# block 1

===== src/rtl/ssm_sched_pkg.sv =====
// Shared definitions for the SSM head scheduler: FSM state encoding and
// the default watchdog limit.
package ssm_sched_pkg;

    typedef enum logic [2:0] {
        IDLE  = 3'd0,
        ISSUE = 3'd1,
        WAIT  = 3'd2,
        NEXT  = 3'd3,
        DONE  = 3'd4
    } sched_state_e;

    localparam int unsigned TO_CYC_DEFAULT = 1024;

endpackage


===== src/rtl/ssm_sched_wdog.sv =====
// Watchdog counter for the scheduler's WAIT state. Clears on clr, counts while
// en is high, and flags expiry on the cycle the count reaches TO_CYC-1.
module ssm_sched_wdog
    import ssm_sched_pkg::*;
#(
    parameter int unsigned TO_CYC = TO_CYC_DEFAULT
) (
    input  logic clk,
    input  logic rst,
    input  logic clr,
    input  logic en,
    output logic expired
);

    localparam int unsigned CW = (TO_CYC > 2) ? $clog2(TO_CYC) : 1;

    logic [CW-1:0] cnt_q;
    logic [CW-1:0] cnt_d;

    always_comb begin
        cnt_d = cnt_q;
        if (clr) begin
            cnt_d = '0;
        end else if (en) begin
            cnt_d = cnt_q + CW'(1);
        end
    end

    // Expiry fires on the increment that would land on TO_CYC-1, so the
    // scheduler leaves WAIT on that same edge.
    assign expired = en && !clr && (cnt_q == CW'(TO_CYC - 2));

    always_ff @(posedge clk) begin
        if (rst) begin
            cnt_q <= '0;
        end else begin
            cnt_q <= cnt_d;
        end
    end

endmodule


===== src/rtl/ssm_head_scheduler.sv =====
// Sequences H heads through one shared SSM engine, one start/done handshake per head.
// Optional watchdog on the engine wait is enabled by defining SSM_SCHED_WDOG_EN.
module ssm_head_scheduler
    import ssm_sched_pkg::*;
#(
    parameter int unsigned H      = 4,
    parameter int unsigned HW     = 2,
    parameter int unsigned TO_CYC = TO_CYC_DEFAULT
) (
    input  logic          clk,
    input  logic          rst,
    input  logic          start,
    input  logic          abort,
    input  logic          eng_done,
    output logic          eng_start,
    output logic [HW-1:0] head_idx,
    output logic          busy,
    output logic          done,
    output logic          err
);

    localparam logic [HW-1:0] LAST_HEAD = HW'(H - 1);

    if (((1 << HW) < H) || (H < 1) || (TO_CYC < 2)) begin : g_bad_params
        $error("ssm_head_scheduler: illegal H/HW/TO_CYC combination");
    end

    sched_state_e  state_q;
    logic [HW-1:0] head_q;
    logic          done_q;
    logic          wdog_exp;

`ifdef SSM_SCHED_WDOG_EN
    logic err_q;

    ssm_sched_wdog #(
        .TO_CYC (TO_CYC)
    ) u_wdog (
        .clk     (clk),
        .rst     (rst),
        .clr     (state_q == ISSUE),
        .en      ((state_q == WAIT) && !eng_done),
        .expired (wdog_exp)
    );

    // Sticky until reset or the next accepted start.
    always_ff @(posedge clk) begin
        if (rst) begin
            err_q <= 1'b0;
        end else if ((state_q == IDLE) && start) begin
            err_q <= 1'b0;
        end else if (wdog_exp && !abort) begin
            err_q <= 1'b1;
        end
    end

    assign err = err_q;
`else
    assign wdog_exp = 1'b0;
    assign err      = 1'b0;
`endif

    always_ff @(posedge clk) begin
        if (rst) begin
            state_q <= IDLE;
            head_q  <= '0;
            done_q  <= 1'b0;
        end else begin
            done_q <= 1'b0;
            // Abort outranks everything, including a same-cycle eng_done;
            // head_q is deliberately left untouched.
            if (abort && (state_q != IDLE)) begin
                state_q <= IDLE;
            end else begin
                case (state_q)
                    IDLE: begin
                        if (start) begin
                            head_q  <= '0;
                            state_q <= ISSUE;
                        end
                    end
                    ISSUE: state_q <= WAIT;
                    WAIT: begin
                        if (eng_done) begin
                            state_q <= (head_q == LAST_HEAD) ? DONE : NEXT;
                        end else if (wdog_exp) begin
                            state_q <= IDLE;
                        end
                    end
                    NEXT: begin
                        head_q  <= head_q + HW'(1);
                        state_q <= ISSUE;
                    end
                    DONE: begin
                        done_q  <= 1'b1;
                        state_q <= IDLE;
                    end
                    default: state_q <= IDLE;
                endcase
            end
        end
    end

    assign eng_start = (state_q == ISSUE);
    assign busy      = (state_q != IDLE);
    assign head_idx  = head_q;
    assign done      = done_q;

endmodule


===== config.mk =====
export PLATFORM = sky130hd
export DESIGN_NAME = ssm_head_scheduler
export DESIGN_NICKNAME = d
export VERILOG_FILES = /design/src/rtl/ssm_sched_pkg.sv /design/src/rtl/ssm_sched_wdog.sv /design/src/rtl/ssm_head_scheduler.sv
export SDC_FILE = /design/constraint.sdc
export NUM_CORES = 1
export LEC_CHECK = 0
export CORE_AREA = 2 2 39 41
export DETAILED_ROUTE_END_ITERATION = 10
export DIE_AREA = 0 0 41 43
export PLACE_DENSITY = 0.44
export SYNTH_ARGS = -nofsm -noshare
export SYNTH_HDL_FRONTEND = slang
export SYNTH_SLANG_ARGS = --single-unit

===== constraint.sdc =====
create_clock -name clk -period 1.3 [get_ports clk]
set_input_delay 0.26 -clock clk [delete_from_list [all_inputs] [get_ports clk]]
set_output_delay 0.26 -clock clk [all_outputs]
set_load 0.01 [all_outputs]

# block 2

File: config.mk
export PLATFORM = sky130hd
export DESIGN_NAME = alu_bist_sequencer
export DESIGN_NICKNAME = d
export VERILOG_FILES = /design/src/rtl/alu_bist_sequencer.sv
export SDC_FILE = /design/constraint.sdc
export NUM_CORES = 1
export LEC_CHECK = 0
export CORE_MARGIN = 8
export CORE_UTILIZATION = 30
export CTS_BUF_LIST = sky130_fd_sc_hd__clkbuf_4 sky130_fd_sc_hd__clkbuf_8 sky130_fd_sc_hd__clkbuf_16
export DETAILED_ROUTE_END_ITERATION = 10
export DONT_BUFFER_PORTS = 1
export PLACE_DENSITY = 0.44
export SLEW_MARGIN = 20
export SYNTH_ARGS = -nofsm -noshare
export SYNTH_HDL_FRONTEND = slang
export SYNTH_SLANG_ARGS = --single-unit
File: constraint.sdc
create_clock -name clk -period 2.25 [get_ports clk]
set_input_delay 0.225 -clock clk [delete_from_list [all_inputs] [get_ports clk]]
set_output_delay 0.225 -clock clk [all_outputs]
set_load 0.03 [all_outputs]
File: src/rtl/alu_bist_sequencer.sv
// Self-test sequencer for the 4-bit ALU tile: sweeps every opcode/operand pair,
// streams each sampled result over valid/ready and folds it into a signature.
module alu_bist_sequencer #(
    parameter int NUM_OPS       = 13,
    parameter int SETTLE_CYCLES = 1
) (
    input  logic        clk,
    input  logic        rst,
    input  logic        start,
    input  logic        abort,
    output logic [7:0]  alu_ui,
    output logic [7:0]  alu_op,
    input  logic [7:0]  alu_result,
    output logic        res_valid,
    input  logic        res_ready,
    output logic [7:0]  res_data,
    output logic [11:0] res_tag,
    output logic        busy,
    output logic        done,
    output logic [15:0] signature
);

    localparam int              WCW       = (SETTLE_CYCLES > 1) ? $clog2(SETTLE_CYCLES) : 1;
    localparam logic [WCW-1:0]  WAIT_LOAD = WCW'(SETTLE_CYCLES - 1);
    localparam logic [3:0]      LAST_OP   = 4'(NUM_OPS - 1);

    typedef enum logic [2:0] {
        S_IDLE,
        S_DRIVE,
        S_WAIT,
        S_SAMPLE,
        S_EMIT,
        S_DONE
    } state_t;

    state_t         state;
    logic [3:0]     op_cnt;
    logic [7:0]     operand;
    logic [WCW-1:0] wait_cnt;

    // Abort outranks start; the ALU-facing and result registers keep their last values.
    always_ff @(posedge clk) begin
        if (rst) begin
            state     <= S_IDLE;
            op_cnt    <= '0;
            operand   <= '0;
            wait_cnt  <= '0;
            alu_ui    <= '0;
            alu_op    <= '0;
            res_valid <= 1'b0;
            res_data  <= '0;
            res_tag   <= '0;
            busy      <= 1'b0;
            done      <= 1'b0;
            signature <= '0;
        end else if (abort) begin
            if (state != S_IDLE) begin
                state     <= S_IDLE;
                busy      <= 1'b0;
                done      <= 1'b0;
                res_valid <= 1'b0;
            end
        end else begin
            case (state)
                S_IDLE, S_DONE: begin
                    if (start) begin
                        state     <= S_DRIVE;
                        op_cnt    <= '0;
                        operand   <= '0;
                        signature <= '0;
                        done      <= 1'b0;
                        busy      <= 1'b1;
                    end
                end
                S_DRIVE: begin
                    alu_ui   <= operand;
                    alu_op   <= {4'b0000, op_cnt};
                    wait_cnt <= WAIT_LOAD;
                    state    <= S_WAIT;
                end
                S_WAIT: begin
                    if (wait_cnt == '0) begin
                        state <= S_SAMPLE;
                    end else begin
                        wait_cnt <= wait_cnt - 1'b1;
                    end
                end
                S_SAMPLE: begin
                    res_data  <= alu_result;
                    res_tag   <= {op_cnt, operand};
                    res_valid <= 1'b1;
                    signature <= {signature[14:0], signature[15]} ^ {8'h00, alu_result};
                    state     <= S_EMIT;
                end
                S_EMIT: begin
                    if (res_valid && res_ready) begin
                        res_valid <= 1'b0;
                        if (operand == 8'hFF && op_cnt == LAST_OP) begin
                            state <= S_DONE;
                            busy  <= 1'b0;
                            done  <= 1'b1;
                        end else if (operand == 8'hFF) begin
                            operand <= '0;
                            op_cnt  <= op_cnt + 1'b1;
                            state   <= S_DRIVE;
                        end else begin
                            operand <= operand + 1'b1;
                            state   <= S_DRIVE;
                        end
                    end
                end
                default: state <= S_IDLE;
            endcase
        end
    end

endmodule

# block 3

==> config.mk <==
export PLATFORM = sky130hd
export DESIGN_NAME = rv_mc_ctrl
export DESIGN_NICKNAME = d
export VERILOG_FILES = /design/src/rtl/rv_mc_ctrl.sv
export SDC_FILE = /design/constraint.sdc
export NUM_CORES = 1
export LEC_CHECK = 0
export CAP_MARGIN = 20
export CORE_MARGIN = 4
export CORE_UTILIZATION = 36
export DETAILED_ROUTE_END_ITERATION = 7
export GPL_TIMING_DRIVEN = 1
export PLACE_DENSITY = 0.89
export SETUP_SLACK_MARGIN = 0.4
export SKIP_LAST_GASP = 1
export SLEW_MARGIN = 20
export SYNTH_ARGS = -nofsm -noshare
export SYNTH_HDL_FRONTEND = slang
export SYNTH_SLANG_ARGS = --single-unit
==> constraint.sdc <==
create_clock -name clk_i -period 2.8 [get_ports clk_i]
set_input_delay 0.56 -clock clk_i [delete_from_list [all_inputs] [get_ports clk_i]]
set_output_delay 0.56 -clock clk_i [all_outputs]
set_load 0.01 [all_outputs]
==> src/rtl/rv_mc_ctrl.sv <==
// Multi-cycle control sequencer for the RV32I core: FETCH/DECODE/EXEC/MEM/WB/TRAP.
// Optional retired-instruction counter enabled by defining RV_INSTRET_EN.
module rv_mc_ctrl (
  input  logic        clk_i,
  input  logic        rst_ni,
  input  logic [6:0]  opcode_i,
  input  logic [4:0]  rd_i,
  input  logic        branch_taken_i,
  output logic        imem_req_o,
  input  logic        imem_ack_i,
  output logic        ir_we_o,
  output logic        dmem_req_o,
  output logic        dmem_we_o,
  input  logic        dmem_ack_i,
  output logic        pc_we_o,
  output logic [1:0]  pc_sel_o,
  output logic [1:0]  alu_a_sel_o,
  output logic        alu_b_sel_o,
  output logic        rf_we_o,
  output logic [1:0]  wb_sel_o,
  output logic        trap_o,
  output logic [31:0] instret_o
);

  localparam logic [6:0] OPC_OP     = 7'b0110011;
  localparam logic [6:0] OPC_OP_IMM = 7'b0010011;
  localparam logic [6:0] OPC_LOAD   = 7'b0000011;
  localparam logic [6:0] OPC_STORE  = 7'b0100011;
  localparam logic [6:0] OPC_BRANCH = 7'b1100011;
  localparam logic [6:0] OPC_JAL    = 7'b1101111;
  localparam logic [6:0] OPC_JALR   = 7'b1100111;
  localparam logic [6:0] OPC_LUI    = 7'b0110111;
  localparam logic [6:0] OPC_AUIPC  = 7'b0010111;
  localparam logic [6:0] OPC_FENCE  = 7'b0001111;

  typedef enum logic [2:0] {
    S_FETCH,
    S_DECODE,
    S_EXEC,
    S_MEM,
    S_WB,
    S_TRAP
  } state_t;

  state_t     state_reg, state_next;
  logic       legal;
  logic [1:0] a_sel;
  logic       b_sel;

  // Opcode classification and the ALU operand selects for each class.
  always_comb begin
    legal = 1'b1;
    a_sel = 2'd0;
    b_sel = 1'b0;
    case (opcode_i)
      OPC_OP, OPC_BRANCH, OPC_FENCE: ;
      OPC_OP_IMM, OPC_LOAD, OPC_STORE, OPC_JALR: b_sel = 1'b1;
      OPC_JAL, OPC_AUIPC: begin
        a_sel = 2'd1;
        b_sel = 1'b1;
      end
      OPC_LUI: begin
        a_sel = 2'd2;
        b_sel = 1'b1;
      end
      default: legal = 1'b0;
    endcase
  end

  always_ff @(posedge clk_i) begin
    if (!rst_ni) state_reg <= S_FETCH;
    else         state_reg <= state_next;
  end

  // Outputs stay at reset values while rst_ni is low, so no write lands in a reset cycle.
  always_comb begin
    state_next  = state_reg;
    imem_req_o  = 1'b0;
    ir_we_o     = 1'b0;
    dmem_req_o  = 1'b0;
    dmem_we_o   = 1'b0;
    pc_we_o     = 1'b0;
    pc_sel_o    = 2'd0;
    alu_a_sel_o = 2'd0;
    alu_b_sel_o = 1'b0;
    rf_we_o     = 1'b0;
    wb_sel_o    = 2'd0;
    trap_o      = 1'b0;
    if (rst_ni) begin
      case (state_reg)
        S_FETCH: begin
          imem_req_o = 1'b1;
          if (imem_ack_i) begin
            ir_we_o    = 1'b1;
            state_next = S_DECODE;
          end
        end
        S_DECODE: state_next = legal ? S_EXEC : S_TRAP;
        S_EXEC: begin
          alu_a_sel_o = a_sel;
          alu_b_sel_o = b_sel;
          case (opcode_i)
            OPC_LOAD, OPC_STORE: state_next = S_MEM;
            OPC_BRANCH: begin
              pc_we_o    = 1'b1;
              pc_sel_o   = branch_taken_i ? 2'd1 : 2'd0;
              state_next = S_FETCH;
            end
            OPC_FENCE: begin
              pc_we_o    = 1'b1;
              state_next = S_FETCH;
            end
            default: state_next = S_WB;
          endcase
        end
        S_MEM: begin
          alu_a_sel_o = a_sel;
          alu_b_sel_o = b_sel;
          dmem_req_o  = 1'b1;
          dmem_we_o   = (opcode_i == OPC_STORE);
          if (dmem_ack_i) begin
            if (opcode_i == OPC_STORE) begin
              pc_we_o    = 1'b1;
              state_next = S_FETCH;
            end else begin
              state_next = S_WB;
            end
          end
        end
        S_WB: begin
          alu_a_sel_o = a_sel;
          alu_b_sel_o = b_sel;
          rf_we_o     = (rd_i != 5'd0);
          pc_we_o     = 1'b1;
          state_next  = S_FETCH;
          case (opcode_i)
            OPC_LOAD: wb_sel_o = 2'd1;
            OPC_JAL: begin
              wb_sel_o = 2'd2;
              pc_sel_o = 2'd1;
            end
            OPC_JALR: begin
              wb_sel_o = 2'd2;
              pc_sel_o = 2'd2;
            end
            default: ;
          endcase
        end
        S_TRAP:  trap_o = 1'b1;
        default: state_next = S_FETCH;
      endcase
    end
  end

`ifdef RV_INSTRET_EN
  logic [31:0] instret_reg;

  // pc_we_o is never raised in TRAP, so the count freezes there.
  always_ff @(posedge clk_i) begin
    if (!rst_ni)      instret_reg <= 32'd0;
    else if (pc_we_o) instret_reg <= instret_reg + 32'd1;
  end

  assign instret_o = instret_reg;
`else
  assign instret_o = 32'd0;
`endif

endmodule

==> block_3/final_placement.png <==
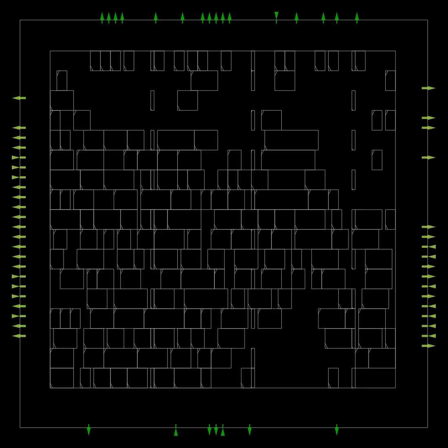
tapcell count: 28
Fill cells: 217
num rows: 17

==> block_3/pins.png <==
(8 px per µm) Pins as bars across the die edge, other pins in gray.
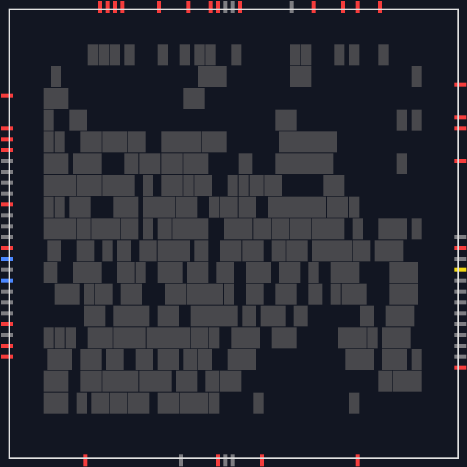
legend:
  `imem_ack_i`:
    color: yellow
    pins: 1
    direction: input
    edge: right
  `pc_sel_o`:
    color: blue
    pins: 2
    direction: output
    edge: left
  `instret_o`:
    color: red
    pins: 32
    direction: output
    edge: 13 top, 9 left, 6 right, 4 bottom
Die Y-Extent: 55.9 µm
die x size: 55.9 µm

==> results.cfg, block 3 <==
; implementation run metrics
[outcome]
status = completed

[min_path]
min_path_type = reg -> reg
hold_depth = 3

[setup_path]
cp.depth = 8
cp_slowest_stage_delay_ns = 0.30
crit_top_cell = buf_4
slowest_stage = dlygate4sd2_1
required_ns = 2.24

[layout]
final_area_um2 = 1250
drive_above_1_share_pct = 32.0
final_core_util_pct = 57.3

[logic_synthesis]
synth-edff-count = 0
ys_types = 40
top_cell = buf_4
synth_stat.cells = 119
synthTopCellsByArea = buf_4 29%, dfxtp_1 7.3%, nor2_1 5.0%
common_cells = 32 x buf_4, 11 x nor2_1, 10 x nand2_1
yosys_warnings = 0
top_area_cell = buf_4
synth_flop_count = 3
xor_area_share_pct = 1.06

[floorplan]
fp_util_pct = 37.7
ios = 63

[clock_network]
cts_tree = yes
root_buffer = clkbuf_4
clk_latency_ns = 0.23
htree_levels = 1

[sta]
setup_viol = 0
fin_skew_ns = 0.00373
maxSlewViolCount = 0
worst_slack_ns = 0.436
post-route-min-period_ns = 2.36

[global_routing]
grt.busiest_layer = met2
grt_antenna_before_repair = 0
use_met2_pct = 23.8

[power]
clkPwrFrac_pct = 18.3
power_leader = combinational logic
total_power_mw = 0.420
powerComb_mw = 0.280

[placement]
dp_hpwl_um = 1730
place_inst = 192

[routing]
m1WireLength_um = 887
met2WireLength_um = 1120
met3WireLength_um = 247
[block 3: cell type report]
class	count	area, µm²
timing repair buffer	55	473
inverter	1	3.75
multi-input combinational	109	657
sequential	3	60.1
fill	217	936
tap	28	35.0
clock buffer	4	26.3
[block 3: cells in the final DEF, fill, tap and decap left out, types with 3 or more instances in the layout]
cell type,count
dlygate4sd2_1,8
clkbuf_4,3
nand2_1,8
nor2b_1,3
nor2_1,7
a31oi_1,4
buf_4,22
clkdlybuf4s15_2,3
buf_2,4
a21oi_1,3
conb_1,32
buf_6,3
nand2b_1,3
o21ai_0,5
and2_1,3
clkdlybuf4s50_1,13
dfxtp_1,3
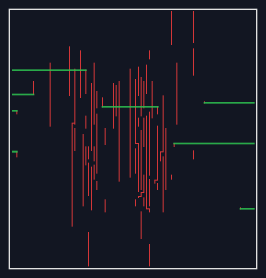
(block_1/metal_stack.png)
(6 px per µm) Only two layers are drawn.
legend:
  met2:
    color: red
    wire_length: 380 µm
  met3:
    color: green
    wire_length: 49.8 µm
Routed WL: 779 µm
Global Route Usage Sum: 11.3%
via count: 298
routed len/inst: 12.2 µm

==> results.cfg, block 1 <==
; implementation run metrics
[sta]
setup_tns_ns = -0.00704
setup_viol = 1
post-route-min-period_ns = 1.31
max_freq_mhz = 765
worst_slack_ns = -0.00704

[setup_path]
rr_startpoint = state_q[0]$_SDFFE_PP0P_
cp.depth = 2
r2r_slack_ns = 0.08
crit_path_end = busy
critPathArrivalTime_ns = 1.05
crit_buf_inv = 1

[placement]
place_inst = 61
dpl_worst_slack_ns = -0.150
portBuffers = 9

[power]
powerComb_mw = 0.0638
p_sw_share_pct = 21.8
p_sw_mw = 0.0916
clkPwrFrac_pct = 39.5

[logic_synthesis]
flop_cell = dfxtp_1
synth_stat.cells = 33
synth_area_um2 = 315
synth-edff-count = 0
common_cells = 6 x dfxtp_1, 2 x nand3b_1, 2 x nor2b_1

[outcome]
status = finished with violations
violations = setup timing

[routing]
first_iter_violations = 0

[global_routing]
grt_pass1_vias = 296
grt_overflow_total = 0

[clock_network]
clk_transition_reported_paths_ns = 0.04

[job]
max-cap-violations = 0
-- block 1: logic make-up after synthesis --
family,Yosys count,synth area share [%]
compound gates,7,17.9
fa+ha+maj,1,3.97
buf+inv,2,3.97
flops,6,38.1
other cells,1,1.19
simple gates,16,34.9
-- block 1: final cells by class --
class                   count  area share, %
multi-input cells          25           39.6
well taps                  16           4.34
repair buffers             14           24.7
flip-flops and latches      6           26.6
clock buffers               3           4.88
-- block 1: routing by layer --
metal / global-route usage, % / vias up
li1: - / 151
met1: 13.9 / 138
met2: 15.6 / 9
met3: 6.81 / 0
met4: 4.00 / 0
met5: 0 / -
==> block_2/met2.png <==
(4 px per µm)
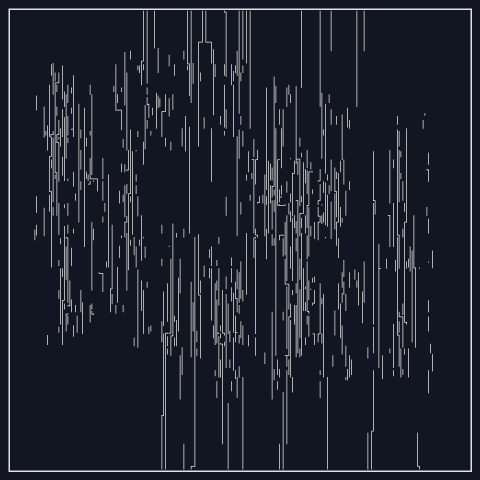
main direction: vertical
nets with wire on the layer: 297
longest straight run: 57.3 µm
share of all routed wire: 47%
met2 usage: 20.2%
Routed WL: 8040 µm
via count: 2520

==> block_2/final_placement.png <==
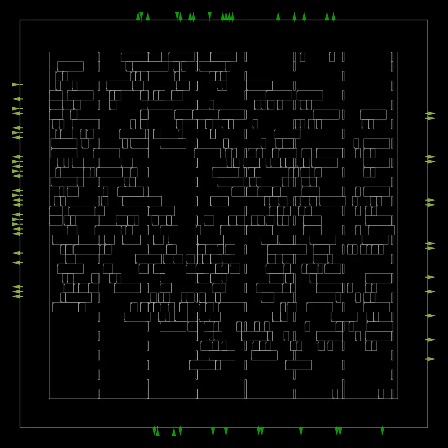
fin cells: 508
core footprint: 9640 µm²
tapcell count: 133
Fill cells: 1083

==> results.cfg, block 2 <==
; implementation run metrics
[setup_path]
crit_fanout = 5

[floorplan]
die_area_um2 = 13300
fp.dieH_um = 115

[logic_synthesis]
yosys_warnings = 0
top_logic_kind = simple AND/OR/NAND/NOR gates
synth_flop_count = 66
simple_gate_share_pct = 26.7

[layout]
fin_nets = 386
comb_cells = 270
layout.nonclk_buf_share_pct = 4.71
signal_buffers = 16
seq_area_um2 = 1320

[sta]
worst_slack_ns = 0.272
setup_tns_ns = 0
setup_viol = 0
maxSlewViolCount = 0

[job]
tool_warnings = 27

[power]
max-vdd-ir-drop_mv = 0.345
p_sw_share_pct = 23.1
powerClk_mw = 1.14
powerDensity_nw_per_um2 = 725
p_sw_mw = 0.559

[global_routing]
grt_overflow_total = 0

[placement]
dpl_worst_slack_ns = 0.274

[clock_network]
cts_resized = 0
post_cts_buffers = 0

[min_path]
hold_depth = 2

[outcome]
status = completed
## block 2: sequential cells by signal, indices dropped and copies added (netlist names)
| register | count |
|---|---|
| alu_op | 4 |
| alu_ui | 8 |
| busy | 1 |
| done | 1 |
| op_cnt | 4 |
| operand | 8 |
| res_data | 8 |
| res_tag | 12 |
| res_valid | 1 |
| signature | 16 |
| state | 3 |
## block 2: worst reg2reg max path, cell delays in order, from the launching register on
cell	delay, ns
dfxtp_1	0.40
inv_1	0.08
ha_1	0.21
and3_1	0.22
or3_4	0.42
o2111a_1	0.25
a311o_1	0.30

# block 4

==> block_4/metal_stack.png <==
(2 px per µm) Only two layers are drawn.
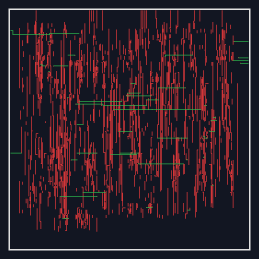

===== src/rtl/uart_pkg.sv =====
`timescale 1ns/1ps
// Shared definitions for the UART receive path: parity modes, FSM encoding,
// baud-divider arithmetic and parameter legality checks.
package uart_pkg;

    localparam int PAR_NONE = 0;
    localparam int PAR_ODD  = 1;
    localparam int PAR_EVEN = 2;

    typedef enum logic [2:0] {
        ST_IDLE,
        ST_START,
        ST_DATA,
        ST_PARITY,
        ST_STOP,
        ST_WAIT_IDLE
    } rx_state_e;

    // Clocks per oversample tick, rounded to nearest and never below one.
    function automatic int calc_div(input int clk_freq, input int baud, input int os);
        longint den;
        longint q;
        den = longint'(baud) * longint'(os);
        q   = (longint'(clk_freq) + den / 2) / den;
        return (q < 1) ? 1 : int'(q);
    endfunction

    function automatic bit data_bits_ok(input int n);
        return (n >= 5) && (n <= 9);
    endfunction

endpackage


===== src/rtl/sync_fifo.sv =====
`timescale 1ns/1ps
// First-word-fall-through synchronous FIFO. When empty, rdata keeps showing
// the last entry popped so the bus never sees stale memory contents.
module sync_fifo #(
    parameter int WIDTH = 8,
    parameter int DEPTH = 8
) (
    input  logic                     clk,
    input  logic                     reset,
    input  logic                     push,
    input  logic [WIDTH-1:0]         wdata,
    input  logic                     pop,
    output logic [WIDTH-1:0]         rdata,
    output logic [$clog2(DEPTH):0]   count,
    output logic                     full,
    output logic                     empty
);

    localparam int AW = $clog2(DEPTH);

    logic [WIDTH-1:0] mem [DEPTH];
    logic [AW:0]      wr_ptr_q, wr_ptr_d;
    logic [AW:0]      rd_ptr_q, rd_ptr_d;
    logic [WIDTH-1:0] hold_q, hold_d;
    logic             do_push, do_pop;

    assign empty = (wr_ptr_q == rd_ptr_q);
    assign full  = (wr_ptr_q[AW] != rd_ptr_q[AW]) &&
                   (wr_ptr_q[AW-1:0] == rd_ptr_q[AW-1:0]);
    assign count = wr_ptr_q - rd_ptr_q;

    // A pop on a full FIFO frees the slot the simultaneous push needs.
    assign do_pop  = pop && !empty;
    assign do_push = push && (!full || do_pop);

    assign rdata = empty ? hold_q : mem[rd_ptr_q[AW-1:0]];

    always_comb begin
        wr_ptr_d = wr_ptr_q;
        rd_ptr_d = rd_ptr_q;
        hold_d   = hold_q;
        if (do_push) begin
            wr_ptr_d = wr_ptr_q + {{AW{1'b0}}, 1'b1};
        end
        if (do_pop) begin
            rd_ptr_d = rd_ptr_q + {{AW{1'b0}}, 1'b1};
            hold_d   = mem[rd_ptr_q[AW-1:0]];
        end
    end

    always_ff @(posedge clk or posedge reset) begin
        if (reset) begin
            wr_ptr_q <= '0;
            rd_ptr_q <= '0;
            hold_q   <= '0;
        end else begin
            wr_ptr_q <= wr_ptr_d;
            rd_ptr_q <= rd_ptr_d;
            hold_q   <= hold_d;
        end
    end

    always_ff @(posedge clk) begin
        if (do_push) begin
            mem[wr_ptr_q[AW-1:0]] <= wdata;
        end
    end

endmodule


===== src/rtl/uart_rx_fifo.sv =====
`timescale 1ns/1ps
// Oversampling UART receiver feeding an RX FIFO, with sticky frame/parity/
// overflow flags and an interrupt that is pending while data or errors exist.
module uart_rx_fifo
    import uart_pkg::*;
#(
    parameter int CLK_FREQ   = 50_000_000,
    parameter int BAUD       = 9600,
    parameter int OVERSAMPLE = 16,
    parameter int DATA_BITS  = 8,
    parameter int PARITY     = 0,
    parameter int FIFO_DEPTH = 8
) (
    input  logic                          clk,
    input  logic                          reset,
    input  logic                          uart_rx,
    input  logic                          rd,
    output logic [DATA_BITS-1:0]          rdata,
    output logic                          rx_valid,
    output logic [$clog2(FIFO_DEPTH):0]   count,
    output logic                          frame_err,
    output logic                          parity_err,
    output logic                          overflow,
    input  logic                          clr_err,
    output logic                          irq
);

    localparam int DIV  = calc_div(CLK_FREQ, BAUD, OVERSAMPLE);
    localparam int TW   = $clog2(DIV) + 1;
    localparam int OS_W = $clog2(OVERSAMPLE);
    localparam logic [TW-1:0]   TICK_LAST = TW'(DIV - 1);
    localparam logic [OS_W-1:0] OS_HALF   = OS_W'(OVERSAMPLE / 2 - 1);
    localparam logic [OS_W-1:0] OS_LAST   = OS_W'(OVERSAMPLE - 1);
    localparam logic [3:0]      BIT_LAST  = 4'(DATA_BITS - 1);

    if (!data_bits_ok(DATA_BITS) || (OVERSAMPLE < 8) || (OVERSAMPLE % 2 != 0) ||
        (PARITY > PAR_EVEN) || (FIFO_DEPTH < 2) ||
        ((FIFO_DEPTH & (FIFO_DEPTH - 1)) != 0)) begin : g_bad_param
        $error("uart_rx_fifo: illegal parameter combination");
    end

    logic                 sync1_q, rxs_q;
    logic [TW-1:0]        tick_cnt_q, tick_cnt_d;
    logic                 tick, tick_clr;
    rx_state_e            state_q, state_d;
    logic [OS_W-1:0]      os_cnt_q, os_cnt_d;
    logic [3:0]           bit_cnt_q, bit_cnt_d;
    logic [DATA_BITS-1:0] shift_q, shift_d;
    logic                 par_bad_q, par_bad_d;
    logic                 frame_err_q, frame_err_d;
    logic                 parity_err_q, parity_err_d;
    logic                 overflow_q, overflow_d;
    logic                 push, set_frame, set_parity, set_overflow;
    logic                 fifo_full, fifo_empty;

    assign tick = (tick_cnt_q == TICK_LAST);

    always_comb begin
        tick_cnt_d = tick ? '0 : tick_cnt_q + TW'(1);
        if (tick_clr) begin
            tick_cnt_d = '0;
        end
    end

    always_comb begin
        state_d    = state_q;
        os_cnt_d   = os_cnt_q;
        bit_cnt_d  = bit_cnt_q;
        shift_d    = shift_q;
        par_bad_d  = par_bad_q;
        tick_clr   = 1'b0;
        push       = 1'b0;
        set_frame  = 1'b0;
        set_parity = 1'b0;
        unique case (state_q)
            ST_IDLE: begin
                if (!rxs_q) begin
                    state_d  = ST_START;
                    tick_clr = 1'b1;
                    os_cnt_d = '0;
                end
            end
            ST_START: begin
                if (tick) begin
                    os_cnt_d = os_cnt_q + OS_W'(1);
                    if (os_cnt_q == OS_HALF) begin
                        os_cnt_d = '0;
                        if (rxs_q) begin
                            state_d = ST_IDLE;
                        end else begin
                            // Re-phase the divider so later samples land mid-bit.
                            state_d   = ST_DATA;
                            tick_clr  = 1'b1;
                            bit_cnt_d = '0;
                            par_bad_d = 1'b0;
                        end
                    end
                end
            end
            ST_DATA: begin
                if (tick) begin
                    os_cnt_d = os_cnt_q + OS_W'(1);
                    if (os_cnt_q == OS_LAST) begin
                        os_cnt_d  = '0;
                        shift_d   = {rxs_q, shift_q[DATA_BITS-1:1]};
                        bit_cnt_d = bit_cnt_q + 4'd1;
                        if (bit_cnt_q == BIT_LAST) begin
                            state_d = (PARITY != PAR_NONE) ? ST_PARITY : ST_STOP;
                        end
                    end
                end
            end
            ST_PARITY: begin
                if (tick) begin
                    os_cnt_d = os_cnt_q + OS_W'(1);
                    if (os_cnt_q == OS_LAST) begin
                        os_cnt_d  = '0;
                        par_bad_d = (PARITY == PAR_ODD) ? ~(^shift_q ^ rxs_q)
                                                        :  (^shift_q ^ rxs_q);
                        state_d   = ST_STOP;
                    end
                end
            end
            ST_STOP: begin
                if (tick) begin
                    os_cnt_d = os_cnt_q + OS_W'(1);
                    if (os_cnt_q == OS_LAST) begin
                        os_cnt_d = '0;
                        if (!rxs_q) begin
                            set_frame = 1'b1;
                            state_d   = ST_WAIT_IDLE;
                        end else if (par_bad_q) begin
                            set_parity = 1'b1;
                            state_d    = ST_IDLE;
                        end else begin
                            push    = 1'b1;
                            state_d = ST_IDLE;
                        end
                    end
                end
            end
            ST_WAIT_IDLE: begin
                if (rxs_q) begin
                    state_d = ST_IDLE;
                end
            end
            default: state_d = ST_IDLE;
        endcase
    end

    // A pop on a full FIFO makes room, so only an unaccompanied push overflows.
    assign set_overflow = push && fifo_full && !rd;

    always_comb begin
        frame_err_d  = set_frame    ? 1'b1 : (clr_err ? 1'b0 : frame_err_q);
        parity_err_d = set_parity   ? 1'b1 : (clr_err ? 1'b0 : parity_err_q);
        overflow_d   = set_overflow ? 1'b1 : (clr_err ? 1'b0 : overflow_q);
    end

    always_ff @(posedge clk or posedge reset) begin
        if (reset) begin
            sync1_q      <= 1'b1;
            rxs_q        <= 1'b1;
            tick_cnt_q   <= '0;
            state_q      <= ST_IDLE;
            os_cnt_q     <= '0;
            bit_cnt_q    <= '0;
            shift_q      <= '0;
            par_bad_q    <= 1'b0;
            frame_err_q  <= 1'b0;
            parity_err_q <= 1'b0;
            overflow_q   <= 1'b0;
        end else begin
            sync1_q      <= uart_rx;
            rxs_q        <= sync1_q;
            tick_cnt_q   <= tick_cnt_d;
            state_q      <= state_d;
            os_cnt_q     <= os_cnt_d;
            bit_cnt_q    <= bit_cnt_d;
            shift_q      <= shift_d;
            par_bad_q    <= par_bad_d;
            frame_err_q  <= frame_err_d;
            parity_err_q <= parity_err_d;
            overflow_q   <= overflow_d;
        end
    end

    sync_fifo #(
        .WIDTH (DATA_BITS),
        .DEPTH (FIFO_DEPTH)
    ) u_fifo (
        .clk   (clk),
        .reset (reset),
        .push  (push),
        .wdata (shift_q),
        .pop   (rd),
        .rdata (rdata),
        .count (count),
        .full  (fifo_full),
        .empty (fifo_empty)
    );

    assign rx_valid   = !fifo_empty;
    assign frame_err  = frame_err_q;
    assign parity_err = parity_err_q;
    assign overflow   = overflow_q;
    assign irq        = rx_valid | frame_err_q | parity_err_q | overflow_q;

endmodule


===== config.mk =====
export PLATFORM = sky130hd
export DESIGN_NAME = uart_rx_fifo
export DESIGN_NICKNAME = d
export VERILOG_FILES = /design/src/rtl/uart_pkg.sv /design/src/rtl/sync_fifo.sv /design/src/rtl/uart_rx_fifo.sv
export SDC_FILE = /design/constraint.sdc
export NUM_CORES = 1
export LEC_CHECK = 0
export ABC_AREA = 1
export CORE_MARGIN = 4
export CORE_UTILIZATION = 45
export DETAILED_ROUTE_END_ITERATION = 10
export PLACE_DENSITY_LB_ADDON = 0.05
export RECOVER_POWER = 100
export SYNTH_ARGS = -nofsm -noshare
export SYNTH_HDL_FRONTEND = slang
export SYNTH_SLANG_ARGS = --single-unit

===== constraint.sdc =====
create_clock -name clk -period 6.1 [get_ports clk]
set_input_delay 1.22 -clock clk [delete_from_list [all_inputs] [get_ports clk]]
set_output_delay 1.22 -clock clk [all_outputs]
set_load 0.005 [all_outputs]

# block 5

===== src/rtl/ctrl_pkg.sv =====
// Shared types for the ALU control slice:
// opcodes, ALUop codes, FSM states, decoded bundle.
package ctrl_pkg;

  localparam logic [6:0] OP_R      = 7'b0110011;
  localparam logic [6:0] OP_I      = 7'b0010011;
  localparam logic [6:0] OP_LOAD   = 7'b0000011;
  localparam logic [6:0] OP_STORE  = 7'b0100011;
  localparam logic [6:0] OP_BRANCH = 7'b1100011;

  localparam logic [3:0] R_ADD = 4'b0000;
  localparam logic [3:0] R_SUB = 4'b0001;
  localparam logic [3:0] R_XOR = 4'b0010;
  localparam logic [3:0] R_OR  = 4'b0011;
  localparam logic [3:0] R_AND = 4'b0100;
  localparam logic [3:0] R_SLL = 4'b0101;
  localparam logic [3:0] R_SRL = 4'b0110;
  localparam logic [3:0] R_SRA = 4'b0111;

  localparam logic [3:0] I_ADDI = 4'b0000;
  localparam logic [3:0] I_XORI = 4'b0001;
  localparam logic [3:0] I_ORI  = 4'b0010;
  localparam logic [3:0] I_ANDI = 4'b0011;
  localparam logic [3:0] I_SLLI = 4'b0100;
  localparam logic [3:0] I_SRAI = 4'b0101;
  localparam logic [3:0] I_SRLI = 4'b0110;

  localparam logic [3:0] OP_ADDR = 4'b0000;
  localparam logic [3:0] OP_CMP  = 4'b0001;

  typedef enum logic [2:0] {
    S_FETCH,
    S_DECODE,
    S_EXEC,
    S_MEM,
    S_WB,
    S_TRAP
  } state_e;

  typedef enum logic [1:0] {
    CL_ALU,
    CL_LOAD,
    CL_STORE,
    CL_BRANCH
  } cls_e;

  // br: {beq, bne, blt, bge, bltu, bgeu}
  typedef struct packed {
    logic [3:0] alu_op;
    logic       alu_src;
    logic       sftmd;
    logic [5:0] br;
    cls_e       cls;
  } ctrl_t;

endpackage


===== src/rtl/alu_op_decode.sv =====
// Combinational RV32I subset decoder:
// instruction word to ALU control bundle.
module alu_op_decode
  import ctrl_pkg::*;
(
  input  logic [31:0] instr,
  output ctrl_t       ctrl,
  output logic        illegal
);

  logic [6:0] opc;
  logic [2:0] f3;
  logic [6:0] f7;

  assign opc = instr[6:0];
  assign f3  = instr[14:12];
  assign f7  = instr[31:25];

  // Map opcode/funct3/funct7 to control fields.
  always_comb begin
    ctrl    = '0;
    illegal = 1'b0;
    case (opc)
      OP_R: begin
        ctrl.cls = CL_ALU;
        if (f7 == 7'h00) begin
          case (f3)
            3'b000: ctrl.alu_op = R_ADD;
            3'b001: begin
              ctrl.alu_op = R_SLL;
              ctrl.sftmd  = 1'b1;
            end
            3'b100: ctrl.alu_op = R_XOR;
            3'b101: begin
              ctrl.alu_op = R_SRL;
              ctrl.sftmd  = 1'b1;
            end
            3'b110: ctrl.alu_op = R_OR;
            3'b111: ctrl.alu_op = R_AND;
            default: illegal = 1'b1;
          endcase
        end else if (f7 == 7'h20) begin
          case (f3)
            3'b000: ctrl.alu_op = R_SUB;
            3'b101: begin
              ctrl.alu_op = R_SRA;
              ctrl.sftmd  = 1'b1;
            end
            default: illegal = 1'b1;
          endcase
        end else begin
          illegal = 1'b1;
        end
      end
      OP_I: begin
        ctrl.cls     = CL_ALU;
        ctrl.alu_src = 1'b1;
        case (f3)
          3'b000: ctrl.alu_op = I_ADDI;
          3'b100: ctrl.alu_op = I_XORI;
          3'b110: ctrl.alu_op = I_ORI;
          3'b111: ctrl.alu_op = I_ANDI;
          3'b001: begin
            ctrl.alu_op = I_SLLI;
            ctrl.sftmd  = 1'b1;
            illegal     = (f7 != 7'h00);
          end
          3'b101: begin
            ctrl.sftmd = 1'b1;
            if (f7 == 7'h00)
              ctrl.alu_op = I_SRLI;
            else if (f7 == 7'h20)
              ctrl.alu_op = I_SRAI;
            else
              illegal = 1'b1;
          end
          default: illegal = 1'b1;
        endcase
      end
      OP_LOAD: begin
        ctrl.cls     = CL_LOAD;
        ctrl.alu_op  = OP_ADDR;
        ctrl.alu_src = 1'b1;
        illegal      = (f3 == 3'b011) || (f3[2:1] == 2'b11);
      end
      OP_STORE: begin
        ctrl.cls     = CL_STORE;
        ctrl.alu_op  = OP_ADDR;
        ctrl.alu_src = 1'b1;
        illegal      = (f3 > 3'b010);
      end
      OP_BRANCH: begin
        ctrl.cls    = CL_BRANCH;
        ctrl.alu_op = OP_CMP;
        case (f3)
          3'b000: ctrl.br = 6'b100000;
          3'b001: ctrl.br = 6'b010000;
          3'b100: ctrl.br = 6'b001000;
          3'b101: ctrl.br = 6'b000100;
          3'b110: ctrl.br = 6'b000010;
          3'b111: ctrl.br = 6'b000001;
          default: illegal = 1'b1;
        endcase
      end
      default: illegal = 1'b1;
    endcase
  end

endmodule


===== src/rtl/alu_ctrl_fsm.sv =====
// Multi-cycle ALU control unit: fetch, decode,
// execute, memory and writeback sequencing.
module alu_ctrl_fsm
  import ctrl_pkg::*;
#(
  parameter int unsigned MEM_TIMEOUT  = 15,
  parameter bit          RESET_PC_SEL = 1'b0
) (
  input  logic        clk,
  input  logic        rst,
  input  logic [31:0] instr,
  input  logic        instr_valid,
  output logic        instr_ready,
  input  logic        branch_result,
  input  logic        dmem_ready,
  output logic [3:0]  ALUop,
  output logic        ALUSrc,
  output logic        sftmd,
  output logic        Branch,
  output logic        nBranch,
  output logic        Branch_lt,
  output logic        Branch_ge,
  output logic        Branch_ltu,
  output logic        Branch_geu,
  output logic        mem_read,
  output logic        mem_write,
  output logic        mem_to_reg,
  output logic        reg_we,
  output logic        pc_we,
  output logic        pc_src,
  output logic        illegal
);

  // Wait counter value on the last allowed cycle.
  localparam logic [3:0] TMO_LAST = 4'(MEM_TIMEOUT - 1);

  state_e      state, state_n;
  logic [31:0] ir;
  logic [3:0]  cnt, cnt_n;
  ctrl_t       ctrl_q, dec;
  logic        dec_ill;

  alu_op_decode u_dec (
    .instr   (ir),
    .ctrl    (dec),
    .illegal (dec_ill)
  );

  assign ALUop  = ctrl_q.alu_op;
  assign ALUSrc = ctrl_q.alu_src;
  assign sftmd  = ctrl_q.sftmd;
  assign {Branch, nBranch, Branch_lt,
          Branch_ge, Branch_ltu,
          Branch_geu} = ctrl_q.br;

  // State, wait counter, IR and decoded fields.
  always_ff @(posedge clk) begin
    if (rst) begin
      state  <= S_FETCH;
      cnt    <= '0;
      ir     <= '0;
      ctrl_q <= '0;
    end else begin
      state <= state_n;
      cnt   <= cnt_n;
      if (state == S_FETCH && instr_valid)
        ir <= instr;
      if (state == S_DECODE)
        ctrl_q <= dec_ill ? '0 : dec;
      else if (state_n == S_FETCH ||
               state_n == S_TRAP)
        ctrl_q <= '0;
    end
  end

  // Next state, counter and strobes.
  always_comb begin
    state_n     = state;
    cnt_n       = '0;
    instr_ready = 1'b0;
    mem_read    = 1'b0;
    mem_write   = 1'b0;
    mem_to_reg  = 1'b0;
    reg_we      = 1'b0;
    pc_we       = 1'b0;
    pc_src      = 1'b0;
    illegal     = 1'b0;
    case (state)
      S_FETCH: begin
        instr_ready = 1'b1;
        if (instr_valid)
          state_n = S_DECODE;
        else if (cnt == TMO_LAST)
          state_n = S_TRAP;
        else
          cnt_n = cnt + 4'd1;
      end
      S_DECODE: begin
        state_n = dec_ill ? S_TRAP : S_EXEC;
      end
      S_EXEC: begin
        case (ctrl_q.cls)
          CL_BRANCH: begin
            pc_src  = branch_result;
            pc_we   = 1'b1;
            state_n = S_FETCH;
          end
          CL_LOAD, CL_STORE: state_n = S_MEM;
          default: state_n = S_WB;
        endcase
      end
      S_MEM: begin
        mem_read  = (ctrl_q.cls == CL_LOAD);
        mem_write = (ctrl_q.cls == CL_STORE);
        // Completion beats a same-cycle timeout.
        if (dmem_ready) begin
          if (ctrl_q.cls == CL_LOAD) begin
            state_n = S_WB;
          end else begin
            pc_we   = 1'b1;
            state_n = S_FETCH;
          end
        end else if (cnt == TMO_LAST) begin
          state_n = S_TRAP;
        end else begin
          cnt_n = cnt + 4'd1;
        end
      end
      S_WB: begin
        reg_we     = 1'b1;
        pc_we      = 1'b1;
        mem_to_reg = (ctrl_q.cls == CL_LOAD);
        state_n    = S_FETCH;
      end
      S_TRAP: illegal = 1'b1;
      default: state_n = S_FETCH;
    endcase
    if (rst)
      pc_src = RESET_PC_SEL;
  end

endmodule

===== config.mk =====
export PLATFORM = sky130hd
export DESIGN_NAME = alu_ctrl_fsm
export DESIGN_NICKNAME = d
export VERILOG_FILES = /design/src/rtl/ctrl_pkg.sv /design/src/rtl/alu_op_decode.sv /design/src/rtl/alu_ctrl_fsm.sv
export SDC_FILE = /design/constraint.sdc
export NUM_CORES = 1
export LEC_CHECK = 0
export CAP_MARGIN = 20
export CORE_MARGIN = 3
export CORE_UTILIZATION = 52
export DETAILED_ROUTE_END_ITERATION = 7
export PLACE_DENSITY = 0.81
export SYNTH_ARGS = -nofsm -noshare
export SYNTH_HDL_FRONTEND = slang
export SYNTH_HIERARCHICAL = 1
export SYNTH_SLANG_ARGS = --single-unit

===== constraint.sdc =====
create_clock -name clk -period 2.61 [get_ports clk]
set_input_delay 0.3915 -clock clk [delete_from_list [all_inputs] [get_ports clk]]
set_output_delay 0.3915 -clock clk [all_outputs]
set_load 0.005 [all_outputs]

# block 6

**src/rtl/mem_arb_pkg.sv**
```systemverilog
//------------------------------------------------------------------------------
// mem_arb_pkg
// Shared definitions for the two-requester memory arbiter: the arbiter state
// encoding and the owner identifiers used by the picker and the top level.
// Revision: 1.0 - initial release
//------------------------------------------------------------------------------
`default_nettype none

package mem_arb_pkg;

  // Arbiter control states
  typedef enum logic [1:0] {
    IDLE   = 2'd0,
    ACCESS = 2'd1,
    ACK    = 2'd2
  } arbState_t;

  // Owner identifiers; the owner and last-grant flags are single bits
  localparam logic OWN_CPU = 1'b0;
  localparam logic OWN_LD  = 1'b1;

endpackage : mem_arb_pkg

`default_nettype wire

```
**src/rtl/mem_arbiter_if.sv**
```systemverilog
//------------------------------------------------------------------------------
// mem_arbiter_if
// Bundles the CPU requester port, the loader requester port, the shared
// single-port memory bus and the status outputs of mem_arbiter.
// slave  : arbiter side
// master : requesters + memory side (testbench / system)
// Revision: 1.0 - initial release
//------------------------------------------------------------------------------
`default_nettype none

interface mem_arbiter_if #(
  parameter int DW = 32,
  parameter int AW = 32
);

  // CPU requester
  logic          cpuReq;
  logic          cpuWe;
  logic [AW-1:0] cpuAddr;
  logic [DW-1:0] cpuWData;
  logic          cpuAck;
  logic [DW-1:0] cpuRData;

  // Loader requester
  logic          ldReq;
  logic          ldWe;
  logic [AW-1:0] ldAddr;
  logic [DW-1:0] ldWData;
  logic          ldAck;
  logic [DW-1:0] ldRData;

  // Shared memory
  logic [AW-1:0] memAddr;
  logic          memWe;
  logic [DW-1:0] memDIn;
  logic [DW-1:0] memDOut;

  // Status
  logic          busy;
  logic          owner;

  modport slave (
    input  cpuReq, cpuWe, cpuAddr, cpuWData,
    output cpuAck, cpuRData,
    input  ldReq, ldWe, ldAddr, ldWData,
    output ldAck, ldRData,
    output memAddr, memWe, memDIn,
    input  memDOut,
    output busy, owner
  );

  modport master (
    output cpuReq, cpuWe, cpuAddr, cpuWData,
    input  cpuAck, cpuRData,
    output ldReq, ldWe, ldAddr, ldWData,
    input  ldAck, ldRData,
    input  memAddr, memWe, memDIn,
    output memDOut,
    input  busy, owner
  );

endinterface : mem_arbiter_if

`default_nettype wire

```
**src/rtl/mem_arb_pick.sv**
```systemverilog
//------------------------------------------------------------------------------
// mem_arb_pick
// Combinational grantee selection over the two requests. A lone request wins
// outright; on a tie the side that did NOT win last time is chosen. Holding
// i_lastGrant at OWN_LD therefore yields plain CPU-first fixed priority.
// Revision: 1.0 - initial release
//------------------------------------------------------------------------------
`default_nettype none

module mem_arb_pick
  import mem_arb_pkg::*;
(
  input  logic i_cpuReq,
  input  logic i_ldReq,
  input  logic i_lastGrant,
  output logic o_anyReq,
  output logic o_grant
);

  // Loader wins when alone, or on a tie when the CPU was granted last
  always_comb begin
    o_anyReq = i_cpuReq | i_ldReq;
    o_grant  = OWN_CPU;
    if (i_ldReq && (!i_cpuReq || (i_lastGrant == OWN_CPU))) begin
      o_grant = OWN_LD;
    end
  end

endmodule : mem_arb_pick

`default_nettype wire

```
**src/rtl/mem_arbiter.sv**
```systemverilog
//------------------------------------------------------------------------------
// mem_arbiter
// Two-requester (CPU, loader) arbiter in front of a single-port memory.
// IDLE -> ACCESS (LAT cycles) -> ACK (one cycle) -> IDLE. The request is
// latched in IDLE, the memory sees one write pulse in the first ACCESS cycle
// and its read data is captured in the last ACCESS cycle.
// Build option: MEM_ARBITER_RR_EN - round-robin on simultaneous requests;
//               undefined gives fixed CPU-first priority.
// Revision: 1.0 - initial release
//------------------------------------------------------------------------------
`default_nettype none

module mem_arbiter
  import mem_arb_pkg::*;
#(
  parameter int DW  = 32,
  parameter int AW  = 32,
  parameter int LAT = 1
)(
  input  logic          clk,
  input  logic          rst_n,
  mem_arbiter_if.slave  bus
);

  // LAT is limited to 1..15, so the access counter fits in four bits
  localparam logic [3:0] c_lat = 4'(LAT);

  arbState_t     r_state;
  logic [3:0]    r_cnt;
  logic [AW-1:0] r_memAddr;
  logic [DW-1:0] r_memDIn;
  logic [DW-1:0] r_rdata;
  logic          r_memWe;
  logic          r_cpuAck;
  logic          r_ldAck;
  logic          r_busy;
  logic          r_owner;

  logic          w_anyReq;
  logic          w_grant;
  logic          w_lastGrant;

`ifdef MEM_ARBITER_RR_EN
  logic          r_lastGrant;

  // Remember the most recent grantee; loader after reset so the CPU wins the first tie
  always_ff @(posedge clk or negedge rst_n) begin
    if (!rst_n) begin
      r_lastGrant <= OWN_LD;
    end else if ((r_state == IDLE) && w_anyReq) begin
      r_lastGrant <= w_grant;
    end
  end

  assign w_lastGrant = r_lastGrant;
`else
  // A permanently "loader granted last" view makes the picker CPU-first
  assign w_lastGrant = OWN_LD;
`endif

  mem_arb_pick u_pick (
    .i_cpuReq    (bus.cpuReq),
    .i_ldReq     (bus.ldReq),
    .i_lastGrant (w_lastGrant),
    .o_anyReq    (w_anyReq),
    .o_grant     (w_grant)
  );

  // Control FSM with registered outputs; arbitration only happens in IDLE
  always_ff @(posedge clk or negedge rst_n) begin
    if (!rst_n) begin
      r_state   <= IDLE;
      r_cnt     <= 4'd0;
      r_memAddr <= '0;
      r_memDIn  <= '0;
      r_rdata   <= '0;
      r_memWe   <= 1'b0;
      r_cpuAck  <= 1'b0;
      r_ldAck   <= 1'b0;
      r_busy    <= 1'b0;
      r_owner   <= OWN_CPU;
    end else begin
      // Pulses default low; they are raised for exactly one cycle below
      r_memWe  <= 1'b0;
      r_cpuAck <= 1'b0;
      r_ldAck  <= 1'b0;
      case (r_state)
        IDLE: begin
          if (w_anyReq) begin
            r_state <= ACCESS;
            r_busy  <= 1'b1;
            r_owner <= w_grant;
            r_cnt   <= c_lat;
            if (w_grant == OWN_LD) begin
              r_memAddr <= bus.ldAddr;
              r_memDIn  <= bus.ldWData;
              r_memWe   <= bus.ldWe;
            end else begin
              r_memAddr <= bus.cpuAddr;
              r_memDIn  <= bus.cpuWData;
              r_memWe   <= bus.cpuWe;
            end
          end
        end
        ACCESS: begin
          r_cnt <= r_cnt - 4'd1;
          // Last access cycle: capture memory output (also for writes) and ack the owner
          if (r_cnt == 4'd1) begin
            r_state  <= ACK;
            r_rdata  <= bus.memDOut;
            r_cpuAck <= (r_owner == OWN_CPU);
            r_ldAck  <= (r_owner == OWN_LD);
          end
        end
        ACK: begin
          r_state <= IDLE;
          r_busy  <= 1'b0;
        end
        default: begin
          r_state <= IDLE;
          r_busy  <= 1'b0;
        end
      endcase
    end
  end

  assign bus.memAddr  = r_memAddr;
  assign bus.memDIn   = r_memDIn;
  assign bus.memWe    = r_memWe;
  assign bus.cpuAck   = r_cpuAck;
  assign bus.ldAck    = r_ldAck;
  assign bus.cpuRData = r_rdata;
  assign bus.ldRData  = r_rdata;
  assign bus.busy     = r_busy;
  assign bus.owner    = r_owner;

endmodule : mem_arbiter

`default_nettype wire

```
**src/flat_wrapper.sv**
```systemverilog
// flat-port wrapper written by rule: the top's interface ports become plain ports
module mem_arbiter_flat import mem_arb_pkg::*;
#(
  parameter int DW  = 32,
  parameter int AW  = 32,
  parameter int LAT = 1
)
  (clk, rst_n, bus_cpuReq, bus_cpuWe, bus_cpuAddr, bus_cpuWData, bus_cpuAck, bus_cpuRData, bus_ldReq, bus_ldWe, bus_ldAddr, bus_ldWData, bus_ldAck, bus_ldRData, bus_memAddr, bus_memWe, bus_memDIn, bus_memDOut, bus_busy, bus_owner);
  mem_arbiter_if #(.DW(DW), .AW(AW)) bus_i ();
  input  logic clk;
  input  logic rst_n;
  input wire logic [$bits(bus_i.cpuReq)-1:0] bus_cpuReq;
  input wire logic [$bits(bus_i.cpuWe)-1:0] bus_cpuWe;
  input wire logic [$bits(bus_i.cpuAddr)-1:0] bus_cpuAddr;
  input wire logic [$bits(bus_i.cpuWData)-1:0] bus_cpuWData;
  output wire logic [$bits(bus_i.cpuAck)-1:0] bus_cpuAck;
  output wire logic [$bits(bus_i.cpuRData)-1:0] bus_cpuRData;
  input wire logic [$bits(bus_i.ldReq)-1:0] bus_ldReq;
  input wire logic [$bits(bus_i.ldWe)-1:0] bus_ldWe;
  input wire logic [$bits(bus_i.ldAddr)-1:0] bus_ldAddr;
  input wire logic [$bits(bus_i.ldWData)-1:0] bus_ldWData;
  output wire logic [$bits(bus_i.ldAck)-1:0] bus_ldAck;
  output wire logic [$bits(bus_i.ldRData)-1:0] bus_ldRData;
  output wire logic [$bits(bus_i.memAddr)-1:0] bus_memAddr;
  output wire logic [$bits(bus_i.memWe)-1:0] bus_memWe;
  output wire logic [$bits(bus_i.memDIn)-1:0] bus_memDIn;
  input wire logic [$bits(bus_i.memDOut)-1:0] bus_memDOut;
  output wire logic [$bits(bus_i.busy)-1:0] bus_busy;
  output wire logic [$bits(bus_i.owner)-1:0] bus_owner;
  assign bus_i.cpuReq = bus_cpuReq;
  assign bus_i.cpuWe = bus_cpuWe;
  assign bus_i.cpuAddr = bus_cpuAddr;
  assign bus_i.cpuWData = bus_cpuWData;
  assign bus_cpuAck = bus_i.cpuAck;
  assign bus_cpuRData = bus_i.cpuRData;
  assign bus_i.ldReq = bus_ldReq;
  assign bus_i.ldWe = bus_ldWe;
  assign bus_i.ldAddr = bus_ldAddr;
  assign bus_i.ldWData = bus_ldWData;
  assign bus_ldAck = bus_i.ldAck;
  assign bus_ldRData = bus_i.ldRData;
  assign bus_memAddr = bus_i.memAddr;
  assign bus_memWe = bus_i.memWe;
  assign bus_memDIn = bus_i.memDIn;
  assign bus_i.memDOut = bus_memDOut;
  assign bus_busy = bus_i.busy;
  assign bus_owner = bus_i.owner;
  mem_arbiter #(.DW(DW), .AW(AW), .LAT(LAT)) u_core (.clk(clk), .rst_n(rst_n), .bus(bus_i));
endmodule
```
**config.mk**
```make
export PLATFORM = sky130hd
export DESIGN_NAME = mem_arbiter_flat
export DESIGN_NICKNAME = d
export VERILOG_FILES = /design/src/rtl/mem_arb_pkg.sv /design/src/rtl/mem_arbiter_if.sv /design/src/rtl/mem_arb_pick.sv /design/src/rtl/mem_arbiter.sv /design/src/flat_wrapper.sv
export SDC_FILE = /design/constraint.sdc
export NUM_CORES = 1
export LEC_CHECK = 0
export CORE_ASPECT_RATIO = 0.8
export CORE_MARGIN = 2
export CORE_UTILIZATION = 41
export DETAILED_ROUTE_END_ITERATION = 16
export GPL_TIMING_DRIVEN = 1
export HOLD_SLACK_MARGIN = 0.1
export PLACE_DENSITY = 0.86
export SLEW_MARGIN = 30
export SYNTH_ARGS = -nofsm -noshare
export SYNTH_HDL_FRONTEND = slang
export SYNTH_SLANG_ARGS = --single-unit
```
**constraint.sdc**
```tcl
create_clock -name clk -period 4.1 [get_ports clk]
set_clock_uncertainty 0.15 [all_clocks]
set_input_delay 0.615 -clock clk [delete_from_list [all_inputs] [get_ports clk]]
set_output_delay 0.615 -clock clk [all_outputs]
set_load 0.1 [all_outputs]
```
==> block_5/port_nets.png <==
(4 px per µm)
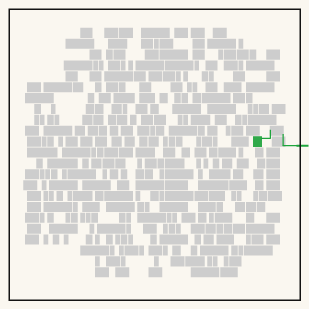
legend:
  `mem_write`:
    color: green
    bits: 1
    direction: output
    edge: right
    end_cells: 1
    buffers: 1
    wire: 10.9 µm
Port Buf Inserts: 41
Ports: 57

==> results.cfg, block 5 <==
; implementation run metrics
[setup_path]
reg2reg_to = Branch_lt$_SDFFE_PP0P_
slowest_stage = dfxtp_2
cp.depth = 10

[routing]
num_vias = 2096
vias_per_cell = 5.70
firstDrtPassIters = 4

[layout]
largest_cell_class = logic gates
sh_seq_area_pct = 27.3
comb_cells = 214
logic_area_um2 = 1350
seq_area_um2 = 763
signal_buffers = 52

[clock_network]
cts_resized = 0

[outcome]
status = completed

[sta]
post-route-min-period_ns = 2.44
worst_slack_ns = 0.168
maxSlewViolCount = 0

[floorplan]
fp.dieH_um = 72.4

[min_path]
holdPathEnd = ir[27]$_SDFFE_PP0P_
hold_depth = 2

[placement]
dpl_cell_area_um2 = 2700
-- block 5: registers in the layout (all words and copies together), names as in the netlist --
signal      cells
ir             17
ALUop           4
cnt             4
state           3
ctrl_q          2
ALUSrc          1
Branch          1
Branch_ge       1
Branch_geu      1
Branch_lt       1
Branch_ltu      1
nBranch         1
sftmd           1
-- block 5: worst min-delay path: stages, from the launching register on --
cell and delay [ns]:
dfxtp_1 0.31, nand2_1 0.05, a21oi_1 0.05
==> block_4/port_nets.png <==
(2 px per µm)
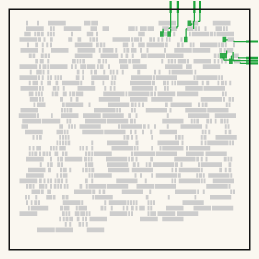
legend:
  `rdata`:
    color: green
    bits: 8
    direction: output
    edge: 4 right, 4 top
    end_cells: 8
    buffers: 8
    wire: 86.1 µm
Port Buf Inserts: 21
Ports: 22

==> block_4/final_placement.png <==
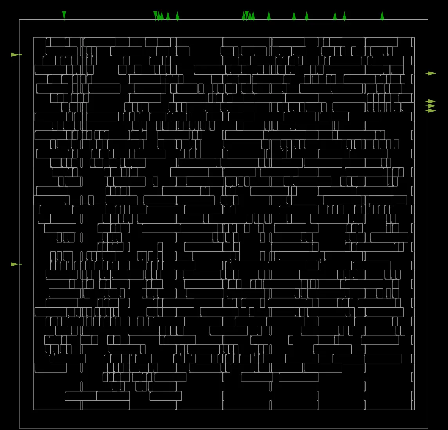
Fill cells: 1178
core footprint: 12100 µm²
tapcell count: 168
registers: 115

## Picture notes: block_4/metal_stack.png
legend:
  met2:
    color: red
    wire_length: 5870 µm
  met3:
    color: green
    wire_length: 365 µm
via count: 4050
Global Route Usage Sum: 17.7%

==> results.cfg, block 4 <==
; implementation run metrics
[outcome]
status = finished with violations
violations = capacitance limit, slew limit

[sta]
fin_skew_ns = 0.00691
maxSlewViolCount = 88
hold_slack_ns = 0.354
setup_viol = 0
max_freq_mhz = 204
rsz0062_at_grt = no

[layout]
comb_area_share_pct = 31.5
synthToLayoutAreaGrowth_pct = 13.0
layout.nonclk_buf_share_pct = 3.44
drive_above_1_share_pct = 5.97
final_area_um2 = 6320
clkCellAreaFrac_pct = 7.70
clock_buffers = 22
antenna_cells = 0
largest_reg_flops = 64
signal_buffers = 23

[setup_path]
cp_slowest_stage_delay_ns = 1.16
startpoint = u_fifo.rd_ptr_q[0]$_DFFE_PP0P_
required_ns = 4.88
critical-path-top-delay-family = buffers and inverters
crit_buf_inv = 3
worstSetupStartpointType = flip-flop
crit_fanout = 35

[global_routing]
grt_antenna_before_repair = 0
grt_pass1_wl_um = 19700
grt_overflow_total = 0
grt.met1_usage_pct = 21.8

[clock_network]
holdBufCountCts = 0
cts_buffers = 17
htree_levels = 4
cts_resized = 0

[placement]
dpl_worst_slack_ns = 2.14

[logic_synthesis]
ys_chip_area_um2 = 5590
synth_area_um2 = 5590

[floorplan]
fp_util_pct = 46.2

[routing]
vias_per_cell = 4.93

[job]
max-cap-violations = 2
-- block 4: cell families after synthesis --
| kind of cell | share of synthesized area, % |
|---|---|
| adders and majority gates | 2.37 |
| and+or+nand+nor | 25.1 |
| AOI/OAI and AO/OA | 7.30 |
| xor gates and xnor gates | 2.17 |
| DFF | 57.3 |
| buffers and inverters | 5.77 |
-- block 4: worst reg2reg max path: cells and delay by family, from the launching register on --
| kind | cells | cell delay, ns |
|---|---|---|
| buffers and inverters | 2 | 1.25 |
| and+or+nand+nor | 4 | 1.21 |
| adders and majority gates | 1 | 0.42 |
| DFF | 1 | 0.34 |
==> block_6/final_placement.png <==
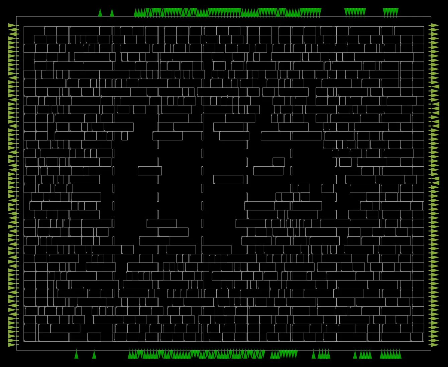
num rows: 36
tapcell count: 152
core footprint: 12200 µm²
Seq/total area: 32.6%

==> results.cfg, block 6 <==
; implementation run metrics
[outcome]
status = completed

[sta]
worst_pin_slew_ns = 1.02
worst_slack_ns = 1.42

[setup_path]
slowest_stage = clkdlybuf4s50_1
crit_buf_inv = 1
crit_path_end = bus_owner
cp.depth = 1

[layout]
final_core_util_pct = 67.6

[routing]
met2WireLength_um = 7560
first_iter_violations = 207

[logic_synthesis]
flop_cell = dfrtp_1
synth_area_um2 = 5100
synth_stat.cells = 429
xor_area_share_pct = 0
simple_gate_share_pct = 1.84

[placement]
portBuffers = 298
place_inst = 820

[clock_network]
htree_levels = 3
max-clock-path-buffers = 2

[global_routing]
grt_util_met3_pct = 6.51
grt_pass1_wl_um = 23000
grt.busiest_layer = met2

[min_path]
min_path_type = in -> async
==> block 6: placed cells by master (no fill, tap or decap), types with 2 or more instances in the layout <==
cell type | synthesis | routed
bufinv_16 | 0 | 2
nand2_1 | 2 | 2
inv_1 | 4 | 4
mux2_4 | 28 | 28
a21oi_1 | 4 | 4
buf_4 | 33 | 2
mux2_2 | 4 | 4
ha_1 | 2 | 2
mux2i_1 | 66 | 66
o21ai_0 | 100 | 100
clkbuf_16 | 0 | 9
buf_12 | 0 | 2
o21ai_1 | 33 | 33
nor2_1 | 4 | 3
clkdlybuf4s50_1 | 0 | 297
dfrtp_1 | 107 | 107

==> notes/layouts.md <==
Pictures saved along the way, in no particular order.

Pin placement.
Plate I
(4 px per µm) Pins as bars across the die edge, other pins in gray.
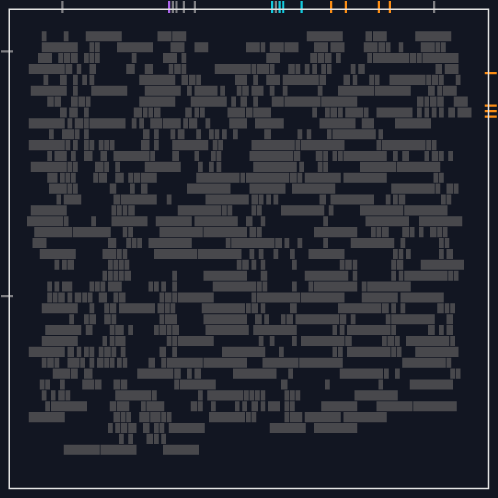
Plate II
(4 px per µm) Pins as bars across the die edge, other pins in gray.
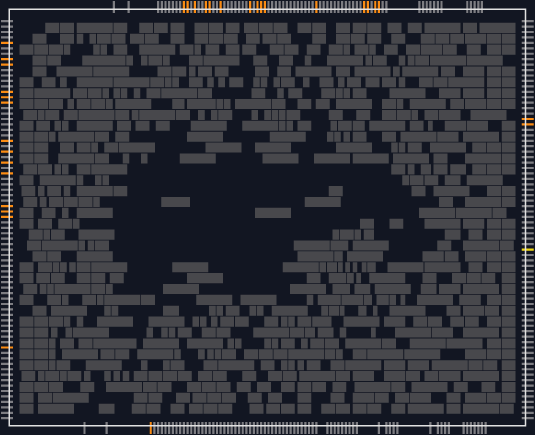
Plate III
(6 px per µm) Pins as bars across the die edge, other pins in gray.
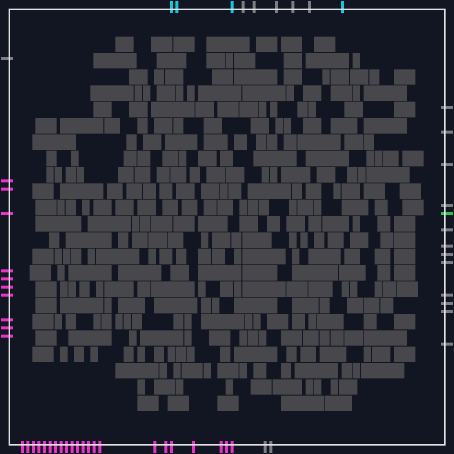
block 6: Plate II
block 5: Plate III
block 4: Plate I
The one with the most pins is Plate II.

Key to Plate II:
legend:
  `bus_ldWData`:
    color: orange
    pins: 32
    direction: input
    edge: 15 top, 14 left, 2 right, 1 bottom
  `bus_ldAck`:
    color: yellow
    pins: 1
    direction: output
    edge: right
all pins by edge: 77 top, 74 right, 74 bottom, 74 left



==> gallery <==
Wiring by layer.
image #1
(4 px per µm) Only two layers are drawn.
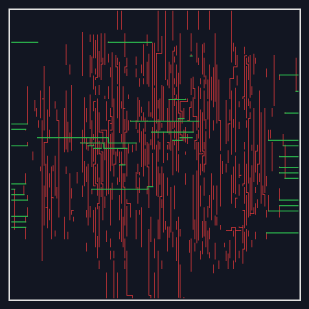
image #2
(2 px per µm) Only two layers are drawn.
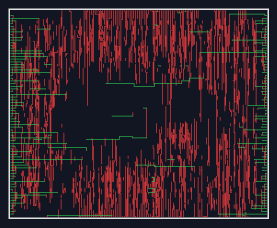
image #3
(2 px per µm) Only two layers are drawn.
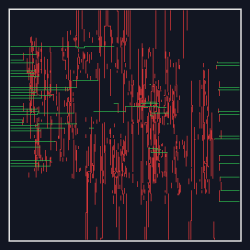
image #4
(4 px per µm) Only two layers are drawn.
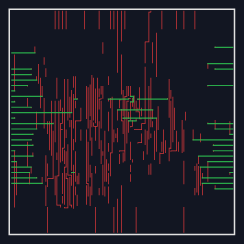
- smallest die: image #4
For block 6, see image #2.
For block 2, see image #3.
For block 3, see image #4.
For block 5, see image #1.

Key to image #1:
legend:
  met2:
    color: red
    wire_length: 2570 µm
  met3:
    color: green
    wire_length: 208 µm


==> screenshots <==
M2 wires.
(a)
(4 px per µm)
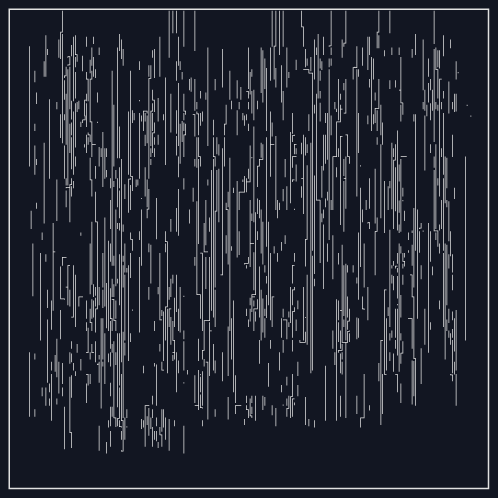
(b)
(4 px per µm)
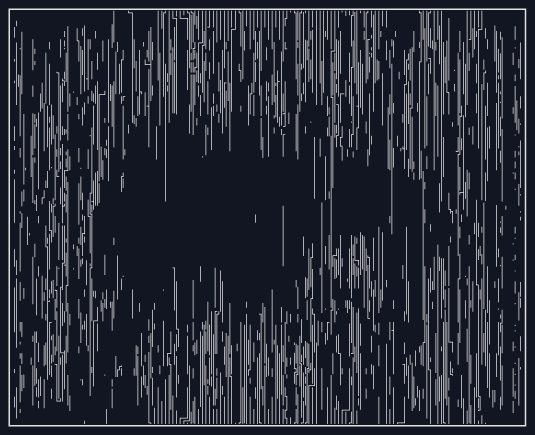
(c)
(8 px per µm)
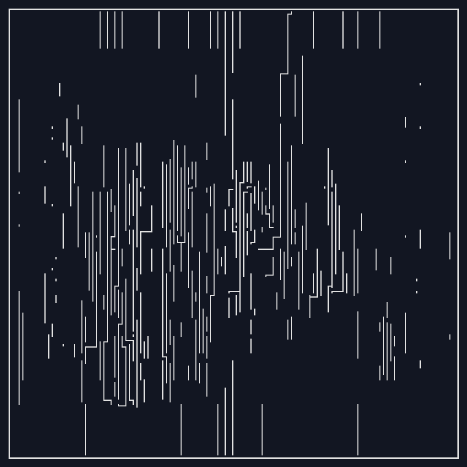
(d)
(12 px per µm)
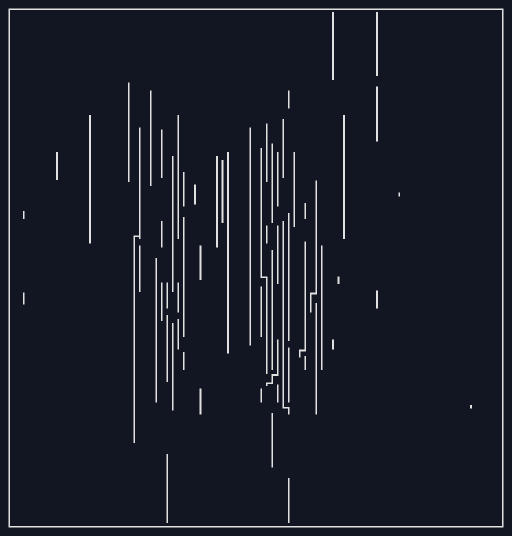
(e)
(6 px per µm)
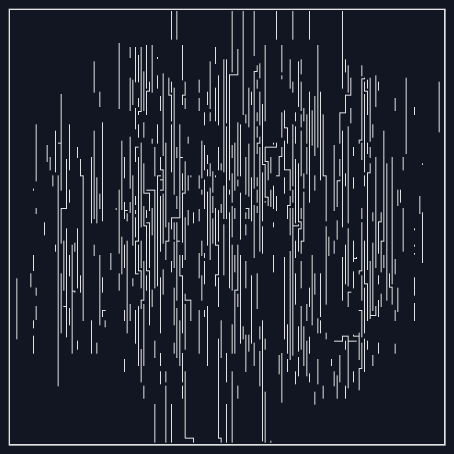
Of these, smallest die: (d)
(d): block 1
(a): block 4
(e): block 5
(c): block 3
(b): block 6

Key to (c):
nets with wire on the layer: 172
main direction: vertical
share of all routed wire: 49%
wire length on this layer: 1120 µm

